==================== design 1
design_1/io_placement.png
Pins as bars across the die edge, other pins in grey.
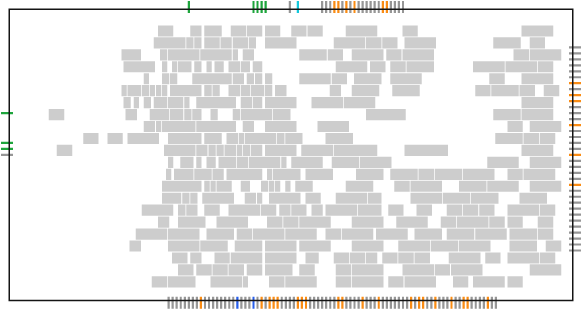

--- src/rtl/shift_seq_ctrl.sv ---
// Sequences one ARM-style shift (LSL/LSR/ASR/ROR by N) onto an external
// serial shift register: a parallel load, then N single-bit shift cycles.
module shift_seq_ctrl #(
  parameter int unsigned W  = 32,
  parameter int unsigned AW = 8
) (
  input  logic          clk,
  input  logic          reset,
  input  logic          start,
  input  logic [1:0]    op,
  input  logic [AW-1:0] amount,
  input  logic [W-1:0]  data_in,
  input  logic          carry_in,
  input  logic [W-1:0]  sr_q,
  output logic          ps,
  output logic          rl,
  output logic          serial_left,
  output logic          serial_right,
  output logic [W-1:0]  sr_data,
  output logic          busy,
  output logic          done,
  output logic [W-1:0]  result,
  output logic          carry_out
);

  typedef enum logic [1:0] {IDLE, SHIFT, DONE} state_t;

  localparam logic [1:0] OP_LSL = 2'b00;
  localparam logic [1:0] OP_LSR = 2'b01;
  localparam logic [1:0] OP_ASR = 2'b10;
  localparam logic [1:0] OP_ROR = 2'b11;

  state_t        state, state_nxt;
  logic [1:0]    op_r, op_nxt;
  logic [AW-1:0] cnt, cnt_nxt;
  logic          carry_nxt;

  // State and operand registers
  always_ff @(posedge clk) begin
    if (reset) begin
      state     <= IDLE;
      op_r      <= 2'b00;
      cnt       <= '0;
      carry_out <= 1'b0;
    end else begin
      state     <= state_nxt;
      op_r      <= op_nxt;
      cnt       <= cnt_nxt;
      carry_out <= carry_nxt;
    end
  end

  // Next state and shift-register controls; the register reloads itself whenever ps=1
  always_comb begin
    state_nxt    = state;
    op_nxt       = op_r;
    cnt_nxt      = cnt;
    carry_nxt    = carry_out;
    ps           = 1'b1;
    rl           = 1'b0;
    serial_left  = 1'b0;
    serial_right = 1'b0;
    sr_data      = sr_q;
    busy         = 1'b0;
    done         = 1'b0;

    case (state)
      IDLE: begin
        if (start) begin
          sr_data = data_in;
          op_nxt  = op;
          cnt_nxt = amount;
          if (amount == '0) begin
            carry_nxt = carry_in;
            state_nxt = DONE;
          end else begin
            state_nxt = SHIFT;
          end
        end
      end

      SHIFT: begin
        ps      = 1'b0;
        busy    = 1'b1;
        sr_data = '0;
        cnt_nxt = cnt - AW'(1);
        if (cnt == AW'(1)) state_nxt = DONE;
        case (op_r)
          OP_LSL: begin
            rl           = 1'b0;
            serial_right = 1'b0;
            carry_nxt    = sr_q[W-1];
          end
          OP_LSR: begin
            rl          = 1'b1;
            serial_left = 1'b0;
            carry_nxt   = sr_q[0];
          end
          OP_ASR: begin
            rl          = 1'b1;
            serial_left = sr_q[W-1];
            carry_nxt   = sr_q[0];
          end
          OP_ROR: begin
            rl          = 1'b1;
            serial_left = sr_q[0];
            carry_nxt   = sr_q[0];
          end
          default: ;
        endcase
      end

      DONE: begin
        busy      = 1'b1;
        done      = 1'b1;
        state_nxt = IDLE;
      end

      default: state_nxt = IDLE;
    endcase
  end

  assign result = sr_q;

endmodule
--- config.mk ---
export PLATFORM = sky130hd
export DESIGN_NAME = shift_seq_ctrl
export DESIGN_NICKNAME = d
export VERILOG_FILES = /design/src/rtl/shift_seq_ctrl.sv
export SDC_FILE = /design/constraint.sdc
export NUM_CORES = 1
export LEC_CHECK = 0
export CELL_PAD_IN_SITES_DETAIL_PLACEMENT = 0
export CELL_PAD_IN_SITES_GLOBAL_PLACEMENT = 1
export CORE_ASPECT_RATIO = 0.5
export CORE_MARGIN = 2
export CORE_UTILIZATION = 18
export DETAILED_ROUTE_END_ITERATION = 10
export HOLD_SLACK_MARGIN = 0.02
export PLACE_DENSITY = 0.93
export SETUP_SLACK_MARGIN = 0.2
export SYNTH_ARGS = -nofsm -noshare
export SYNTH_HDL_FRONTEND = slang
export SYNTH_SLANG_ARGS = --single-unit
--- constraint.sdc ---
create_clock -name clk -period 2.75 [get_ports clk]
set_input_delay 0.825 -clock clk [delete_from_list [all_inputs] [get_ports clk]]
set_output_delay 0.825 -clock clk [all_outputs]
set_load 0.1 [all_outputs]
==================== design 2
`config.mk`:
```
export PLATFORM = sky130hd
export DESIGN_NAME = complete_arbiter
export DESIGN_NICKNAME = d
export VERILOG_FILES = /design/src/rtl/complete_arb_pkg.sv /design/src/rtl/rr_pick2.sv /design/src/rtl/complete_arbiter.sv
export SDC_FILE = /design/constraint.sdc
export NUM_CORES = 1
export LEC_CHECK = 0
export CAP_MARGIN = 40
export CELL_PAD_IN_SITES_DETAIL_PLACEMENT = 0
export CELL_PAD_IN_SITES_GLOBAL_PLACEMENT = 1
export CORE_ASPECT_RATIO = 1.5
export CORE_UTILIZATION = 37
export CTS_BUF_LIST = sky130_fd_sc_hd__clkbuf_4 sky130_fd_sc_hd__clkbuf_8
export DETAILED_ROUTE_END_ITERATION = 16
export PLACE_DENSITY_LB_ADDON = 0.1
export RECOVER_POWER = 25
export SLEW_MARGIN = 5
export SYNTH_ARGS = -nofsm -noshare
export SYNTH_HDL_FRONTEND = slang
export SYNTH_SLANG_ARGS = --single-unit
```
`constraint.sdc`:
```
create_clock -name clk -period 1.7 [get_ports clk]
set_input_delay 0.425 -clock clk [delete_from_list [all_inputs] [get_ports clk]]
set_output_delay 0.425 -clock clk [all_outputs]
set_load 0.03 [all_outputs]
```
`src/rtl/complete_arb_pkg.sv`:
```
// Shared types and helpers for the FU-to-ROB completion arbiter.
// Optional perf counters are enabled with COMPLETE_ARBITER_PERF_EN (see complete_arbiter).
package complete_arb_pkg;

    localparam int PC_W_DEF   = 32;
    localparam int DATA_W_DEF = 32;
    localparam int PREG_W_DEF = 6;

    typedef struct packed {
        logic [PC_W_DEF-1:0]   pc;
        logic [PREG_W_DEF-1:0] preg;
        logic [DATA_W_DEF-1:0] data;
    } cmp_result_t;

    function automatic logic [1:0] popcount2(input logic [1:0] v);
        return {v[1] & v[0], v[1] ^ v[0]};
    endfunction

endpackage

```
`src/rtl/rr_pick2.sv`:
```
// Combinational round-robin picker: first two set requesters scanning from rr_ptr.
module rr_pick2 #(
    parameter int NUM_REQ = 4,
    parameter int PTR_W   = $clog2(NUM_REQ)
) (
    input  logic [NUM_REQ-1:0] req,
    input  logic [PTR_W-1:0]   rr_ptr,
    output logic               grant0_vld,
    output logic [PTR_W-1:0]   grant0_idx,
    output logic               grant1_vld,
    output logic [PTR_W-1:0]   grant1_idx,
    output logic [PTR_W-1:0]   next_ptr
);

    // Rotating scan; the first hit fills slot 0, the second fills slot 1.
    always_comb begin
        int             sum_v;
        int             nxt_v;
        logic [PTR_W-1:0] idx_s;
        logic [PTR_W-1:0] last_s;
        logic           take0_s;
        logic           take1_s;
        sum_v      = 0;
        nxt_v      = 0;
        idx_s      = {PTR_W{1'b0}};
        last_s     = {PTR_W{1'b0}};
        take0_s    = 1'b0;
        take1_s    = 1'b0;
        grant0_vld = 1'b0;
        grant0_idx = {PTR_W{1'b0}};
        grant1_vld = 1'b0;
        grant1_idx = {PTR_W{1'b0}};
        for (int k = 0; k < NUM_REQ; k++) begin
            sum_v      = int'(rr_ptr) + k;
            sum_v      = (sum_v >= NUM_REQ) ? (sum_v - NUM_REQ) : sum_v;
            idx_s      = PTR_W'(sum_v);
            take0_s    = req[idx_s] & ~grant0_vld;
            take1_s    = req[idx_s] & grant0_vld & ~grant1_vld;
            grant0_idx = take0_s ? idx_s : grant0_idx;
            grant1_idx = take1_s ? idx_s : grant1_idx;
            grant0_vld = grant0_vld | take0_s;
            grant1_vld = grant1_vld | take1_s;
        end
        last_s   = grant1_vld ? grant1_idx : grant0_idx;
        nxt_v    = int'(last_s) + 1;
        nxt_v    = (nxt_v >= NUM_REQ) ? 0 : nxt_v;
        next_ptr = grant0_vld ? PTR_W'(nxt_v) : rr_ptr;
    end

endmodule

```
`src/rtl/complete_arbiter.sv`:
```
// Collects FU writeback results into per-FU holds and completes up to two per cycle to the ROB.
// Define COMPLETE_ARBITER_PERF_EN to add grant/stall performance counters.
module complete_arbiter
    import complete_arb_pkg::*;
#(
    parameter int NUM_REQ = 4,
    parameter int PC_W    = PC_W_DEF,
    parameter int DATA_W  = DATA_W_DEF,
    parameter int PREG_W  = PREG_W_DEF
) (
    input  logic                  clk,
    input  logic                  rstn,
    input  logic [NUM_REQ-1:0]    fu_valid,
    output logic [NUM_REQ-1:0]    fu_ready,
    input  logic [NUM_REQ*PC_W-1:0]   fu_pc,
    input  logic [NUM_REQ*PREG_W-1:0] fu_preg,
    input  logic [NUM_REQ*DATA_W-1:0] fu_data,
    output logic [1:0]            cmp_valid,
    output logic [2*PC_W-1:0]     cmp_pc,
    output logic [2*PREG_W-1:0]   cmp_preg,
    output logic [2*DATA_W-1:0]   cmp_data,
    input  logic                  rob_ready
`ifdef COMPLETE_ARBITER_PERF_EN
    ,
    output logic [31:0]           perf_grant_cnt,
    output logic [31:0]           perf_stall_cnt
`endif
);

    localparam int PTR_W = $clog2(NUM_REQ);

    logic [NUM_REQ-1:0]             hold_valid_r;
    logic [NUM_REQ-1:0][PC_W-1:0]   hold_pc_r;
    logic [NUM_REQ-1:0][PREG_W-1:0] hold_preg_r;
    logic [NUM_REQ-1:0][DATA_W-1:0] hold_data_r;

    logic [1:0]                     cmp_valid_r;
    logic [1:0][PC_W-1:0]           cmp_pc_r;
    logic [1:0][PREG_W-1:0]         cmp_preg_r;
    logic [1:0][DATA_W-1:0]         cmp_data_r;
    logic [PTR_W-1:0]               rr_ptr_r;

    logic                           adv_s;
    logic [NUM_REQ-1:0]             cap_s;
    logic [NUM_REQ-1:0]             clr_s;
    logic                           g0_vld_s;
    logic                           g1_vld_s;
    logic [PTR_W-1:0]               g0_idx_s;
    logic [PTR_W-1:0]               g1_idx_s;
    logic [PTR_W-1:0]               next_ptr_s;

    // Capture only into free holds and grant only from full ones, so the two never touch one entry.
    assign adv_s    = ~(|cmp_valid_r) | rob_ready;
    assign cap_s    = fu_valid & ~hold_valid_r;
    assign fu_ready = ~hold_valid_r;

    assign cmp_valid = cmp_valid_r;
    assign cmp_pc    = cmp_pc_r;
    assign cmp_preg  = cmp_preg_r;
    assign cmp_data  = cmp_data_r;

    rr_pick2 #(
        .NUM_REQ (NUM_REQ),
        .PTR_W   (PTR_W)
    ) u_pick (
        .req        (hold_valid_r),
        .rr_ptr     (rr_ptr_r),
        .grant0_vld (g0_vld_s),
        .grant0_idx (g0_idx_s),
        .grant1_vld (g1_vld_s),
        .grant1_idx (g1_idx_s),
        .next_ptr   (next_ptr_s)
    );

    // Mask of holds released by this cycle's grant.
    always_comb begin
        clr_s           = {NUM_REQ{1'b0}};
        clr_s[g0_idx_s] = clr_s[g0_idx_s] | (adv_s & g0_vld_s);
        clr_s[g1_idx_s] = clr_s[g1_idx_s] | (adv_s & g1_vld_s);
    end

    // Per-FU holding registers.
    always_ff @(posedge clk or negedge rstn) begin
        if (!rstn) begin
            hold_valid_r <= {NUM_REQ{1'b0}};
            hold_pc_r    <= '{default: {PC_W{1'b0}}};
            hold_preg_r  <= '{default: {PREG_W{1'b0}}};
            hold_data_r  <= '{default: {DATA_W{1'b0}}};
        end else begin
            hold_valid_r <= (hold_valid_r & ~clr_s) | cap_s;
            for (int i = 0; i < NUM_REQ; i++) begin
                if (cap_s[i]) begin
                    hold_pc_r[i]   <= fu_pc[i*PC_W +: PC_W];
                    hold_preg_r[i] <= fu_preg[i*PREG_W +: PREG_W];
                    hold_data_r[i] <= fu_data[i*DATA_W +: DATA_W];
                end
            end
        end
    end

    // Output stage and round-robin pointer; everything freezes while the ROB stalls a full stage.
    always_ff @(posedge clk or negedge rstn) begin
        if (!rstn) begin
            cmp_valid_r <= 2'b00;
            cmp_pc_r    <= '{default: {PC_W{1'b0}}};
            cmp_preg_r  <= '{default: {PREG_W{1'b0}}};
            cmp_data_r  <= '{default: {DATA_W{1'b0}}};
            rr_ptr_r    <= {PTR_W{1'b0}};
        end else if (adv_s) begin
            cmp_valid_r <= {g1_vld_s, g0_vld_s};
            rr_ptr_r    <= next_ptr_s;
            if (g0_vld_s) begin
                cmp_pc_r[0]   <= hold_pc_r[g0_idx_s];
                cmp_preg_r[0] <= hold_preg_r[g0_idx_s];
                cmp_data_r[0] <= hold_data_r[g0_idx_s];
            end
            if (g1_vld_s) begin
                cmp_pc_r[1]   <= hold_pc_r[g1_idx_s];
                cmp_preg_r[1] <= hold_preg_r[g1_idx_s];
                cmp_data_r[1] <= hold_data_r[g1_idx_s];
            end
        end
    end

`ifdef COMPLETE_ARBITER_PERF_EN
    logic [31:0] perf_grant_cnt_r;
    logic [31:0] perf_stall_cnt_r;

    assign perf_grant_cnt = perf_grant_cnt_r;
    assign perf_stall_cnt = perf_stall_cnt_r;

    // Free-running wrap-around counters of granted results and stalled edges.
    always_ff @(posedge clk or negedge rstn) begin
        if (!rstn) begin
            perf_grant_cnt_r <= 32'd0;
            perf_stall_cnt_r <= 32'd0;
        end else begin
            if (adv_s) begin
                perf_grant_cnt_r <= perf_grant_cnt_r + {30'd0, popcount2({g1_vld_s, g0_vld_s})};
            end
            if ((|cmp_valid_r) && !rob_ready) begin
                perf_stall_cnt_r <= perf_stall_cnt_r + 32'd1;
            end
        end
    end
`endif

endmodule

```

==> layout pictures side by side <==
Metal layers overlaid.
The bar under the picture is 50 um long.
Plate I
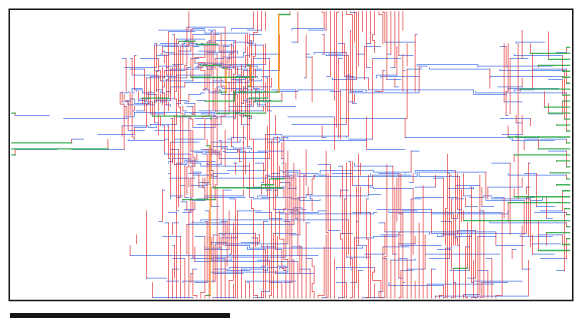
Plate II
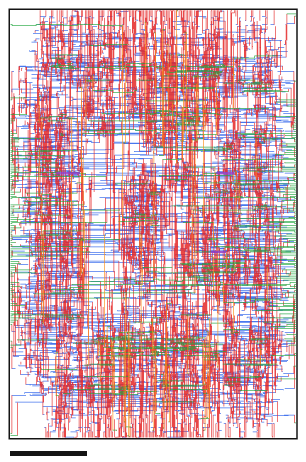
The one with the most wire is Plate II.
The one with the largest die is Plate II.
- design 1 = Plate I
- design 2 = Plate II

design_2/placement.png
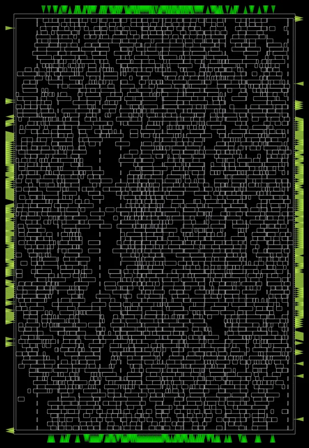
Seq area share: 0.372
Rows: 100
Finished Layout Cells: 2899

==> flow_summary.toml, design 2 <==
# yosys + openroad results
[synthesis]
yosysSeqAreaShare = 0.571
ys_area_um2 = 18700

[timing]
setup_viol = 289
max_slew_margin = 0.391
setup_ws_ns = -0.373

[cells_and_area]
nFlopsAndLatches = 428
layout-drive-gt1-share = 0.402
final-clk-cell-share = 0.0522
clock_buffers = 115
signal_buffers = 676

[outcome]
failed_checks = "negative setup slack"
status = "complete, but fails checks"

[global_routing]
use_met1 = 0.348
grt_pass1_vias = 17275

[worst_hold_path]
hold_end = "hold_pc_r[19]$_DFFE_PN0P_"

[job]
cap_violations = 0

[pwr]
powerSeq_mw = 20.3

[route]
route.met3.wl_um = 6610
wl_met2_um = 39900
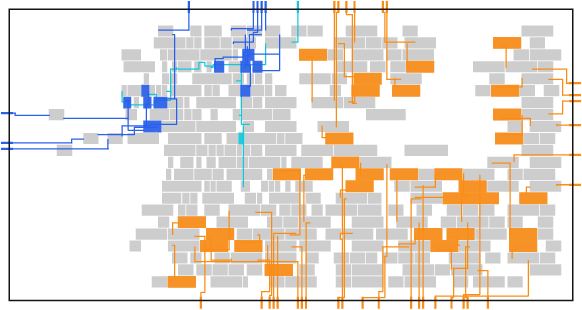
design_1/io_fan.png
legend:
  `sr_data`:
    colour: orange
    bits: 32
    direction: output
    edge: 20 bottom, 6 right, 6 top
    end_cells: 32
    buffers: 32
    wire: 837 um
  `ps`:
    colour: cyan
    bits: 1
    direction: output
    edge: top
    end_cells: 1
    buffers: 2
    wire: 97.8 um
  `amount`:
    colour: blue
    bits: 8
    direction: input
    edge: 5 top, 3 left
    end_cells: 11
    buffers: 8
    wire: 245 um

Notes on design_1/io_placement.png above:
legend:
  `ps`:
    colour: cyan
    pins: 1
    direction: output
    edge: top
  `op`:
    colour: blue
    pins: 2
    direction: input
    edge: bottom
  `sr_data`:
    colour: orange
    pins: 32
    direction: output
    edge: 20 bottom, 6 right, 6 top
  `amount`:
    colour: green
    pins: 8
    direction: input
    edge: 5 top, 3 left
die width: 128 um
Die Y-Extent: 66.0 um
Port Buf Inserts: 147

==> flow_summary.toml, design 1 <==
# yosys + openroad results
[outcome]
status = "finished clean"

[cells_and_area]
lay_top_count = "clkdlybuf4s50_1"
most-common-layout-cells = "74 x clkdlybuf4s50_1, 72 x buf_12, 32 x a22o_4, 16 x buf_4, 12 x a21oi_1"
clock_buffers = 4

[global_routing]
grt_max_degree = 27
track_usage = 0.163
met2_usage = 0.330
met3_usage = 0.0227

[synthesis]
synth_nets = 263
synthArstFlopShare = 0
ys_area_um2 = 1380
ys_types = 38
synth_area_per_cell_um2 = 7.68

[die]
ios = 149

[pwr]
p_comb_mw = 4.52

[worst_hold_path]
hold_end = "op_r[1]$_SDFFE_PP0P_"

[timing]
hold_slack_ns = 0.479
max_slew_margin = 0.615
rsz0062_at_grt = "yes"
setup_ws_ns = 0.0621

[setup_path]
end_kind = "output port"
rrSetupSlack_ns = 0.56
path_depth = 8
critical-path-max-stage-delay_ns = 0.17
reg2regPathDepth = 7

[place]
dp_slack_ns = -0.296
finalWeightedCongestion = 0.798

[route]
wl_met2_um = 3870
route.met3.wl_um = 336

[clock_tree]
clock_latency_ns = 0.24
cts_buffers = 3

==================== design 3
design_3/io_fan.png
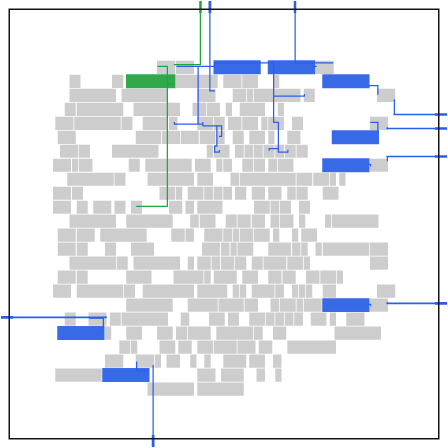

==> src/rtl/fifo_pkg.sv <==
// Shared FIFO pointer helpers: gray<->binary conversion and reset constants.
// Functions work on PTR_W bits; callers zero-extend and truncate to their pointer width.
package fifo_pkg;

    localparam int PTR_W = 32;

    localparam logic [PTR_W-1:0] PTR_RST   = '0;
    localparam logic             EMPTY_RST = 1'b1;
    localparam logic             AE_RST    = 1'b1;

    function automatic logic [PTR_W-1:0] bin2gray(input logic [PTR_W-1:0] b);
        return b ^ (b >> 1);
    endfunction

    // Prefix-XOR from the MSB down; zero upper bits leave narrower pointers intact.
    function automatic logic [PTR_W-1:0] gray2bin(input logic [PTR_W-1:0] g);
        logic [PTR_W-1:0] b;
        b[PTR_W-1] = g[PTR_W-1];
        for (int i = PTR_W - 2; i >= 0; i--) begin
            b[i] = b[i+1] ^ g[i];
        end
        return b;
    endfunction

endpackage

==> src/rtl/rptr_empty_if.sv <==
// Read-pointer bundle between the FIFO read side and rptr_empty.
// The level signal exists only when RPTR_LEVEL_EN is defined.
interface rptr_empty_if #(
    parameter int WIDTH = 8
);
    logic             en;
    logic [WIDTH-1:0] cnt_gray_async;
    logic [WIDTH-1:0] cnt_bin;
    logic [WIDTH-1:0] cnt_gray;
    logic             empty;
    logic             almost_empty;
`ifdef RPTR_LEVEL_EN
    logic [WIDTH-1:0] level;
`endif

    modport master (
        output en,
        output cnt_gray_async,
        input  cnt_bin,
        input  cnt_gray,
        input  empty,
        input  almost_empty
`ifdef RPTR_LEVEL_EN
        , input level
`endif
    );

    modport slave (
        input  en,
        input  cnt_gray_async,
        output cnt_bin,
        output cnt_gray,
        output empty,
        output almost_empty
`ifdef RPTR_LEVEL_EN
        , output level
`endif
    );

endinterface

==> src/rtl/DFF_.sv <==
// Generic register primitive: async reset and sync clear to RST_VAL, load on en.
// One cycle from d to q; clear has priority over load.
module DFF_ #(
    parameter int               WIDTH   = 1,
    parameter logic [WIDTH-1:0] RST_VAL = '0
) (
    input  logic             clk,
    input  logic             rst,
    input  logic             clr,
    input  logic             en,
    input  logic [WIDTH-1:0] d,
    output logic [WIDTH-1:0] q
);

    logic [WIDTH-1:0] dat_d;
    logic [WIDTH-1:0] dat_q;

    always_comb begin
        dat_d = dat_q;
        if (clr) begin
            dat_d = RST_VAL;
        end else if (en) begin
            dat_d = d;
        end
    end

    always_ff @(posedge clk or posedge rst) begin
        if (rst) begin
            dat_q <= RST_VAL;
        end else begin
            dat_q <= dat_d;
        end
    end

    assign q = dat_q;

endmodule

==> src/rtl/sync_2ff.sv <==
// Two-flop synchronizer for a gray-coded bus crossing into clk.
// Two-edge latency; the only logic in the path is the synchronous clear.
module sync_2ff #(
    parameter int WIDTH = 8
) (
    input  logic             clk,
    input  logic             rst,
    input  logic             clr,
    input  logic [WIDTH-1:0] d,
    output logic [WIDTH-1:0] q
);

    logic [WIDTH-1:0] meta_d;
    logic [WIDTH-1:0] meta_q;
    logic [WIDTH-1:0] sync_d;
    logic [WIDTH-1:0] sync_q;

    always_comb begin
        meta_d = clr ? '0 : d;
        sync_d = clr ? '0 : meta_q;
    end

    always_ff @(posedge clk or posedge rst) begin
        if (rst) begin
            meta_q <= '0;
            sync_q <= '0;
        end else begin
            meta_q <= meta_d;
            sync_q <= sync_d;
        end
    end

    assign q = sync_q;

endmodule

==> src/rtl/rptr_empty.sv <==
// Async-FIFO read pointer with registered empty/almost_empty; reads while empty are ignored.
// Write pointer seen 2 edges after it changes, flags on the 3rd; RPTR_LEVEL_EN adds the level output.
module rptr_empty
    import fifo_pkg::*;
#(
    parameter int WIDTH     = 8,
    parameter int AE_THRESH = 2
) (
    input  logic         clk,
    input  logic         rst,
    input  logic         clr,
    rptr_empty_if.slave  bus
);

    localparam logic [WIDTH-1:0] AE_T  = WIDTH'(AE_THRESH);
    localparam logic [WIDTH-1:0] PTR_R = WIDTH'(PTR_RST);

    logic [WIDTH-1:0] wgray_sync;
    logic [WIDTH-1:0] wbin_sync;
    logic [WIDTH-1:0] bin_next;
    logic [WIDTH-1:0] gray_next;
    logic [WIDTH-1:0] ae_gap;
    logic [WIDTH-1:0] cnt_bin_q;
    logic [WIDTH-1:0] cnt_gray_q;
    logic             rd_inc;
    logic             empty_d;
    logic             empty_q;
    logic             ae_d;
    logic             ae_q;

    sync_2ff #(.WIDTH(WIDTH)) u_wgray_sync (
        .clk (clk),
        .rst (rst),
        .clr (clr),
        .d   (bus.cnt_gray_async),
        .q   (wgray_sync)
    );

    // Flags look at the pointer after this edge's read against the synced write side.
    always_comb begin
        rd_inc    = bus.en & ~empty_q;
        bin_next  = cnt_bin_q + WIDTH'(rd_inc);
        gray_next = WIDTH'(bin2gray(PTR_W'(bin_next)));
        wbin_sync = WIDTH'(gray2bin(PTR_W'(wgray_sync)));
        ae_gap    = wbin_sync - bin_next;
        empty_d   = (gray_next == wgray_sync);
        ae_d      = (ae_gap <= AE_T);
    end

    DFF_ #(.WIDTH(WIDTH), .RST_VAL(PTR_R)) u_cnt_bin (
        .clk (clk), .rst (rst), .clr (clr), .en (1'b1), .d (bin_next), .q (cnt_bin_q)
    );

    DFF_ #(.WIDTH(WIDTH), .RST_VAL(PTR_R)) u_cnt_gray (
        .clk (clk), .rst (rst), .clr (clr), .en (1'b1), .d (gray_next), .q (cnt_gray_q)
    );

    DFF_ #(.WIDTH(1), .RST_VAL(EMPTY_RST)) u_empty (
        .clk (clk), .rst (rst), .clr (clr), .en (1'b1), .d (empty_d), .q (empty_q)
    );

    DFF_ #(.WIDTH(1), .RST_VAL(AE_RST)) u_almost_empty (
        .clk (clk), .rst (rst), .clr (clr), .en (1'b1), .d (ae_d), .q (ae_q)
    );

    assign bus.cnt_bin      = cnt_bin_q;
    assign bus.cnt_gray     = cnt_gray_q;
    assign bus.empty        = empty_q;
    assign bus.almost_empty = ae_q;

`ifdef RPTR_LEVEL_EN
    assign bus.level = wbin_sync - cnt_bin_q;
`endif

endmodule

==> src/flat_wrapper.sv <==
// flat-port wrapper written by rule: the top's interface ports become plain ports
module rptr_empty_flat import fifo_pkg::*;
#(
    parameter int WIDTH     = 8,
    parameter int AE_THRESH = 2
)
  (clk, rst, clr, bus_en, bus_cnt_gray_async, bus_cnt_bin, bus_cnt_gray, bus_empty, bus_almost_empty);
  rptr_empty_if #(.WIDTH(WIDTH)) bus_i ();
  input  logic clk;
  input  logic rst;
  input  logic clr;
  input wire logic [$bits(bus_i.en)-1:0] bus_en;
  input wire logic [$bits(bus_i.cnt_gray_async)-1:0] bus_cnt_gray_async;
  output wire logic [$bits(bus_i.cnt_bin)-1:0] bus_cnt_bin;
  output wire logic [$bits(bus_i.cnt_gray)-1:0] bus_cnt_gray;
  output wire logic [$bits(bus_i.empty)-1:0] bus_empty;
  output wire logic [$bits(bus_i.almost_empty)-1:0] bus_almost_empty;
  assign bus_i.en = bus_en;
  assign bus_i.cnt_gray_async = bus_cnt_gray_async;
  assign bus_cnt_bin = bus_i.cnt_bin;
  assign bus_cnt_gray = bus_i.cnt_gray;
  assign bus_empty = bus_i.empty;
  assign bus_almost_empty = bus_i.almost_empty;
  rptr_empty #(.WIDTH(WIDTH), .AE_THRESH(AE_THRESH)) u_core (.clk(clk), .rst(rst), .clr(clr), .bus(bus_i));
endmodule
==> config.mk <==
export PLATFORM = sky130hd
export DESIGN_NAME = rptr_empty_flat
export DESIGN_NICKNAME = d
export VERILOG_FILES = /design/src/rtl/fifo_pkg.sv /design/src/rtl/rptr_empty_if.sv /design/src/rtl/DFF_.sv /design/src/rtl/sync_2ff.sv /design/src/rtl/rptr_empty.sv /design/src/flat_wrapper.sv
export SDC_FILE = /design/constraint.sdc
export NUM_CORES = 1
export LEC_CHECK = 0
export CORE_MARGIN = 8
export CORE_UTILIZATION = 46
export CTS_BUF_LIST = sky130_fd_sc_hd__clkbuf_4 sky130_fd_sc_hd__clkbuf_8
export CTS_CLUSTER_DIAMETER = 200
export CTS_CLUSTER_SIZE = 30
export DETAILED_ROUTE_END_ITERATION = 12
export PLACE_DENSITY = 0.72
export SYNTH_ARGS = -nofsm -noshare
export SYNTH_HDL_FRONTEND = slang
export SYNTH_SLANG_ARGS = --single-unit
==> constraint.sdc <==
create_clock -name clk -period 3.5 [get_ports clk]
set_input_delay 0.7 -clock clk [delete_from_list [all_inputs] [get_ports clk]]
set_output_delay 0.7 -clock clk [all_outputs]
set_load 0.05 [all_outputs]
==================== design 4
File: config.mk
export PLATFORM = sky130hd
export DESIGN_NAME = mips_cpu_muldiv
export DESIGN_NICKNAME = d
export VERILOG_FILES = /design/src/rtl/mips_cpu_muldiv.sv
export SDC_FILE = /design/constraint.sdc
export NUM_CORES = 1
export LEC_CHECK = 0
export CAP_MARGIN = 20
export CORE_UTILIZATION = 39
export DETAILED_ROUTE_END_ITERATION = 8
export DONT_BUFFER_PORTS = 1
export HOLD_SLACK_MARGIN = 0.06
export PLACE_DENSITY_LB_ADDON = 0.08
export SLEW_MARGIN = 10
export SYNTH_ARGS = -nofsm -noshare
export SYNTH_HDL_FRONTEND = slang
export SYNTH_SLANG_ARGS = --single-unit
export TNS_END_PERCENT = 100
File: constraint.sdc
create_clock -name clk -period 5.6 [get_ports clk]
set_input_delay 1.12 -clock clk [delete_from_list [all_inputs] [get_ports clk]]
set_output_delay 1.12 -clock clk [all_outputs]
set_load 0.02 [all_outputs]
File: src/rtl/mips_cpu_muldiv.sv
// MIPS HI/LO multiply/divide unit: shift-add multiply, restoring divide, 32 iterations, result on edge N+32.
// No backpressure: start/mthi/mtlo are dropped outside IDLE; busy flags the iteration window.
module mips_cpu_muldiv (
  input  logic        clk,
  input  logic        reset,
  input  logic        start,
  input  logic [1:0]  op,
  input  logic [31:0] a,
  input  logic [31:0] b,
  input  logic        mthi,
  input  logic        mtlo,
  input  logic [31:0] wdata,
  output logic        busy,
  output logic        done,
  output logic [31:0] hi,
  output logic [31:0] lo
);

  localparam logic [1:0] IDLE = 2'd0;
  localparam logic [1:0] RUN  = 2'd1;
  localparam logic [1:0] DONE = 2'd2;

  logic [1:0]  state;
  logic [4:0]  cnt;
  logic        is_div;
  logic        neg_lo;
  logic        neg_hi;
  logic        div0;
  logic [63:0] acc;
  logic [31:0] opb;

  logic        a_neg, b_neg;
  logic [31:0] a_mag, b_mag;
  logic [32:0] msum, rshift, rdiff;
  logic [63:0] acc_next, prod_fix;
  logic [31:0] quo_fix, rem_fix;

  // Magnitudes are only taken for the signed ops; unsigned ops use raw operands.
  always_comb begin
    a_neg = ~op[0] & a[31];
    b_neg = ~op[0] & b[31];
    a_mag = a_neg ? (32'd0 - a) : a;
    b_mag = b_neg ? (32'd0 - b) : b;
  end

  // acc holds {partial product, multiplier} for multiply and {remainder, dividend/quotient} for divide.
  always_comb begin
    msum   = {1'b0, acc[63:32]} + (acc[0] ? {1'b0, opb} : 33'd0);
    rshift = {acc[63:32], acc[31]};
    rdiff  = rshift - {1'b0, opb};
    if (is_div) begin
      if (rdiff[32])
        acc_next = {rshift[31:0], acc[30:0], 1'b0};
      else
        acc_next = {rdiff[31:0], acc[30:0], 1'b1};
    end else begin
      acc_next = {msum, acc[31:1]};
    end
    prod_fix = neg_lo ? (64'd0 - acc_next) : acc_next;
    quo_fix  = neg_lo ? (32'd0 - acc_next[31:0]) : acc_next[31:0];
    rem_fix  = neg_hi ? (32'd0 - acc_next[63:32]) : acc_next[63:32];
  end

  always_ff @(posedge clk or posedge reset) begin
    if (reset) begin
      state  <= IDLE;
      cnt    <= 5'd0;
      is_div <= 1'b0;
      neg_lo <= 1'b0;
      neg_hi <= 1'b0;
      div0   <= 1'b0;
      acc    <= 64'd0;
      opb    <= 32'd0;
    end else begin
      case (state)
        IDLE: begin
          if (start) begin
            state  <= RUN;
            cnt    <= 5'd0;
            is_div <= op[1];
            neg_lo <= a_neg ^ b_neg;
            neg_hi <= op[1] ? a_neg : (a_neg ^ b_neg);
            div0   <= op[1] & (b == 32'd0);
            acc    <= {32'd0, a_mag};
            opb    <= b_mag;
          end
        end
        RUN: begin
          acc <= acc_next;
          cnt <= cnt + 5'd1;
          if (cnt == 5'd31)
            state <= DONE;
        end
        default: state <= IDLE;
      endcase
    end
  end

  // The last iteration's result is sign-corrected and written on the same edge that enters DONE.
  always_ff @(posedge clk or posedge reset) begin
    if (reset) begin
      hi <= 32'd0;
      lo <= 32'd0;
    end else if (state == RUN && cnt == 5'd31) begin
      if (is_div) begin
        hi <= rem_fix;
        lo <= div0 ? 32'hFFFF_FFFF : quo_fix;
      end else begin
        hi <= prod_fix[63:32];
        lo <= prod_fix[31:0];
      end
    end else if (state == IDLE && !start) begin
      if (mthi)
        hi <= wdata;
      if (mtlo)
        lo <= wdata;
    end
  end

  assign busy = (state == RUN);
  assign done = (state == DONE);

endmodule

==================== design 5
===== config.mk =====
export PLATFORM = sky130hd
export DESIGN_NAME = acc32_stage
export DESIGN_NICKNAME = d
export VERILOG_FILES = /design/src/rtl/acc32_stage.sv
export SDC_FILE = /design/constraint.sdc
export NUM_CORES = 1
export LEC_CHECK = 0
export ABC_AREA = 1
export CORE_MARGIN = 5
export CORE_UTILIZATION = 25
export CTS_BUF_LIST = sky130_fd_sc_hd__clkbuf_16
export DETAILED_ROUTE_END_ITERATION = 6
export HOLD_SLACK_MARGIN = 0.06
export SKIP_CTS_REPAIR_TIMING = 1
export SLEW_MARGIN = 30
export SYNTH_ARGS = -nofsm -noshare
export SYNTH_HDL_FRONTEND = slang
export SYNTH_SLANG_ARGS = --single-unit

===== constraint.sdc =====
create_clock -name clk -period 17.09 [get_ports clk]
set_clock_uncertainty 0.15 [all_clocks]
set_input_delay 1.709 -clock clk [delete_from_list [all_inputs] [get_ports clk]]
set_output_delay 1.709 -clock clk [all_outputs]
set_load 0.1 [all_outputs]

===== src/rtl/acc32_stage.sv =====
`default_nettype none
// ============================================================================
//  Module   : acc32_stage
//  Brief    : Valid/ready accumulator stage around a ripple-carry adder with
//             carry/overflow flags and a wrapping op counter.
//             Define ACC_SATURATE_EN to clamp acc on signed overflow.
//  Revision : 1.0  initial release
// ============================================================================
module acc32_stage #(
    parameter int WIDTH = 32,
    parameter int CNT_W = 8
) (
    input  logic             clk,
    input  logic             rst,
    input  logic             in_valid,
    output logic             in_ready,
    input  logic [1:0]       in_op,
    input  logic [WIDTH-1:0] in_data,
    output logic             out_valid,
    input  logic             out_ready,
    output logic [WIDTH-1:0] acc,
    output logic             carry,
    output logic             ovf,
    output logic             ovf_sticky,
    output logic [CNT_W-1:0] op_count
);

    localparam logic [1:0] C_OP_ADD   = 2'b00;
    localparam logic [1:0] C_OP_SUB   = 2'b01;
    localparam logic [1:0] C_OP_LOAD  = 2'b10;
    localparam logic [1:0] C_OP_CLEAR = 2'b11;

    typedef enum logic [0:0] {
        S_IDLE = 1'b0,
        S_RESP = 1'b1
    } state_t;

    state_t           r_state_q;
    state_t           r_state_d;
    logic [WIDTH-1:0] r_acc_q;
    logic [WIDTH-1:0] r_acc_d;
    logic             r_carry_q;
    logic             r_carry_d;
    logic             r_ovf_q;
    logic             r_ovf_d;
    logic             r_sticky_q;
    logic             r_sticky_d;
    logic [CNT_W-1:0] r_cnt_q;
    logic [CNT_W-1:0] r_cnt_d;

    logic             w_accept;
    logic             w_is_sub;
    logic [WIDTH-1:0] w_add_a;
    logic [WIDTH-1:0] w_add_b;
    logic [WIDTH-1:0] w_add_s;
    logic [WIDTH:0]   w_chain;
    logic             w_add_cout;
    logic             w_add_ovf;
    logic [WIDTH-1:0] w_arith_res;

    // A held result blocks new input unless downstream drains it this cycle.
    assign in_ready = (r_state_q == S_IDLE) || out_ready;
    assign w_accept = in_valid && in_ready;

    assign w_is_sub   = (in_op == C_OP_SUB);
    assign w_add_a    = r_acc_q;
    assign w_add_b    = w_is_sub ? ~in_data : in_data;
    assign w_chain[0] = w_is_sub;

    generate
        for (genvar gi = 0; gi < WIDTH; gi++) begin : g_ripple
            assign w_add_s[gi]     = w_add_a[gi] ^ w_add_b[gi] ^ w_chain[gi];
            assign w_chain[gi + 1] = (w_add_a[gi] & w_add_b[gi])
                                   | (w_chain[gi] & (w_add_a[gi] ^ w_add_b[gi]));
        end
    endgenerate

    assign w_add_cout = w_chain[WIDTH];
    assign w_add_ovf  = (w_add_a[WIDTH-1] == w_add_b[WIDTH-1])
                      && (w_add_s[WIDTH-1] != w_add_a[WIDTH-1]);

`ifdef ACC_SATURATE_EN
    localparam logic [WIDTH-1:0] C_SAT_MAX = {1'b0, {(WIDTH-1){1'b1}}};
    localparam logic [WIDTH-1:0] C_SAT_MIN = {1'b1, {(WIDTH-1){1'b0}}};

    // The sign of the accumulator tells which rail the true result passed.
    assign w_arith_res = !w_add_ovf        ? w_add_s   :
                         w_add_a[WIDTH-1]  ? C_SAT_MIN : C_SAT_MAX;
`else
    assign w_arith_res = w_add_s;
`endif

    always_comb begin
        r_state_d  = r_state_q;
        r_acc_d    = r_acc_q;
        r_carry_d  = r_carry_q;
        r_ovf_d    = r_ovf_q;
        r_sticky_d = r_sticky_q;
        r_cnt_d    = r_cnt_q;

        if (w_accept) begin
            r_state_d = S_RESP;
            r_cnt_d   = r_cnt_q + CNT_W'(1);
            case (in_op)
                C_OP_ADD, C_OP_SUB: begin
                    r_acc_d    = w_arith_res;
                    r_carry_d  = w_add_cout;
                    r_ovf_d    = w_add_ovf;
                    r_sticky_d = r_sticky_q | w_add_ovf;
                end
                C_OP_LOAD: begin
                    r_acc_d   = in_data;
                    r_carry_d = 1'b0;
                    r_ovf_d   = 1'b0;
                end
                C_OP_CLEAR: begin
                    r_acc_d    = '0;
                    r_carry_d  = 1'b0;
                    r_ovf_d    = 1'b0;
                    r_sticky_d = 1'b0;
                end
                default: begin
                    r_acc_d = r_acc_q;
                end
            endcase
        end else if ((r_state_q == S_RESP) && out_ready) begin
            r_state_d = S_IDLE;
        end
    end

    always_ff @(posedge clk) begin
        if (rst) begin
            r_state_q  <= S_IDLE;
            r_acc_q    <= '0;
            r_carry_q  <= 1'b0;
            r_ovf_q    <= 1'b0;
            r_sticky_q <= 1'b0;
            r_cnt_q    <= '0;
        end else begin
            r_state_q  <= r_state_d;
            r_acc_q    <= r_acc_d;
            r_carry_q  <= r_carry_d;
            r_ovf_q    <= r_ovf_d;
            r_sticky_q <= r_sticky_d;
            r_cnt_q    <= r_cnt_d;
        end
    end

    assign out_valid  = (r_state_q == S_RESP);
    assign acc        = r_acc_q;
    assign carry      = r_carry_q;
    assign ovf        = r_ovf_q;
    assign ovf_sticky = r_sticky_q;
    assign op_count   = r_cnt_q;

endmodule
`default_nettype wire

design_5/io_placement.png
Pins as bars across the die edge, other pins in grey.
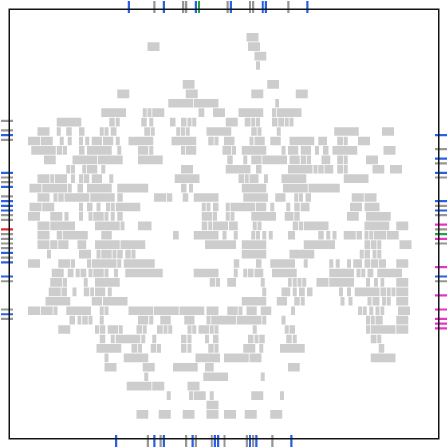
legend:
  `op_count`:
    colour: magenta
    pins: 8
    direction: output
    edge: right
  `in_op`:
    colour: green
    pins: 2
    direction: input
    edge: 1 right, 1 top
  `in_ready`:
    colour: red
    pins: 1
    direction: output
    edge: left
  `acc`:
    colour: blue
    pins: 32
    direction: output
    edge: 10 left, 9 bottom, 7 top, 6 right
Port Buf Inserts: 82
die width: 123 um
Die Y-Extent: 123 um

==> flow_summary.toml, design 5 <==
# yosys + openroad results
[synthesis]
yosys_cells = 418
most_common_cell = "nor2_1"
area_leaders = "dfxtp_1 27%, fa_1 19%, xor2_1 8.4%"
yosysSeqAreaShare = 0.274
synth.top_cell.area_share = 0.274
logic_family = "adder cells"
largest_area_cell = "dfxtp_1"

[cells_and_area]
largest_reg_flops = 32
area_growth_pct = 32.6
nFlopsAndLatches = 44
sh_comb_area = 0.457
nMultiInputCombCells = 289
clock_buffers = 5
comb_area_um2 = 1950

[route]
wl_met2_um = 3940

[setup_path]
critPathTopFamily = "adder cells"
crit_type = "primary input to flop"
path_depth = 44

[outcome]
status = "finished clean"

[place]
dp_slack_ns = 2.75

[die]
core-area_um2 = 12600
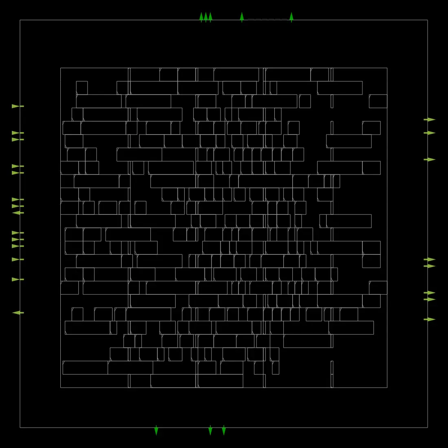
design_3/placement.png
number of fill cells: 369
Rows: 24
Util after Layout: 0.600

## Picture notes: design_3/io_fan.png
legend:
  `bus_cnt_gray`:
    colour: blue
    bits: 8
    direction: output
    edge: 4 right, 2 top, 1 left, 1 bottom
    end_cells: 8
    buffers: 8
    wire: 204 um
  `bus_empty`:
    colour: green
    bits: 1
    direction: output
    edge: top
    end_cells: 1
    buffers: 1
    wire: 51.9 um
Port Buf Inserts: 29
# IOs: 30

==> flow_summary.toml, design 3 <==
# yosys + openroad results
[cells_and_area]
sh_comb_area = 0.449
seq_share = 0.317
area_growth_pct = 25.6
lay_top_count = "dfrtp_1"

[timing]
hold_viol = 0

[outcome]
status = "finished clean"

[setup_path]
endpoint = "u_core.u_almost_empty.q$_DFF_PP1_"

[place]
dpl.hpwl_um = 3320

[die]
dieArea_um2 = 6930
core-area_um2 = 4350

[worst_hold_path]
hp-start = "u_core.u_wgray_sync.meta_q[1]$_DFF_PP0_"

[route]
via_per_inst = 5.25
wl_met2_um = 2150
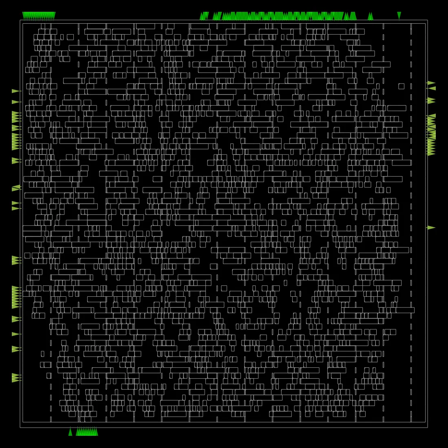
design_4/placement.png
Rows: 73
core area: 39800 um2
Seq area share: 0.252

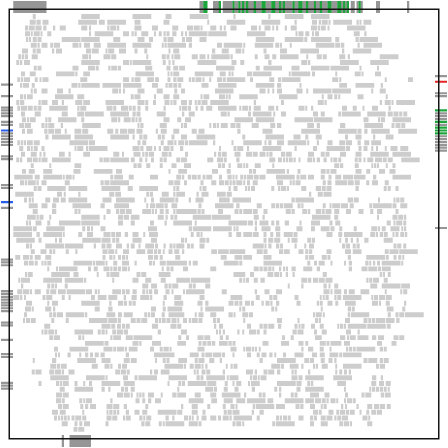
design_4/io_placement.png
Pins as bars across the die edge, other pins in grey.
legend:
  `reset`:
    colour: red
    pins: 1
    direction: input
    edge: right
  `op`:
    colour: blue
    pins: 2
    direction: input
    edge: left
  `wdata`:
    colour: green
    pins: 32
    direction: input
    edge: 27 top, 5 right
all pins by edge: 98 top, 39 left, 20 right, 12 bottom
Die Y-Extent: 203 um
die width: 203 um
Port Buf Inserts: 0

==> flow_summary.toml, design 4 <==
# yosys + openroad results
[clock_tree]
cts_buffer_depth = 2
clk_pin_slew_ns = 0.08
cts.sinks = 171
cts_buffers = 17
clockRootBuffer = "clkbuf_16"
cts_setup_buffers = 0

[synthesis]
yosys.area_share.adder = 0.0581
synthTopCellsByCount = "297 x nand2_1, 171 x dfrtp_1, 158 x o21ai_0, 137 x a21oi_1, 105 x nor2_1"
synth-simple-area-share = 0.232
synth.top_cell.area_share = 0.272
most_common_cell = "nand2_1"
compound_area_frac = 0.259
ys.warnings.count = 0
synth_flops = 171
yosysSeqAreaShare = 0.272

[setup_path]
end_kind = "flop"
cp_num_buf_inv = 0
path_max_fanout = 9
endpoint = "hi[28]$_DFFE_PP0P_"
critPathLaunch = "acc[50]$_DFFE_PP0P_"
cp_slowest_cell = "or4b_2"

[cells_and_area]
largestClassByArea = "combinational gates"
fin_cells = 2511
nMultiInputCombCells = 1641
layout-drive-gt1-share = 0.0877
most-common-layout-cells = "295 x nand2_1, 170 x dfrtp_1, 158 x o21ai_0, 136 x a21oi_1, 103 x nor2_1"

[global_routing]
grt_max_degree = 93
grt_antenna_before_repair = 0

[timing]
setup_ws_ns = 0.562
hold_viol = 0
slew_viol_final = 0
final.setup_skew_ns = 0.0172

[worst_hold_path]
hp-start = "opb[27]$_DFFE_PP0P_"

[route]
ant_nets = 0
wl_met2_um = 27200
finalWirelength_um = 60100

[place]
finalWeightedCongestion = 0.909

[outcome]
status = "finished clean"

==> notes/layouts.md <==
Pictures saved along the way, in no particular order.

Metal layers overlaid.
picture 1
The bar under the picture is 50 um long.
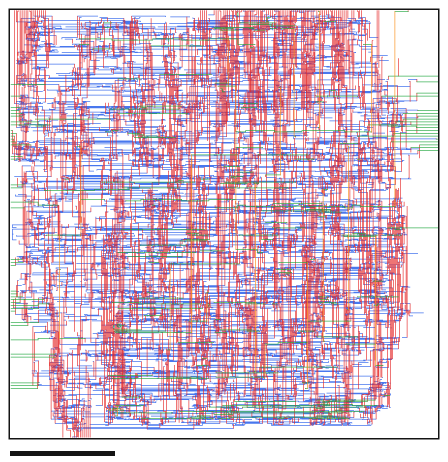
picture 2
The bar under the picture is 20 um long.
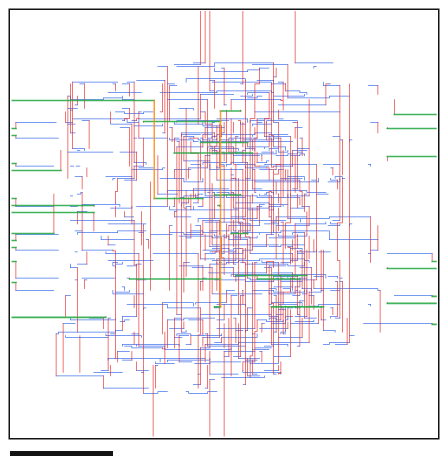
picture 3
The bar under the picture is 20 um long.
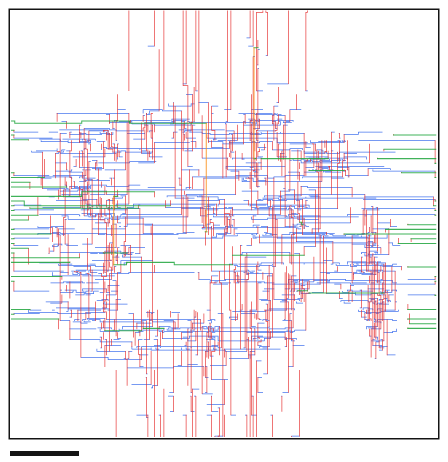
- picture 3 = design 5
- picture 2 = design 3
- picture 1 = design 4


==================== design 6
design_6/placement.png
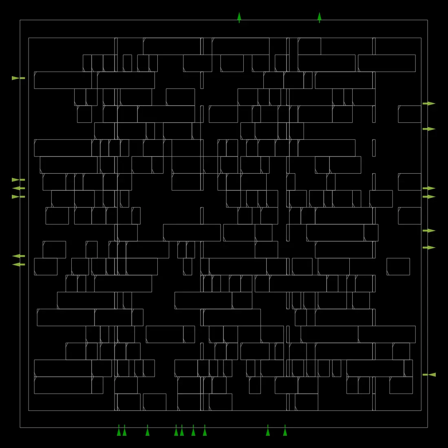

## config.mk

```make
export PLATFORM = sky130hd
export DESIGN_NAME = uart_msg_sender
export DESIGN_NICKNAME = d
export VERILOG_FILES = /design/src/rtl/uart_msg_sender.sv
export SDC_FILE = /design/constraint.sdc
export NUM_CORES = 1
export LEC_CHECK = 0
export CORE_MARGIN = 1
export CORE_UTILIZATION = 45
export DETAILED_ROUTE_END_ITERATION = 10
export PLACE_DENSITY_LB_ADDON = 0.05
export SYNTH_ARGS = -nofsm -noshare
export SYNTH_HDL_FRONTEND = slang
export SYNTH_SLANG_ARGS = --single-unit
```

## constraint.sdc

```tcl
create_clock -name clk -period 5.1 [get_ports clk]
set_input_delay 1.02 -clock clk [delete_from_list [all_inputs] [get_ports clk]]
set_output_delay 1.02 -clock clk [all_outputs]
set_load 0.01 [all_outputs]
```

## src/rtl/uart_msg_sender.sv

```systemverilog
// Byte sequencer that formats "<WORD> <tens><ones><EOL>" and feeds it,
// one byte per send/busy handshake, into the UART transmitter.
module uart_msg_sender #(
  parameter bit EOL_CRLF = 1'b1,
  parameter int VAL_W    = 7
) (
  input  logic             clk,
  input  logic             rst,
  input  logic             start,
  input  logic [1:0]       code,
  input  logic [VAL_W-1:0] value,
  input  logic             tx_busy,
  output logic [7:0]       tx_data,
  output logic             tx_send,
  output logic             msg_busy,
  output logic             done
);

  localparam logic [2:0] S_IDLE    = 3'd0;
  localparam logic [2:0] S_CONV    = 3'd1;
  localparam logic [2:0] S_LOAD    = 3'd2;
  localparam logic [2:0] S_WAIT_HI = 3'd3;
  localparam logic [2:0] S_WAIT_LO = 3'd4;
  localparam logic [2:0] S_DONE    = 3'd5;

  localparam logic [3:0] IDX_CR   = 4'd7;
  localparam logic [3:0] IDX_LAST = 4'd8;

  logic [2:0] state_q, state_d;
  logic [1:0] code_q, code_d;
  logic [6:0] rem_q, rem_d;
  logic [3:0] tens_q, tens_d;
  logic [3:0] idx_q, idx_d;
  logic [7:0] data_q, data_d;
  logic       busy_q, busy_d;

  logic [6:0] val_clamp;
  logic [7:0] word_byte;
  logic [7:0] cur_byte;
  logic [3:0] idx_next;

  always_comb begin
    val_clamp = 7'd99;
    if (32'(value) <= 32'd99) begin
      val_clamp = 7'(value);
    end
  end

  always_comb begin
    word_byte = 8'h20;
    unique case (code_q)
      2'd0: begin
        unique case (idx_q[1:0])
          2'd0: word_byte = 8'h4C;
          2'd1: word_byte = 8'h4F;
          2'd2: word_byte = 8'h57;
          default: word_byte = 8'h20;
        endcase
      end
      2'd1: begin
        unique case (idx_q[1:0])
          2'd0: word_byte = 8'h48;
          2'd1: word_byte = 8'h49;
          2'd2: word_byte = 8'h47;
          default: word_byte = 8'h48;
        endcase
      end
      2'd2: begin
        unique case (idx_q[1:0])
          2'd0: word_byte = 8'h57;
          2'd1: word_byte = 8'h49;
          2'd2: word_byte = 8'h4E;
          default: word_byte = 8'h21;
        endcase
      end
      default: begin
        unique case (idx_q[1:0])
          2'd0: word_byte = 8'h4E;
          2'd1: word_byte = 8'h45;
          2'd2: word_byte = 8'h57;
          default: word_byte = 8'h20;
        endcase
      end
    endcase
  end

  // After CONV, rem_q holds the ones digit (0..9).
  always_comb begin
    cur_byte = 8'h0A;
    unique case (1'b1)
      (idx_q < 4'd4):    cur_byte = word_byte;
      (idx_q == 4'd4):   cur_byte = 8'h20;
      (idx_q == 4'd5):   cur_byte = {4'h3, tens_q};
      (idx_q == 4'd6):   cur_byte = {4'h3, rem_q[3:0]};
      (idx_q == IDX_CR): cur_byte = 8'h0D;
      default:           cur_byte = 8'h0A;
    endcase
  end

  always_comb begin
    idx_next = idx_q + 4'd1;
    if (!EOL_CRLF && (idx_q == 4'd6)) begin
      idx_next = IDX_LAST;
    end
  end

  always_comb begin
    state_d = state_q;
    code_d  = code_q;
    rem_d   = rem_q;
    tens_d  = tens_q;
    idx_d   = idx_q;
    data_d  = data_q;
    busy_d  = busy_q;
    unique case (state_q)
      S_IDLE: begin
        if (start) begin
          code_d  = code;
          rem_d   = val_clamp;
          tens_d  = 4'd0;
          idx_d   = 4'd0;
          busy_d  = 1'b1;
          state_d = S_CONV;
        end
      end
      S_CONV: begin
        if (rem_q >= 7'd10) begin
          rem_d  = rem_q - 7'd10;
          tens_d = tens_q + 4'd1;
        end else begin
          state_d = S_LOAD;
        end
      end
      S_LOAD: begin
        data_d = cur_byte;
        if (!tx_busy) begin
          state_d = S_WAIT_HI;
        end
      end
      S_WAIT_HI: begin
        if (tx_busy) begin
          state_d = S_WAIT_LO;
        end
      end
      S_WAIT_LO: begin
        if (!tx_busy) begin
          if (idx_q == IDX_LAST) begin
            state_d = S_DONE;
          end else begin
            idx_d   = idx_next;
            state_d = S_LOAD;
          end
        end
      end
      S_DONE: begin
        busy_d  = 1'b0;
        state_d = S_IDLE;
      end
      default: begin
        busy_d  = 1'b0;
        state_d = S_IDLE;
      end
    endcase
  end

  always_ff @(posedge clk or posedge rst) begin
    if (rst) begin
      state_q <= S_IDLE;
      code_q  <= 2'd0;
      rem_q   <= 7'd0;
      tens_q  <= 4'd0;
      idx_q   <= 4'd0;
      data_q  <= 8'h00;
      busy_q  <= 1'b0;
    end else begin
      state_q <= state_d;
      code_q  <= code_d;
      rem_q   <= rem_d;
      tens_q  <= tens_d;
      idx_q   <= idx_d;
      data_q  <= data_d;
      busy_q  <= busy_d;
    end
  end

  // The byte is visible in the LOAD cycle itself so the send pulse
  // and its data line up; elsewhere the last byte is held.
  assign tx_data  = (state_q == S_LOAD) ? cur_byte : data_q;
  assign tx_send  = (state_q == S_LOAD) && !tx_busy;
  assign done     = (state_q == S_DONE);
  assign msg_busy = busy_q;

endmodule

```

==================== design 7
**config.mk**
```make
export PLATFORM = sky130hd
export DESIGN_NAME = sample_stream_feeder
export DESIGN_NICKNAME = d
export VERILOG_FILES = /design/src/rtl/sample_stream_feeder.sv
export SDC_FILE = /design/constraint.sdc
export NUM_CORES = 1
export LEC_CHECK = 0
export CAP_MARGIN = 10
export CORE_UTILIZATION = 45
export CTS_BUF_LIST = sky130_fd_sc_hd__clkbuf_8 sky130_fd_sc_hd__clkbuf_16
export CTS_CLUSTER_DIAMETER = 80
export CTS_CLUSTER_SIZE = 24
export DETAILED_ROUTE_END_ITERATION = 6
export PLACE_DENSITY = 0.61
export SKIP_CTS_REPAIR_TIMING = 1
export SYNTH_ARGS = -nofsm -noshare
export SYNTH_HDL_FRONTEND = slang
export SYNTH_SLANG_ARGS = --single-unit
```
**constraint.sdc**
```tcl
create_clock -name avl_clk_i -period 5.9 [get_ports avl_clk_i]
set_input_delay 1.18 -clock avl_clk_i [delete_from_list [all_inputs] [get_ports avl_clk_i]]
set_output_delay 1.18 -clock avl_clk_i [all_outputs]
set_load 0.01 [all_outputs]
```
**src/rtl/sample_stream_feeder.sv**
```systemverilog
// ADC sample capture FIFO with paced single-cycle sample/valid re-emission.
// Flushes on enable edges and reports dropped samples for status readback.
module sample_stream_feeder #(
  parameter int DATA_W     = 16,
  parameter int FIFO_DEPTH = 16,
  parameter int CNT_W      = 16
) (
  input  logic                          avl_clk_i,
  input  logic                          avl_reset_i,
  input  logic [DATA_W-1:0]             adc_data_i,
  input  logic                          adc_valid_i,
  input  logic                          acq_en_i,
  input  logic [7:0]                    gap_i,
  input  logic                          clr_overflow_i,
  output logic [DATA_W-1:0]             sample_o,
  output logic                          sample_valid_o,
  output logic [$clog2(FIFO_DEPTH):0]   fifo_level_o,
  output logic                          overflow_o,
  output logic [CNT_W-1:0]              drop_cnt_o
);

  localparam int AW = $clog2(FIFO_DEPTH);

  typedef enum logic [1:0] {
    S_IDLE,
    S_EMIT,
    S_GAP
  } state_t;

  state_t r_state;
  state_t w_nstate;

  logic [DATA_W-1:0] r_mem [FIFO_DEPTH];
  logic [AW:0]       r_wr;
  logic [AW:0]       r_rd;
  logic              r_en;
  logic [7:0]        r_gap_cnt;
  logic [DATA_W-1:0] r_sample;
  logic              r_valid;
  logic              r_ovf;
  logic [CNT_W-1:0]  r_drop_cnt;

  logic w_rise;
  logic w_flush;
  logic w_empty;
  logic w_full;
  logic w_push;
  logic w_pop;
  logic w_drop;
  logic w_req;

  assign w_rise  = acq_en_i & ~r_en;
  assign w_flush = ~acq_en_i | w_rise;
  assign w_empty = (r_wr == r_rd);
  assign w_full  = (r_wr[AW] != r_rd[AW]) &&
                   (r_wr[AW-1:0] == r_rd[AW-1:0]);

  // A pop in the same cycle frees the slot a full FIFO needs.
  assign w_req  = acq_en_i & adc_valid_i;
  assign w_pop  = (w_nstate == S_EMIT);
  assign w_push = w_req & (w_rise | ~w_full | w_pop);
  assign w_drop = w_req & ~w_push;

  always_comb begin
    w_nstate = r_state;
    if (!acq_en_i) begin
      w_nstate = S_IDLE;
    end else begin
      unique case (r_state)
        S_IDLE: begin
          if (!w_empty && !w_rise)
            w_nstate = S_EMIT;
        end
        S_EMIT: begin
          if (gap_i != 8'd0)
            w_nstate = S_GAP;
          else if (!w_empty)
            w_nstate = S_EMIT;
          else
            w_nstate = S_IDLE;
        end
        S_GAP: begin
          if (r_gap_cnt <= 8'd1)
            w_nstate = w_empty ? S_IDLE : S_EMIT;
        end
        default: w_nstate = S_IDLE;
      endcase
    end
  end

  always_ff @(posedge avl_clk_i or negedge avl_reset_i) begin
    if (!avl_reset_i) begin
      r_state <= S_IDLE;
      r_en    <= 1'b0;
    end else begin
      r_state <= w_nstate;
      r_en    <= acq_en_i;
    end
  end

  always_ff @(posedge avl_clk_i or negedge avl_reset_i) begin
    if (!avl_reset_i) begin
      r_gap_cnt <= 8'd0;
    end else if (!acq_en_i) begin
      r_gap_cnt <= 8'd0;
    end else if (r_state == S_EMIT) begin
      r_gap_cnt <= gap_i;
    end else if (r_state == S_GAP && r_gap_cnt != 8'd0) begin
      r_gap_cnt <= r_gap_cnt - 8'd1;
    end
  end

  always_ff @(posedge avl_clk_i or negedge avl_reset_i) begin
    if (!avl_reset_i) begin
      r_wr <= '0;
      r_rd <= '0;
    end else if (w_flush) begin
      // A sample arriving with the enable edge survives the flush.
      r_rd <= '0;
      r_wr <= {{AW{1'b0}}, w_push};
    end else begin
      if (w_push)
        r_wr <= r_wr + 1'b1;
      if (w_pop)
        r_rd <= r_rd + 1'b1;
    end
  end

  always_ff @(posedge avl_clk_i) begin
    if (w_push)
      r_mem[w_flush ? '0 : r_wr[AW-1:0]] <= adc_data_i;
  end

  always_ff @(posedge avl_clk_i or negedge avl_reset_i) begin
    if (!avl_reset_i) begin
      r_valid  <= 1'b0;
      r_sample <= '0;
    end else begin
      r_valid <= w_pop;
      if (w_pop)
        r_sample <= r_mem[r_rd[AW-1:0]];
    end
  end

  always_ff @(posedge avl_clk_i or negedge avl_reset_i) begin
    if (!avl_reset_i) begin
      r_ovf      <= 1'b0;
      r_drop_cnt <= '0;
    end else if (clr_overflow_i) begin
      r_ovf      <= w_drop;
      r_drop_cnt <= w_drop ? CNT_W'(1) : '0;
    end else if (w_drop) begin
      r_ovf <= 1'b1;
      if (!(&r_drop_cnt))
        r_drop_cnt <= r_drop_cnt + 1'b1;
    end
  end

  assign sample_o       = r_sample;
  assign sample_valid_o = r_valid;
  assign fifo_level_o   = r_wr - r_rd;
  assign overflow_o     = r_ovf;
  assign drop_cnt_o     = r_drop_cnt;

endmodule

```
==================== design 8
==> src/rtl/ps2_key_tracker.sv <==
// ps2_key_tracker
//   Turns the PS/2 set-2 byte stream into held-key state for the four arrow
//   keys and the space bar. Multi-byte sequences (E0 extended, F0 break,
//   E1 Pause) are parsed by a small FSM. A partial sequence that stalls for
//   TIMEOUT_CYCLES is abandoned.
//
// Ports
//   clock       : system clock
//   reset       : asynchronous, active-high reset
//   key_data    : received byte, qualified by key_pressed
//   key_pressed : one-cycle strobe per received byte
//   movement    : {right,left,down,up} held vector; opposing pairs masked to 0
//   fire        : space bar held
//   key_event   : one-cycle pulse when any tracked held bit changes
//   seq_timeout : one-cycle pulse when a partial sequence is abandoned
module ps2_key_tracker #(
  parameter int TIMEOUT_CYCLES = 2500000,
  parameter int PAUSE_TAIL     = 7
) (
  input  logic       clock,
  input  logic       reset,
  input  logic [7:0] key_data,
  input  logic       key_pressed,
  output logic [3:0] movement,
  output logic       fire,
  output logic       key_event,
  output logic       seq_timeout
);

  localparam int CNT_W  = (TIMEOUT_CYCLES > 1) ? $clog2(TIMEOUT_CYCLES) : 1;
  localparam int SKIP_W = $clog2(PAUSE_TAIL + 1);
  localparam logic [CNT_W-1:0]  CNT_MAX   = CNT_W'(TIMEOUT_CYCLES - 1);
  localparam logic [SKIP_W-1:0] SKIP_INIT = SKIP_W'(PAUSE_TAIL);
  localparam logic [SKIP_W-1:0] SKIP_LAST = SKIP_W'(1);

  typedef enum logic [2:0] {
    S_IDLE, S_EXT, S_BRK, S_EXT_BRK, S_SKIP
  } state_t;

  // held bit order: 0 up, 1 down, 2 left, 3 right, 4 space
  state_t            state_q, state_d;
  logic [4:0]        held_q, held_d;
  logic [4:0]        held_prev_q;
  logic [CNT_W-1:0]  cnt_q, cnt_d;
  logic [SKIP_W-1:0] skip_q, skip_d;
  logic              seq_timeout_q, seq_timeout_d;
  logic [3:0]        movement_q, movement_d;
  logic              fire_q;
  logic              key_event_q, key_event_d;
  logic [3:0]        arrow_mask;

  // Extended arrow codes map to one held bit each.
  always_comb begin
    arrow_mask = 4'b0000;
    case (key_data)
      8'h75:   arrow_mask = 4'b0001;
      8'h72:   arrow_mask = 4'b0010;
      8'h6B:   arrow_mask = 4'b0100;
      8'h74:   arrow_mask = 4'b1000;
      default: arrow_mask = 4'b0000;
    endcase
  end

  always_comb begin
    state_d       = state_q;
    held_d        = held_q;
    cnt_d         = cnt_q;
    skip_d        = skip_q;
    seq_timeout_d = 1'b0;
    if (key_pressed) begin
      // A byte on the timeout cycle takes priority over abandoning.
      cnt_d = '0;
      case (state_q)
        S_IDLE: begin
          case (key_data)
            8'hE0: state_d = S_EXT;
            8'hF0: state_d = S_BRK;
            8'hE1: begin
              state_d = S_SKIP;
              skip_d  = SKIP_INIT;
            end
            8'h29:   held_d[4] = 1'b1;
            default: ; // acks, errors and untracked keys
          endcase
        end
        S_EXT: begin
          if (key_data == 8'hF0) begin
            state_d = S_EXT_BRK;
          end else begin
            // Fake shifts (E0 12 / E0 59) fall out here as untracked codes.
            held_d[3:0] = held_q[3:0] | arrow_mask;
            state_d     = S_IDLE;
          end
        end
        S_BRK: begin
          if (key_data == 8'h29) held_d[4] = 1'b0;
          state_d = S_IDLE;
        end
        S_EXT_BRK: begin
          held_d[3:0] = held_q[3:0] & ~arrow_mask;
          state_d     = S_IDLE;
        end
        S_SKIP: begin
          skip_d = skip_q - SKIP_LAST;
          if (skip_q <= SKIP_LAST) state_d = S_IDLE;
        end
        default: state_d = S_IDLE;
      endcase
    end else if (state_q != S_IDLE) begin
      if (cnt_q == CNT_MAX) begin
        state_d       = S_IDLE;
        skip_d        = '0;
        cnt_d         = '0;
        seq_timeout_d = 1'b1;
      end else begin
        cnt_d = cnt_q + 1'b1;
      end
    end
  end

  // Output stage registered from the held bits: one more cycle after update.
  always_comb begin
    movement_d[1:0] = (held_q[0] & held_q[1]) ? 2'b00 : held_q[1:0];
    movement_d[3:2] = (held_q[2] & held_q[3]) ? 2'b00 : held_q[3:2];
    key_event_d     = (held_q != held_prev_q);
  end

  always_ff @(posedge clock or posedge reset) begin
    if (reset) begin
      state_q       <= S_IDLE;
      held_q        <= '0;
      held_prev_q   <= '0;
      cnt_q         <= '0;
      skip_q        <= '0;
      seq_timeout_q <= 1'b0;
      movement_q    <= '0;
      fire_q        <= 1'b0;
      key_event_q   <= 1'b0;
    end else begin
      state_q       <= state_d;
      held_q        <= held_d;
      held_prev_q   <= held_q;
      cnt_q         <= cnt_d;
      skip_q        <= skip_d;
      seq_timeout_q <= seq_timeout_d;
      movement_q    <= movement_d;
      fire_q        <= held_q[4];
      key_event_q   <= key_event_d;
    end
  end

  assign movement    = movement_q;
  assign fire        = fire_q;
  assign key_event   = key_event_q;
  assign seq_timeout = seq_timeout_q;

endmodule
==> config.mk <==
export PLATFORM = sky130hd
export DESIGN_NAME = ps2_key_tracker
export DESIGN_NICKNAME = d
export VERILOG_FILES = /design/src/rtl/ps2_key_tracker.sv
export SDC_FILE = /design/constraint.sdc
export NUM_CORES = 1
export LEC_CHECK = 0
export ABC_CLOCK_PERIOD_IN_PS = 3200
export CORE_MARGIN = 4
export CORE_UTILIZATION = 37
export CTS_CLUSTER_SIZE = 16
export DETAILED_ROUTE_END_ITERATION = 10
export DONT_BUFFER_PORTS = 1
export PLACE_DENSITY_LB_ADDON = 0.2
export SLEW_MARGIN = 10
export SYNTH_ARGS = -nofsm -noshare
export SYNTH_HDL_FRONTEND = slang
export SYNTH_SLANG_ARGS = --single-unit
==> constraint.sdc <==
create_clock -name clock -period 3.2 [get_ports clock]
set_input_delay 0.64 -clock clock [delete_from_list [all_inputs] [get_ports clock]]
set_output_delay 0.64 -clock clock [all_outputs]
set_load 0.05 [all_outputs]
design_6/io_fan.png
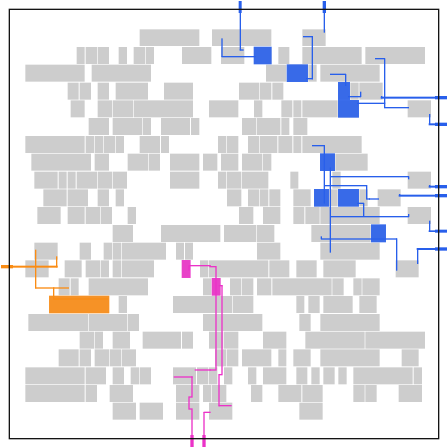
legend:
  `code`:
    colour: magenta
    bits: 2
    direction: input
    edge: bottom
    end_cells: 2
    buffers: 2
    wire: 62.3 um
  `tx_data`:
    colour: blue
    bits: 8
    direction: output
    edge: 6 right, 2 top
    end_cells: 8
    buffers: 8
    wire: 151 um
  `msg_busy`:
    colour: orange
    bits: 1
    direction: output
    edge: left
    end_cells: 1
    buffers: 1
    wire: 29.0 um
# IOs: 24
Port Buf Inserts: 23

Notes on design_6/placement.png above:
Tap Count: 48
number of fill cells: 341
FFs & Latches: 29

==> flow_summary.toml, design 6 <==
# yosys + openroad results
[outcome]
status = "finished clean"

[job]
cap_violations = 0

[worst_hold_path]
holdPathStages = 1

[cells_and_area]
clock_buffers = 8
nMultiInputCombCells = 155
largestClassByArea = "combinational gates"
regArea_um2 = 726
postLayoutCellArea_um2 = 2140
comb_area_um2 = 1000
area_growth_pct = 18.0
inverters = 9
most-common-layout-cells = "29 x dfrtp_1, 23 x nand2_1, 23 x clkdlybuf4s50_1, 16 x nor2_1"
regMostFlops = "data_q"
signal_buffers = 24

[die]
num_rows = 22
dieArea_um2 = 4280

[synthesis]
synth_flops = 29
ys.warnings.count = 0
synthArstFlopShare = 1.00
synth.top_cell.area_share = 0.401
largest_area_cell = "dfrtp_1"

[setup_path]
path_max_fanout = 13

[clock_tree]
cts.sinks = 29
cts_buffer_depth = 2
cts_buffers = 5
clk_pin_slew_ns = 0.06

[timing]
worst_slew_pin_slew_ns = 1.12
slew_viol_final = 0
hold_viol = 0

[global_routing]
track_usage = 0.225
grt_overflow = 0
grt_pass1_wl_um = 7160

[place]
finalWeightedCongestion = 0.842
dpl.hpwl_um = 2990

[route]
dr.first_iter.drc_count = 109
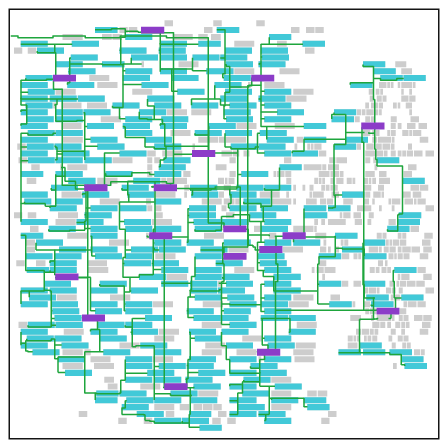
design_7/clk_routes.png
legend:
  clock drivers:
    colour: purple
    count: 17
  flip-flops:
    colour: cyan
    count: 311
  clock wires:
    colour: green
    length: 3250 um
routed clock nets: 18
flops lie: spread over the die
Clk power: 1.23 mW
Clk network pwr share: 0.299
Layout Skew: 0.0254 ns
latest clock arrival within the worst-skew pair: 0.52 ns

==> flow_summary.toml, design 7 <==
# yosys + openroad results
[outcome]
status = "finished clean"

[global_routing]
grt_pass1_vias = 6687
met2_usage = 0.333
met3_usage = 0.0359
grt_antenna_before_repair = 2

[pwr]
comb_power_share = 0.096
powerSeq_mw = 2.48
p_comb_mw = 0.395

[timing]
setup_viol = 0
max_freq_ghz = 0.236
finalCritPeriodShare = 0.719
finalCriticalPeriod_ns = 4.24
slew_viol_final = 0

[route]
vias = 6604
dr.pass1.iters = 5
via_per_inst = 5.81
met1_length_um = 11600

[clock_tree]
cts_buffer_depth = 3
cts_max_level = 1

[synthesis]
synth-edff-count = 256
most_common_cell = "edfxtp_1"
compound_area_frac = 0.0323
synthArstFlopShare = 0.177
ys.warnings.count = 0
synth-simple-area-share = 0.0552
ys_area_um2 = 12700

[cells_and_area]
nMultiInputCombCells = 319
nFlopsAndLatches = 311
final.fill_count = 2185
seq_share = 0.632
lay_top_count = "edfxtp_1"
largestClassByArea = "sequential cells"
final_util = 0.518
largest_reg_flops = 256

[setup_path]
cp_slowest_cell = "dfrtp_4"
required_ns = 4.72
cp_num_buf_inv = 2
critPathArrivalTime_ns = 3.06
end_kind = "output port"

[place]
placed_area_um2 = 13800
dpl.hpwl_um = 18000

[die]
num_rows = 61
nWellTaps = 378

[worst_hold_path]
holdPathStages = 1
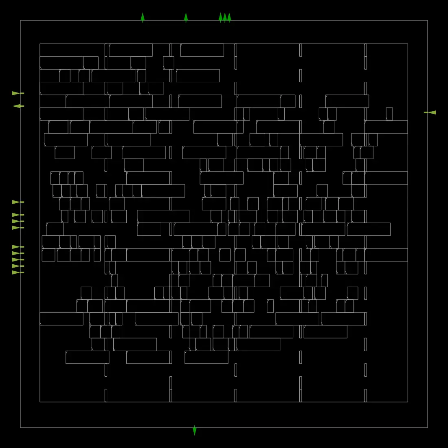
design_8/placement.png
Finished Layout Cells: 312
Rows: 28
Seq area share: 0.446
number of fill cells: 605

==> flow_summary.toml, design 8 <==
# yosys + openroad results
[synthesis]
area_leaders = "dfrtp_1 48%, nand3_1 3.5%, a21oi_1 3.1%"
synthArstFlopShare = 1.00
yosys.area_share.adder = 0.0110
synth_flops = 44
yosys_cells = 236
netlist_area_um2 = 2280
synth_area_per_cell_um2 = 9.68

[die]
dieArea_um2 = 7490
initCoreUtil = 0.383

[job]
tool_warnings = 26

[timing]
finalCriticalPeriod_ns = 2.14
max_slew_margin = 0.368

[pwr]
power_mw = 1.10
pg_clk_mw = 0.434
p_comb_mw = 0.0678
netSwitchingFraction = 0.246
power_switching_mw = 0.271

[setup_path]
critical-path-max-stage-delay_ns = 0.86
path_max_fanout = 11
rrSetupSlack_ns = 1.06
critPathLaunch = "state_q[0]$_DFFE_PP0P_"
critPathTopFamily = "simple AND/OR/NAND/NOR gates"
end_kind = "flop"

[cells_and_area]
largestClassByArea = "combinational gates"
final-clk-cell-share = 0.0472
comb_area_um2 = 1120
nets = 249
nonClkBufAreaFrac = 0.00304

[global_routing]
grt_pass1_wl_um = 8400
met3_usage = 0.0380
met2_usage = 0.210

[place]
placed_area_um2 = 2350
dp.cells = 304
dpl.hpwl_um = 3330

[route]
wl_per_cell_um = 15.0
top_layer = "met4"
ant_nets = 0

[clock_tree]
cts_buffers = 5
clk_pin_slew_ns = 0.09
postCtsResizedCells = 0

[outcome]
status = "finished clean"

==================== design 9
## src/rtl/stim_pkg.sv

```systemverilog
// stim_pkg -- shared constants and types for the stimulus player.
//   WORD_W      : width of a stimulus word (one bit per digital pin)
//   DEF_DEPTH   : default FIFO depth in words
//   DEF_HOLD_W  : default width of the hold-count input
//   state_e     : playback FSM states
package stim_pkg;

    localparam int WORD_W     = 12;
    localparam int DEF_DEPTH  = 16;
    localparam int DEF_HOLD_W = 16;

    typedef enum logic [0:0] {
        ST_IDLE = 1'b0,
        ST_PLAY = 1'b1
    } state_e;

endpackage

```

## src/rtl/stim_fifo.sv

```systemverilog
// stim_fifo -- word FIFO feeding the stimulus player.
//   clk, rst_n : clock, asynchronous active-low reset (pointers only)
//   flush_i    : synchronous empty, overrides push/pop
//   push_i     : write wdata_i at tail; accepted when not full, or when a pop
//                frees a slot in the same cycle (loop re-push of a full FIFO)
//   pop_i      : advance head; ignored when empty
//   rdata_o    : current head word (valid when !empty_o)
//   full_o     : FIFO holds DEPTH words
//   empty_o    : FIFO holds no words
// Pointers carry one extra wrap bit so full and empty differ only in the MSB.
module stim_fifo
    import stim_pkg::*;
#(
    parameter int DEPTH = DEF_DEPTH,
    parameter int W     = WORD_W
) (
    input  logic         clk,
    input  logic         rst_n,
    input  logic         flush_i,
    input  logic         push_i,
    input  logic [W-1:0] wdata_i,
    input  logic         pop_i,
    output logic [W-1:0] rdata_o,
    output logic         full_o,
    output logic         empty_o
);

    localparam int            AW      = $clog2(DEPTH);
    localparam logic [AW:0]   PTR_ONE = {{AW{1'b0}}, 1'b1};

    logic [W-1:0] mem_q [DEPTH];
    logic [AW:0]  wptr_q, rptr_q;
    logic         do_push, do_pop;

    assign full_o  = (wptr_q[AW] != rptr_q[AW]) && (wptr_q[AW-1:0] == rptr_q[AW-1:0]);
    assign empty_o = (wptr_q == rptr_q);
    assign do_pop  = pop_i && !empty_o;
    assign do_push = push_i && (!full_o || do_pop);
    assign rdata_o = mem_q[rptr_q[AW-1:0]];

    always_ff @(posedge clk or negedge rst_n) begin
        if (!rst_n) begin
            wptr_q <= '0;
            rptr_q <= '0;
        end else if (flush_i) begin
            wptr_q <= '0;
            rptr_q <= '0;
        end else begin
            if (do_push) wptr_q <= wptr_q + PTR_ONE;
            if (do_pop)  rptr_q <= rptr_q + PTR_ONE;
        end
    end

    // Storage needs no reset: contents are only visible through valid pointers.
    always_ff @(posedge clk) begin
        if (do_push && !flush_i) mem_q[wptr_q[AW-1:0]] <= wdata_i;
    end

endmodule

```

## src/rtl/stim_player.sv

```systemverilog
// stim_player -- queues 12-bit stimulus words and plays them onto the digital
// pins, holding each word for max(hold_cycles,1) clock cycles.
//   clk, rst_n    : clock, asynchronous active-low reset
//   in_valid/in_ready/in_data : word push handshake
//   hold_cycles   : per-word hold count, sampled whenever a word is loaded
//   start         : one-cycle playback request (IDLE, FIFO non-empty only)
//   abort         : flush FIFO, clear digital, return to IDLE (highest priority)
//   loop          : (STIM_PLAYER_LOOP_EN only) re-push each popped word
//   digital       : pin drive register
//   busy          : registered, high while in PLAY
//   done          : one-cycle pulse on normal completion
// Optional feature macro: STIM_PLAYER_LOOP_EN.
module stim_player
    import stim_pkg::*;
#(
    parameter int DEPTH  = DEF_DEPTH,
    parameter int HOLD_W = DEF_HOLD_W
) (
    input  logic              clk,
    input  logic              rst_n,
    input  logic              in_valid,
    output logic              in_ready,
    input  logic [WORD_W-1:0] in_data,
    input  logic [HOLD_W-1:0] hold_cycles,
    input  logic              start,
    input  logic              abort,
`ifdef STIM_PLAYER_LOOP_EN
    input  logic              loop,
`endif
    output logic [WORD_W-1:0] digital,
    output logic              busy,
    output logic              done
);

    localparam logic [HOLD_W-1:0] HOLD_ONE = {{(HOLD_W-1){1'b0}}, 1'b1};

    state_e              state_q, state_d;
    logic [WORD_W-1:0]   digital_q, digital_d;
    logic [HOLD_W-1:0]   hold_q, hold_d, hold_load;
    logic                busy_q, done_q, done_d;
    logic                pop, repush, ext_push;
    logic                fifo_full, fifo_empty;
    logic [WORD_W-1:0]   fifo_rdata;

    // hold_q counts the cycles remaining for the current word, including this one.
    assign hold_load = (hold_cycles == '0) ? HOLD_ONE : hold_cycles;

    always_comb begin
        state_d   = state_q;
        digital_d = digital_q;
        hold_d    = hold_q;
        done_d    = 1'b0;
        pop       = 1'b0;
        if (abort) begin
            state_d   = ST_IDLE;
            digital_d = '0;
            hold_d    = '0;
        end else begin
            case (state_q)
                ST_IDLE: begin
                    if (start && !fifo_empty) begin
                        pop       = 1'b1;
                        digital_d = fifo_rdata;
                        hold_d    = hold_load;
                        state_d   = ST_PLAY;
                    end
                end
                ST_PLAY: begin
                    if (hold_q <= HOLD_ONE) begin
                        // Empty is the registered flag, so a push landing in
                        // this same cycle stays queued instead of extending play.
                        if (!fifo_empty) begin
                            pop       = 1'b1;
                            digital_d = fifo_rdata;
                            hold_d    = hold_load;
                        end else begin
                            state_d = ST_IDLE;
                            hold_d  = '0;
                            done_d  = 1'b1;
                        end
                    end else begin
                        hold_d = hold_q - HOLD_ONE;
                    end
                end
            endcase
        end
    end

`ifdef STIM_PLAYER_LOOP_EN
    assign repush = pop && loop;
`else
    assign repush = 1'b0;
`endif

    // A loop re-push owns the write port, so the external side is stalled.
    assign in_ready = !fifo_full && !repush;
    assign ext_push = in_valid && in_ready && !abort;

    stim_fifo #(
        .DEPTH (DEPTH),
        .W     (WORD_W)
    ) u_fifo (
        .clk     (clk),
        .rst_n   (rst_n),
        .flush_i (abort),
        .push_i  (ext_push || repush),
        .wdata_i (repush ? fifo_rdata : in_data),
        .pop_i   (pop),
        .rdata_o (fifo_rdata),
        .full_o  (fifo_full),
        .empty_o (fifo_empty)
    );

    always_ff @(posedge clk or negedge rst_n) begin
        if (!rst_n) begin
            state_q   <= ST_IDLE;
            digital_q <= '0;
            hold_q    <= '0;
            busy_q    <= 1'b0;
            done_q    <= 1'b0;
        end else begin
            state_q   <= state_d;
            digital_q <= digital_d;
            hold_q    <= hold_d;
            busy_q    <= (state_d == ST_PLAY);
            done_q    <= done_d;
        end
    end

    assign digital = digital_q;
    assign busy    = busy_q;
    assign done    = done_q;

endmodule

```

## config.mk

```make
export PLATFORM = sky130hd
export DESIGN_NAME = stim_player
export DESIGN_NICKNAME = d
export VERILOG_FILES = /design/src/rtl/stim_pkg.sv /design/src/rtl/stim_fifo.sv /design/src/rtl/stim_player.sv
export SDC_FILE = /design/constraint.sdc
export NUM_CORES = 1
export LEC_CHECK = 0
export CAP_MARGIN = 30
export CORE_MARGIN = 2
export CORE_UTILIZATION = 45
export DETAILED_ROUTE_END_ITERATION = 16
export PLACE_DENSITY = 0.67
export SLEW_MARGIN = 20
export SYNTH_ARGS = -nofsm -noshare
export SYNTH_HDL_FRONTEND = slang
export SYNTH_SLANG_ARGS = --single-unit
```

## constraint.sdc

```tcl
create_clock -name clk -period 7.9 [get_ports clk]
set_clock_uncertainty 0.15 [all_clocks]
set_input_delay 1.58 -clock clk [delete_from_list [all_inputs] [get_ports clk]]
set_output_delay 1.58 -clock clk [all_outputs]
set_load 0.005 [all_outputs]
```

==================== design 10
==> src/rtl/costas_nco_pkg.sv <==
// Shared parameters and helpers for the Costas-loop NCO: default widths, carrier base,
// clamp limits, dither LFSR constants and the quarter-wave table generator.
package costas_nco_pkg;

  localparam int          DEF_PHASE_W   = 32;
  localparam int          DEF_LUT_AW    = 10;
  localparam int          DEF_OUT_W     = 12;
  localparam logic [31:0] DEF_FREQ_BASE = 32'h4000_0000;

  localparam logic [15:0] LFSR_SEED = 16'hACE1;
  // Right-shifting Fibonacci form of x^16+x^14+x^13+x^11+1 (taps on bits 0,2,3,5).
  localparam logic [15:0] LFSR_TAPS = 16'h002D;

  localparam logic signed [33:0] CLAMP_HI = 34'sh0_7FFF_FFFF;
  localparam logic signed [33:0] CLAMP_LO = 34'sh3_8000_0000;
  localparam logic [31:0]        SAT_HI   = 32'h7FFF_FFFF;
  localparam logic [31:0]        SAT_LO   = 32'h8000_0000;

  function automatic logic [31:0] clamp_df(input logic signed [33:0] df);
    logic [31:0] r;
    if (df > CLAMP_HI) r = SAT_HI;
    else if (df < CLAMP_LO) r = SAT_LO;
    else r = df[31:0];
    return r;
  endfunction

  // Elaboration-time sine via Taylor series; accurate far below one LSB on [0, pi/2].
  function automatic int quarter_sine(input int k, input int n, input int amp);
    real x, term, acc;
    x    = 1.5707963267948966 * (real'(k) + 0.5) / real'(n);
    term = x;
    acc  = x;
    for (int i = 1; i < 12; i++) begin
      term = -term * x * x / real'((2 * i) * (2 * i + 1));
      acc  = acc + term;
    end
    return int'(real'(amp) * acc);
  endfunction

endpackage

==> src/rtl/costas_nco_quarter_rom.sv <==
// Dual-read synchronous quarter-wave sine table, one clock read latency.
module costas_nco_quarter_rom
  import costas_nco_pkg::*;
#(
  parameter int AW  = 8,
  parameter int DW  = 11,
  parameter int AMP = 2047
) (
  input  logic          clk,
  input  logic          rst,
  input  logic [AW-1:0] addr_a,
  input  logic [AW-1:0] addr_b,
  output logic [DW-1:0] data_a,
  output logic [DW-1:0] data_b
);

  localparam int N = 1 << AW;

  logic [DW-1:0] table_s [N];

  for (genvar g = 0; g < N; g++) begin : g_tab
    localparam int TV = quarter_sine(g, N, AMP);
    assign table_s[g] = DW'(TV);
  end

  // Registered read ports
  always_ff @(posedge clk or posedge rst) begin
    if (rst) begin
      data_a <= '0;
      data_b <= '0;
    end else begin
      data_a <= table_s[addr_a];
      data_b <= table_s[addr_b];
    end
  end

endmodule

==> src/rtl/costas_nco.sv <==
// Costas-loop carrier NCO: clamped frequency word, phase accumulator, quarter-wave sin/cos.
// Optional phase dither below the lookup bits is enabled by defining COSTAS_NCO_DITHER_EN.
module costas_nco
  import costas_nco_pkg::*;
#(
  parameter int          PHASE_W   = DEF_PHASE_W,
  parameter int          LUT_AW    = DEF_LUT_AW,
  parameter int          OUT_W     = DEF_OUT_W,
  parameter logic [31:0] FREQ_BASE = DEF_FREQ_BASE
) (
  input  logic                    clk,
  input  logic                    rst,
  input  logic signed [33:0]      frequency_df,
  output logic signed [OUT_W-1:0] sine,
  output logic signed [OUT_W-1:0] cosine,
  output logic                    out_valid
);

  localparam int IDX_W  = LUT_AW - 2;
  localparam int FRAC_W = PHASE_W - LUT_AW;
  localparam int AMP    = (1 << (OUT_W - 1)) - 1;

  logic [31:0]        freq_reg;
  logic [PHASE_W-1:0] phase_acc;
  logic [LUT_AW-1:0]  lookup_s;
  logic [LUT_AW-1:0]  cos_lookup_s;
  logic [IDX_W-1:0]   sin_addr_r, cos_addr_r;
  logic               sin_neg1_r, cos_neg1_r, sin_neg2_r, cos_neg2_r;
  logic [OUT_W-2:0]   sin_data_s, cos_data_s;
  logic signed [OUT_W-1:0] sin_mag_s, cos_mag_s;
  logic [2:0]         vld_cnt_r;

  // Frequency word capture and phase accumulation
  always_ff @(posedge clk or posedge rst) begin
    if (rst) begin
      freq_reg  <= '0;
      phase_acc <= '0;
    end else begin
      freq_reg  <= FREQ_BASE + clamp_df(frequency_df);
      phase_acc <= phase_acc + PHASE_W'(freq_reg);
    end
  end

`ifdef COSTAS_NCO_DITHER_EN
  logic [15:0] lfsr_r;

  // Dither LFSR, free-running from the seed
  always_ff @(posedge clk or posedge rst) begin
    if (rst) begin
      lfsr_r <= LFSR_SEED;
    end else begin
      lfsr_r <= {^(lfsr_r & LFSR_TAPS), lfsr_r[15:1]};
    end
  end

  // Dither only touches the truncated fraction; its carry may bump the lookup phase.
  assign lookup_s = LUT_AW'((phase_acc + PHASE_W'(FRAC_W'(lfsr_r))) >> FRAC_W);
`else
  assign lookup_s = LUT_AW'(phase_acc >> FRAC_W);
`endif

  assign cos_lookup_s = lookup_s + {2'b01, {IDX_W{1'b0}}};

  // Quadrant decode: odd quadrants read the table mirrored, upper half is negated later
  always_ff @(posedge clk or posedge rst) begin
    if (rst) begin
      sin_addr_r <= '0;
      cos_addr_r <= '0;
      sin_neg1_r <= 1'b0;
      cos_neg1_r <= 1'b0;
    end else begin
      sin_addr_r <= lookup_s[IDX_W] ? ~lookup_s[IDX_W-1:0] : lookup_s[IDX_W-1:0];
      cos_addr_r <= cos_lookup_s[IDX_W] ? ~cos_lookup_s[IDX_W-1:0] : cos_lookup_s[IDX_W-1:0];
      sin_neg1_r <= lookup_s[LUT_AW-1];
      cos_neg1_r <= cos_lookup_s[LUT_AW-1];
    end
  end

  costas_nco_quarter_rom #(
    .AW  (IDX_W),
    .DW  (OUT_W - 1),
    .AMP (AMP)
  ) u_rom (
    .clk    (clk),
    .rst    (rst),
    .addr_a (sin_addr_r),
    .addr_b (cos_addr_r),
    .data_a (sin_data_s),
    .data_b (cos_data_s)
  );

  assign sin_mag_s = {1'b0, sin_data_s};
  assign cos_mag_s = {1'b0, cos_data_s};

  // Sign alignment with the table read, then signed output registers
  always_ff @(posedge clk or posedge rst) begin
    if (rst) begin
      sin_neg2_r <= 1'b0;
      cos_neg2_r <= 1'b0;
      sine       <= '0;
      cosine     <= '0;
    end else begin
      sin_neg2_r <= sin_neg1_r;
      cos_neg2_r <= cos_neg1_r;
      sine       <= sin_neg2_r ? -sin_mag_s : sin_mag_s;
      cosine     <= cos_neg2_r ? -cos_mag_s : cos_mag_s;
    end
  end

  // Valid counter saturates at 4 once the pipeline is filled
  always_ff @(posedge clk or posedge rst) begin
    if (rst) begin
      vld_cnt_r <= 3'd0;
    end else if (vld_cnt_r != 3'd4) begin
      vld_cnt_r <= vld_cnt_r + 3'd1;
    end else begin
      vld_cnt_r <= vld_cnt_r;
    end
  end

  assign out_valid = vld_cnt_r[2];

endmodule

==> config.mk <==
export PLATFORM = sky130hd
export DESIGN_NAME = costas_nco
export DESIGN_NICKNAME = d
export VERILOG_FILES = /design/src/rtl/costas_nco_pkg.sv /design/src/rtl/costas_nco_quarter_rom.sv /design/src/rtl/costas_nco.sv
export SDC_FILE = /design/constraint.sdc
export NUM_CORES = 1
export LEC_CHECK = 0
export ABC_CLOCK_PERIOD_IN_PS = 4400
export CAP_MARGIN = 20
export CORE_ASPECT_RATIO = 1.2
export CORE_MARGIN = 5
export CORE_UTILIZATION = 55
export DETAILED_ROUTE_END_ITERATION = 10
export PLACE_DENSITY = 0.86
export SYNTH_ARGS = -nofsm -noshare
export SYNTH_HDL_FRONTEND = slang
export SYNTH_SLANG_ARGS = --single-unit
==> constraint.sdc <==
create_clock -name clk -period 4.4 [get_ports clk]
set_input_delay 0.88 -clock clk [delete_from_list [all_inputs] [get_ports clk]]
set_output_delay 0.88 -clock clk [all_outputs]
set_load 0.03 [all_outputs]
==================== design 11
### config.mk
export PLATFORM = sky130hd
export DESIGN_NAME = operand_fetch
export DESIGN_NICKNAME = d
export VERILOG_FILES = /design/src/rtl/operand_fetch.sv
export SDC_FILE = /design/constraint.sdc
export NUM_CORES = 1
export LEC_CHECK = 0
export CAP_MARGIN = 20
export CORE_MARGIN = 2
export CORE_UTILIZATION = 45
export CTS_CLUSTER_SIZE = 40
export DETAILED_ROUTE_END_ITERATION = 6
export GPL_ROUTABILITY_DRIVEN = 1
export GPL_TIMING_DRIVEN = 0
export PLACE_DENSITY = 0.85
export SLEW_MARGIN = 5
export SYNTH_ARGS = -nofsm -noshare
export SYNTH_HDL_FRONTEND = slang
export SYNTH_SLANG_ARGS = --single-unit
export TNS_END_PERCENT = 30
### constraint.sdc
create_clock -name clk -period 9.5 [get_ports clk]
set_input_delay 1.9 -clock clk [delete_from_list [all_inputs] [get_ports clk]]
set_output_delay 1.9 -clock clk [all_outputs]
set_load 0.02 [all_outputs]
### src/rtl/operand_fetch.sv
// Operand fetch: reads two sources, bypasses writeback, blocks RAW/WAW hazards via a busy scoreboard.
// Latency: accepted instruction appears on out_* one cycle later (registered slot).
// Backpressure: in_ready drops when the slot is full and not consumed, or when a hazard is pending.
//
// Ports:
//   clk, reset            : clock, asynchronous active-high reset
//   in_valid/in_ready     : decode handshake; in_src0/in_src1/in_dst/in_wr/in_op instruction fields
//   r0addr/r1addr         : register file read addresses (combinational from the sources)
//   r0data/r1data         : register file read data (pre-write contents)
//   wb_en/wb_addr/wb_data : writeback bus, also feeds the register file write port
//   out_valid/out_ready   : execute handshake; out_op/out_a/out_b/out_dst/out_wr registered payload
//   stall_cnt             : saturating count of cycles where decode was held off
module operand_fetch #(
  parameter int DATA_W = 32,
  parameter int ADDR_W = 3,
  parameter int NREG   = 8
) (
  input  logic              clk,
  input  logic              reset,
  input  logic              in_valid,
  output logic              in_ready,
  input  logic [ADDR_W-1:0] in_src0,
  input  logic [ADDR_W-1:0] in_src1,
  input  logic [ADDR_W-1:0] in_dst,
  input  logic              in_wr,
  input  logic [3:0]        in_op,
  output logic [ADDR_W-1:0] r0addr,
  output logic [ADDR_W-1:0] r1addr,
  input  logic [DATA_W-1:0] r0data,
  input  logic [DATA_W-1:0] r1data,
  input  logic              wb_en,
  input  logic [ADDR_W-1:0] wb_addr,
  input  logic [DATA_W-1:0] wb_data,
  output logic              out_valid,
  input  logic              out_ready,
  output logic [3:0]        out_op,
  output logic [DATA_W-1:0] out_a,
  output logic [DATA_W-1:0] out_b,
  output logic [ADDR_W-1:0] out_dst,
  output logic              out_wr,
  output logic [15:0]       stall_cnt
);

  typedef struct packed {
    logic [3:0]        op;
    logic [DATA_W-1:0] a;
    logic [DATA_W-1:0] b;
    logic [ADDR_W-1:0] dst;
    logic              wr;
  } slot_t;

  slot_t             slot_q;
  slot_t             slot_d;
  logic [NREG-1:0]   busy;
  logic [NREG-1:0]   busy_nxt;

  logic              byp0;
  logic              byp1;
  logic              bypd;
  logic              raw0;
  logic              raw1;
  logic              waw;
  logic              hazard;
  logic              slot_free;
  logic              accept;
  logic              stalled;
  logic [DATA_W-1:0] opnd_a;
  logic [DATA_W-1:0] opnd_b;

  assign r0addr = in_src0;
  assign r1addr = in_src1;

  // A writeback landing this cycle both supplies the operand and retires
  // the pending result, so a matching source is never a hazard.
  assign byp0 = wb_en && (wb_addr == in_src0);
  assign byp1 = wb_en && (wb_addr == in_src1);
  assign bypd = wb_en && (wb_addr == in_dst);

  assign opnd_a = byp0 ? wb_data : r0data;
  assign opnd_b = byp1 ? wb_data : r1data;

  assign raw0   = busy[in_src0] && !byp0;
  assign raw1   = busy[in_src1] && !byp1;
  assign waw    = in_wr && busy[in_dst] && !bypd;
  assign hazard = raw0 || raw1 || waw;

  assign slot_free = !out_valid || out_ready;
  assign in_ready  = slot_free && !hazard;
  assign accept    = in_valid && in_ready;
  assign stalled   = in_valid && !in_ready;

  // Clear first, then set: a new writer of the register being retired
  // keeps it busy.
  always_comb begin
    busy_nxt = busy;
    if (wb_en) begin
      busy_nxt[wb_addr] = 1'b0;
    end
    if (accept && in_wr) begin
      busy_nxt[in_dst] = 1'b1;
    end
  end

  always_comb begin
    slot_d = slot_q;
    if (accept) begin
      slot_d.op  = in_op;
      slot_d.a   = opnd_a;
      slot_d.b   = opnd_b;
      slot_d.dst = in_dst;
      slot_d.wr  = in_wr;
    end
  end

  always_ff @(posedge clk or posedge reset) begin
    if (reset) begin
      busy      <= '0;
      slot_q    <= '0;
      out_valid <= 1'b0;
      stall_cnt <= '0;
    end else begin
      busy   <= busy_nxt;
      slot_q <= slot_d;
      if (accept) begin
        out_valid <= 1'b1;
      end else if (out_ready) begin
        out_valid <= 1'b0;
      end
      if (stalled && (stall_cnt != 16'hFFFF)) begin
        stall_cnt <= stall_cnt + 16'd1;
      end
    end
  end

  assign out_op  = slot_q.op;
  assign out_a   = slot_q.a;
  assign out_b   = slot_q.b;
  assign out_dst = slot_q.dst;
  assign out_wr  = slot_q.wr;

endmodule

==================== design 12
## config.mk

```make
export PLATFORM = sky130hd
export DESIGN_NAME = adc_packetizer
export DESIGN_NICKNAME = d
export VERILOG_FILES = /design/src/rtl/adc_pkt_pkg.sv /design/src/rtl/sync_fifo_fwft.sv /design/src/rtl/adc_packetizer.sv
export SDC_FILE = /design/constraint.sdc
export NUM_CORES = 1
export LEC_CHECK = 0
export ABC_AREA = 1
export ABC_CLOCK_PERIOD_IN_PS = 4600
export CAP_MARGIN = 20
export CELL_PAD_IN_SITES_DETAIL_PLACEMENT = 1
export CELL_PAD_IN_SITES_GLOBAL_PLACEMENT = 1
export CORE_ASPECT_RATIO = 2
export CORE_MARGIN = 2
export CORE_UTILIZATION = 55
export CTS_BUF_LIST = sky130_fd_sc_hd__clkbuf_4
export CTS_CLUSTER_SIZE = 25
export DETAILED_ROUTE_END_ITERATION = 10
export GPL_ROUTABILITY_DRIVEN = 0
export PLACE_DENSITY_LB_ADDON = 0.1
export SYNTH_ARGS = -nofsm -noshare
export SYNTH_HDL_FRONTEND = slang
export SYNTH_SLANG_ARGS = --single-unit
```

## constraint.sdc

```tcl
create_clock -name clk -period 4.6 [get_ports clk]
set_input_delay 0.69 -clock clk [delete_from_list [all_inputs] [get_ports clk]]
set_output_delay 0.69 -clock clk [all_outputs]
set_load 0.005 [all_outputs]
```

## src/rtl/adc_pkt_pkg.sv

```systemverilog
// Shared types and widths for the ADC packetizer slice.
// The optional ramp source is enabled with ADC_PKT_TEST_PATTERN_EN (see adc_packetizer).
package adc_pkt_pkg;

    localparam int ADC_SAMPLE_W = 16;
    localparam int ADC_AXIS_W   = 2 * ADC_SAMPLE_W;
    localparam int ADC_SIZE_W   = 32;

    typedef enum logic [1:0] {
        IDLE    = 2'd0,
        CAPTURE = 2'd1,
        DRAIN   = 2'd2,
        DONE    = 2'd3
    } pkt_state_e;

    typedef logic [ADC_SIZE_W-3:0] beat_cnt_t;

endpackage

```

## src/rtl/sync_fifo_fwft.sv

```systemverilog
// Single-clock first-word-fall-through FIFO; a pop frees a slot for a same-cycle push.
// rdata reads as zero while empty so the stream data bus idles at zero.
module sync_fifo_fwft #(
    parameter int  WIDTH = 32,
    parameter int  DEPTH = 16,
    localparam int AW    = $clog2(DEPTH),
    localparam int CW    = AW + 1
) (
    input  logic             clk,
    input  logic             reset,
    input  logic             push,
    input  logic [WIDTH-1:0] wdata,
    input  logic             pop,
    output logic [WIDTH-1:0] rdata,
    output logic             full,
    output logic             empty,
    output logic [CW-1:0]    count
);

    logic [WIDTH-1:0] mem_r [DEPTH];
    logic [AW-1:0]    wr_ptr_r;
    logic [AW-1:0]    rd_ptr_r;
    logic [CW-1:0]    count_r;
    logic             push_acc_s;
    logic             pop_acc_s;

    assign empty      = (count_r == CW'(0));
    assign full       = (count_r == CW'(DEPTH));
    assign count      = count_r;
    assign pop_acc_s  = pop && !empty;
    assign push_acc_s = push && (!full || pop_acc_s);
    assign rdata      = empty ? {WIDTH{1'b0}} : mem_r[rd_ptr_r];

    // Storage write port
    always_ff @(posedge clk) begin
        if (push_acc_s) begin
            mem_r[wr_ptr_r] <= wdata;
        end
    end

    // Pointers and occupancy
    always_ff @(posedge clk) begin
        if (reset) begin
            wr_ptr_r <= AW'(0);
            rd_ptr_r <= AW'(0);
            count_r  <= CW'(0);
        end else begin
            if (push_acc_s) begin
                wr_ptr_r <= wr_ptr_r + AW'(1);
            end
            if (pop_acc_s) begin
                rd_ptr_r <= rd_ptr_r + AW'(1);
            end
            case ({push_acc_s, pop_acc_s})
                2'b10:   count_r <= count_r + CW'(1);
                2'b01:   count_r <= count_r - CW'(1);
                default: count_r <= count_r;
            endcase
        end
    end

endmodule

```

## src/rtl/adc_packetizer.sv

```systemverilog
// Packs ADC sample pairs into 32-bit AXI-Stream beats for a DMA transfer of pkt_bytes bytes.
// Define ADC_PKT_TEST_PATTERN_EN to add test_mode, which swaps s_data for a per-packet ramp.
module adc_packetizer
    import adc_pkt_pkg::*;
#(
    parameter int SAMPLE_W   = ADC_SAMPLE_W,
    parameter int AXIS_W     = 2 * SAMPLE_W,
    parameter int FIFO_DEPTH = 16,
    parameter int SIZE_W     = ADC_SIZE_W
) (
    input  logic                clk,
    input  logic                reset,
    input  logic                s_valid,
    input  logic [SAMPLE_W-1:0] s_data,
`ifdef ADC_PKT_TEST_PATTERN_EN
    input  logic                test_mode,
`endif
    input  logic                start,
    input  logic [SIZE_W-1:0]   pkt_bytes,
    output logic [AXIS_W-1:0]   m_axis_tdata,
    output logic                m_axis_tvalid,
    input  logic                m_axis_tready,
    output logic                m_axis_tlast,
    output logic                busy,
    output logic                done,
    output logic                overflow
);

    localparam int CNT_W  = SIZE_W - 2;
    localparam int FCNT_W = $clog2(FIFO_DEPTH) + 1;

    pkt_state_e          state_r;
    pkt_state_e          state_next_s;
    logic [CNT_W-1:0]    beats_req_s;
    logic [CNT_W-1:0]    beats_total_r;
    logic [CNT_W-1:0]    words_written_r;
    logic [CNT_W-1:0]    out_idx_r;
    logic                half_r;
    logic [SAMPLE_W-1:0] low_r;
    logic [SAMPLE_W-1:0] sample_s;
    logic [AXIS_W-1:0]   word_s;
    logic                overflow_r;
    logic                done_r;
    logic                busy_r;
    logic                start_ok_s;
    logic                sample_ok_s;
    logic                word_ready_s;
    logic                last_word_s;
    logic                pop_s;
    logic                drop_s;
    logic                fifo_full_s;
    logic                fifo_empty_s;
    logic [FCNT_W-1:0]   fifo_count_s;
    logic [1:0]          pkt_bytes_unused_s;

    assign pkt_bytes_unused_s = pkt_bytes[1:0];
    assign beats_req_s  = pkt_bytes[SIZE_W-1:2];
    assign start_ok_s   = (state_r == IDLE) && start;
    assign sample_ok_s  = (state_r == CAPTURE) && s_valid;
    assign word_ready_s = sample_ok_s && half_r;
    assign word_s       = {sample_s, low_r};
    assign last_word_s  = (words_written_r == beats_total_r - CNT_W'(1));
    assign pop_s        = m_axis_tvalid && m_axis_tready;
    assign drop_s       = word_ready_s && fifo_full_s && !pop_s;

`ifdef ADC_PKT_TEST_PATTERN_EN
    logic [SAMPLE_W-1:0] ramp_r;

    // Ramp source restarts at zero with every accepted start
    always_ff @(posedge clk) begin
        if (reset) begin
            ramp_r <= {SAMPLE_W{1'b0}};
        end else if (start_ok_s) begin
            ramp_r <= {SAMPLE_W{1'b0}};
        end else if (sample_ok_s) begin
            ramp_r <= ramp_r + SAMPLE_W'(1);
        end
    end

    // Sample source select
    always_comb begin
        sample_s = s_data;
        if (test_mode) begin
            sample_s = ramp_r;
        end else begin
            sample_s = s_data;
        end
    end
`else
    assign sample_s = s_data;
`endif

    // Packet sequencing
    always_comb begin
        state_next_s = state_r;
        case (state_r)
            IDLE: begin
                if (start_ok_s && (beats_req_s != CNT_W'(0))) begin
                    state_next_s = CAPTURE;
                end else begin
                    state_next_s = IDLE;
                end
            end
            CAPTURE: begin
                if (word_ready_s && last_word_s) begin
                    state_next_s = DRAIN;
                end else begin
                    state_next_s = CAPTURE;
                end
            end
            DRAIN: begin
                if (fifo_empty_s) begin
                    state_next_s = DONE;
                end else begin
                    state_next_s = DRAIN;
                end
            end
            DONE:    state_next_s = IDLE;
            default: state_next_s = IDLE;
        endcase
    end

    // State register
    always_ff @(posedge clk) begin
        if (reset) begin
            state_r <= IDLE;
        end else begin
            state_r <= state_next_s;
        end
    end

    // Sample pairing, word/beat counters and sticky overflow
    always_ff @(posedge clk) begin
        if (reset) begin
            beats_total_r   <= CNT_W'(0);
            words_written_r <= CNT_W'(0);
            out_idx_r       <= CNT_W'(0);
            half_r          <= 1'b0;
            low_r           <= {SAMPLE_W{1'b0}};
            overflow_r      <= 1'b0;
        end else if (start_ok_s) begin
            beats_total_r   <= beats_req_s;
            words_written_r <= CNT_W'(0);
            out_idx_r       <= CNT_W'(0);
            half_r          <= 1'b0;
            overflow_r      <= 1'b0;
        end else begin
            if (sample_ok_s) begin
                half_r <= ~half_r;
                if (!half_r) begin
                    low_r <= sample_s;
                end
                if (half_r) begin
                    // dropped words still count so the packet length is honoured
                    words_written_r <= words_written_r + CNT_W'(1);
                end
            end
            if (drop_s) begin
                overflow_r <= 1'b1;
            end
            if (pop_s) begin
                out_idx_r <= out_idx_r + CNT_W'(1);
            end
        end
    end

    // Status outputs; a zero-length start yields done without leaving IDLE
    always_ff @(posedge clk) begin
        if (reset) begin
            done_r <= 1'b0;
            busy_r <= 1'b0;
        end else begin
            done_r <= (state_next_s == DONE) || (start_ok_s && (beats_req_s == CNT_W'(0)));
            busy_r <= (state_next_s != IDLE);
        end
    end

    sync_fifo_fwft #(
        .WIDTH (AXIS_W),
        .DEPTH (FIFO_DEPTH)
    ) u_fifo (
        .clk   (clk),
        .reset (reset),
        .push  (word_ready_s),
        .wdata (word_s),
        .pop   (pop_s),
        .rdata (m_axis_tdata),
        .full  (fifo_full_s),
        .empty (fifo_empty_s),
        .count (fifo_count_s)
    );

    // Once capture has ended, the sole remaining word is last even if words were dropped;
    // this term can only rise together with a new head word, so a stalled beat stays stable.
    assign m_axis_tvalid = !fifo_empty_s;
    assign m_axis_tlast  = m_axis_tvalid &&
                           ((out_idx_r == beats_total_r - CNT_W'(1)) ||
                            ((state_r == DRAIN) && (fifo_count_s == FCNT_W'(1))));
    assign done          = done_r;
    assign busy          = busy_r;
    assign overflow      = overflow_r;

endmodule

```

design_11/io_fan.png
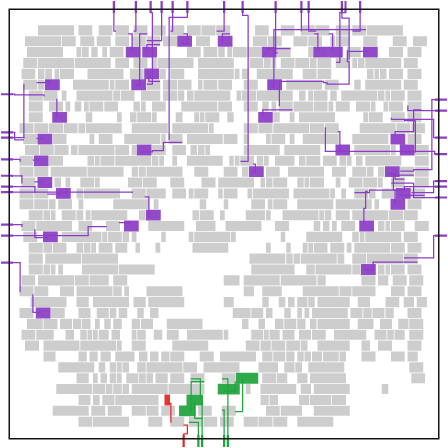
legend:
  `r0data`:
    colour: purple
    bits: 32
    direction: input
    edge: 14 top, 10 left, 8 right
    end_cells: 32
    buffers: 32
    wire: 722 um
  `in_ready`:
    colour: red
    bits: 1
    direction: output
    edge: bottom
    end_cells: 1
    buffers: 1
    wire: 10.2 um
  `in_op`:
    colour: green
    bits: 4
    direction: input
    edge: bottom
    end_cells: 4
    buffers: 4
    wire: 78.1 um

==> flow_summary.toml, design 11 <==
# yosys + openroad results
[die]
die_w_um = 107

[outcome]
status = "finished clean"

[global_routing]
grt_pass1_vias = 4498
met2_usage = 0.456

[synthesis]
synth-simple-area-share = 0.119

[route]
top_layer = "met4"
route.met3.wl_um = 1170

[cells_and_area]
signal_buffers = 245
final.fill_count = 777

[setup_path]
r2r-start = "busy[7]$_DFF_PP0_"
path_max_fanout = 10
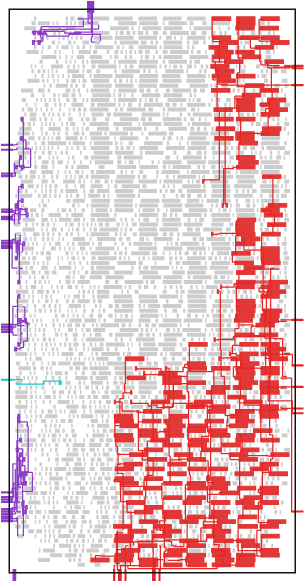
design_12/io_fan.png
legend:
  `s_data`:
    colour: red
    bits: 16
    direction: input
    edge: 9 right, 7 bottom
    end_cells: 272
    buffers: 16
    wire: 3610 um
  `m_axis_tlast`:
    colour: cyan
    bits: 1
    direction: output
    edge: left
    end_cells: 1
    buffers: 1
    wire: 33.8 um
  `pkt_bytes`:
    colour: purple
    bits: 32
    direction: input
    edge: 26 left, 4 top, 2 bottom
    end_cells: 38
    buffers: 30
    wire: 1010 um

==> flow_summary.toml, design 12 <==
# yosys + openroad results
[global_routing]
grt_overflow = 0
track_usage = 0.349
busiest_layer = "met2"

[synthesis]
xor_share = 0.0175
yosys_most_used_dff = "edfxtp_1"
synthTopCellsByCount = "512 x edfxtp_1, 494 x nor2_1, 356 x o21ai_0, 259 x nand2_1, 132 x nand3_1"
netlist_area_um2 = 27300
yosys.area_share.adder = 0.00550
ys_sh_mux = 0

[cells_and_area]
fin_cells = 3473
area_growth_pct = 14.3
nFlopsAndLatches = 641
sh_comb_area = 0.274

[setup_path]
critPathArrivalTime_ns = 3.78

[outcome]
status = "finished clean"

[timing]
final.setup_skew_ns = 0.0580
setup_viol = 0

[route]
dr.pass1.iters = 5
ant_nets = 0
top_layer = "met5"

[pwr]
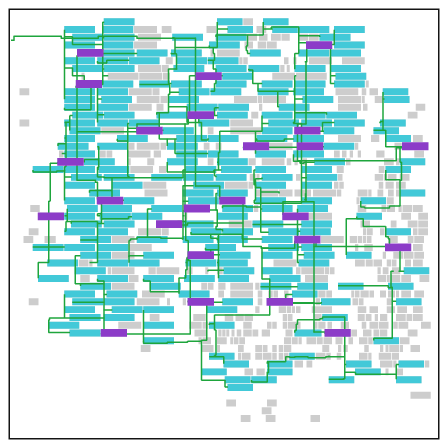
design_9/clk_routes.png
legend:
  clock wires:
    colour: green
    length: 2520 um
  clock drivers:
    colour: purple
    count: 24
  flip-flops:
    colour: cyan
    count: 232
flops lie: spread over the die
routed clock nets: 25
latest clock arrival within the worst-skew pair: 0.51 ns

==> flow_summary.toml, design 9 <==
# yosys + openroad results
[timing]
max_slew_margin = 0.357
rsz0062_at_grt = "no"
hold_slack_ns = 0.362

[worst_hold_path]
hp-start = "digital[6]$_DFFE_PN0P_"
holdPathStages = 1

[synthesis]
synth_flops = 232
yosys.area_share.adder = 0.00918
synth.top_cell.area_share = 0.604
ys.warnings.count = 0
ys_area_um2 = 9540
synth-simple-area-share = 0.0760
synthTopCellsByCount = "192 x edfxtp_1, 48 x mux4_2, 40 x dfrtp_1, 34 x nand3_1, 23 x clkbuf_1"

[route]
ant_nets = 0
dr.pass1.iters = 5
finalWirelength_um = 21800

[cells_and_area]
antenna_cells = 1
area_growth_pct = 16.6
nFlopsAndLatches = 232

[setup_path]
critPathTopFamily = "buffers and inverters"
endpoint = "in_ready"
critPathLaunch = "u_fifo.rptr_q[0]$_DFFE_PN0P_"
cp_slowest_cell = "dfrtp_4"

[clock_tree]
cts_tree = "done"
cts_buffer_depth = 3

[global_routing]
use_met1 = 0.281
met2_usage = 0.311
track_usage = 0.198

[place]
finalWeightedCongestion = 0.777
dp_slack_ns = 3.55

[outcome]
status = "finished clean"

[die]
initCoreUtil = 0.457
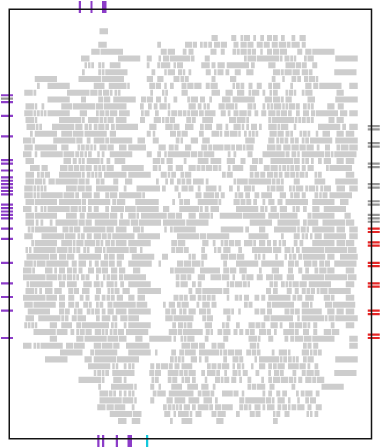
design_10/io_placement.png
Pins as bars across the die edge, other pins in grey.
legend:
  `sine`:
    colour: red
    pins: 12
    direction: output
    edge: right
  `frequency_df`:
    colour: purple
    pins: 34
    direction: input
    edge: 25 left, 5 bottom, 4 top
  `out_valid`:
    colour: cyan
    pins: 1
    direction: output
    edge: bottom
die width: 144 um
Die Y-Extent: 170 um
Port Buf Inserts: 60

==> flow_summary.toml, design 10 <==
# yosys + openroad results
[synthesis]
postSynthCellCount = 1493
area_leaders = "dfrtp_1 28%, ha_1 6.7%, nor2_1 5.6%"
netlist_area_um2 = 11800
synth_flops = 133
compound_area_frac = 0.286
yosys.area_share.adder = 0.0695
most_common_cell = "nor2_1"

[cells_and_area]
nonClkBufAreaFrac = 0.0670
clock_buffers = 18
largestClassByArea = "combinational gates"
comb_area_um2 = 7690
nMultiInputCombCells = 1190
area_growth_pct = 10.2
regArea_um2 = 3340

[route]
wl_per_cell_um = 21.2
finalWirelength_um = 37300
top_layer = "met4"
dr.first_iter.drc_count = 1458
via_per_inst = 6.91
wl_met2_um = 17600
drc = 0
route.met3.wl_um = 3520
met1_length_um = 13900

[place]
placed_area_um2 = 12400
finalWeightedCongestion = 1.02

[clock_tree]
cts_tree = "done"
postCtsResizedCells = 0
clockRootBuffer = "clkbuf_16"

[setup_path]
critPathTopFamily = "AND-OR/OR-AND gates"
crit_type = "flop to flop"
endpoint = "u_rom.data_b[3]$_DFF_PP0_"

[global_routing]
grt_max_degree = 69
grt_pass1_vias = 11473
track_usage = 0.304

[timing]
rsz0062_at_grt = "no"

[outcome]
status = "finished clean"

[worst_hold_path]
holdPathStages = 0


==> notes/layouts.md <==
Pictures saved along the way, in no particular order.

Metal layers overlaid.
panel A
The bar under the picture is 20 um long.
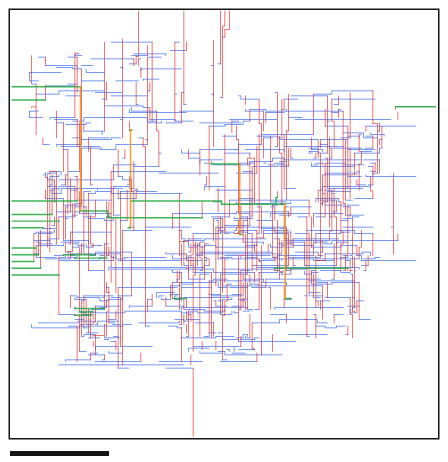
panel B
The bar under the picture is 20 um long.
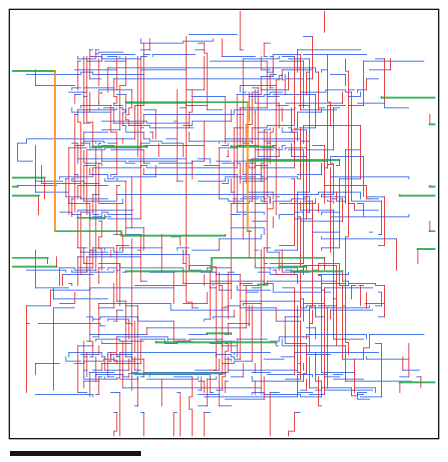
panel C
The bar under the picture is 50 um long.
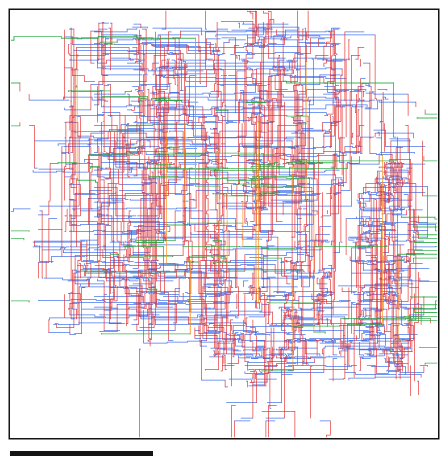
panel D
The bar under the picture is 50 um long.
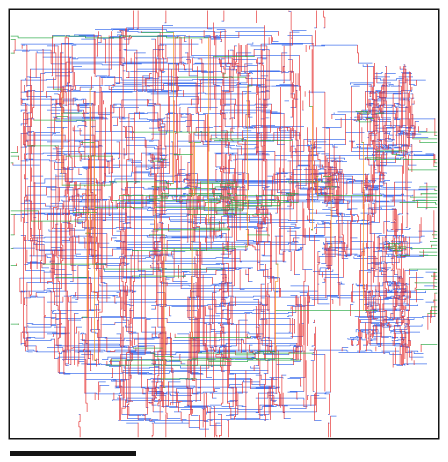
panel E
The bar under the picture is 50 um long.
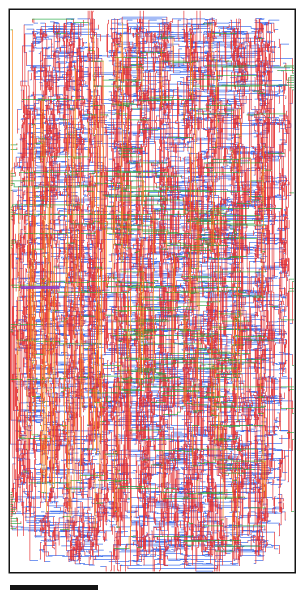
panel F
The bar under the picture is 20 um long.
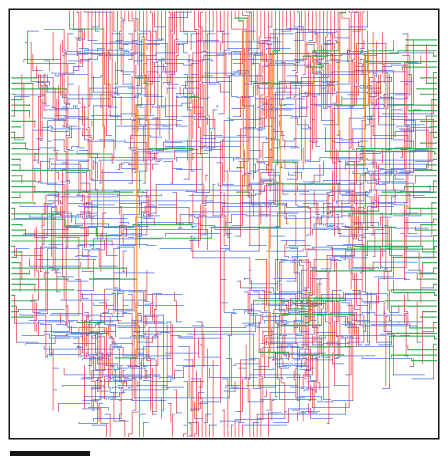
design 12 -> panel E
design 11 -> panel F
design 9 -> panel C
design 6 -> panel B
design 7 -> panel D
design 8 -> panel A


==> gallery <==
Placement view.
shot_01.png
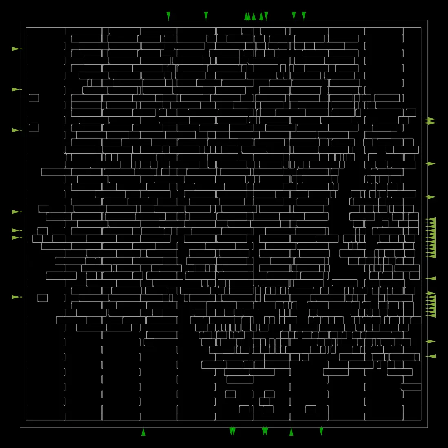
shot_02.png
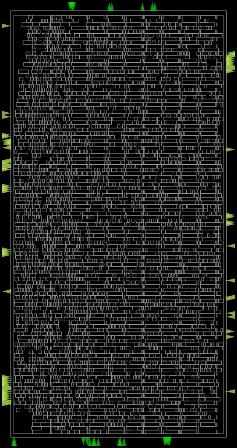
shot_03.png
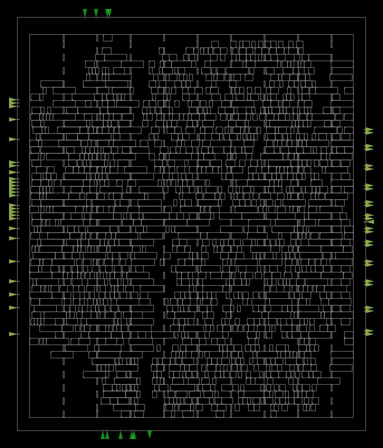
shot_04.png
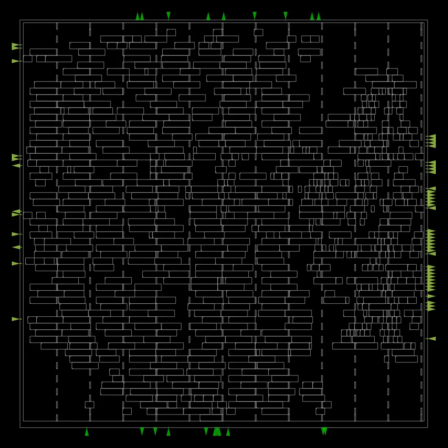
shot_05.png
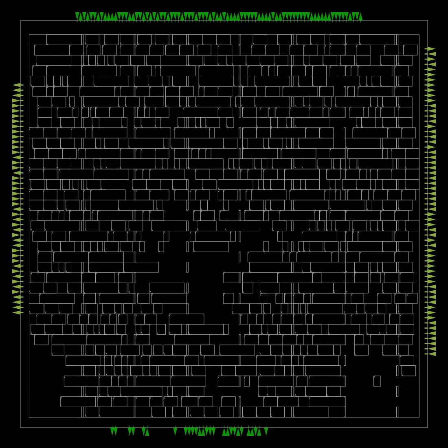
shot_06.png
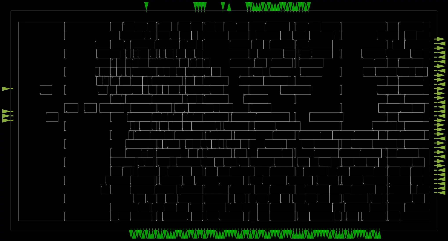
- shot_06.png = design 1
- shot_05.png = design 11
- shot_01.png = design 9
- shot_03.png = design 10
- shot_02.png = design 12
- shot_04.png = design 7
- fewest cells: shot_06.png
- fewest sequential cells: shot_06.png

No activity file was given, so power comes from the tool's default toggle rates.
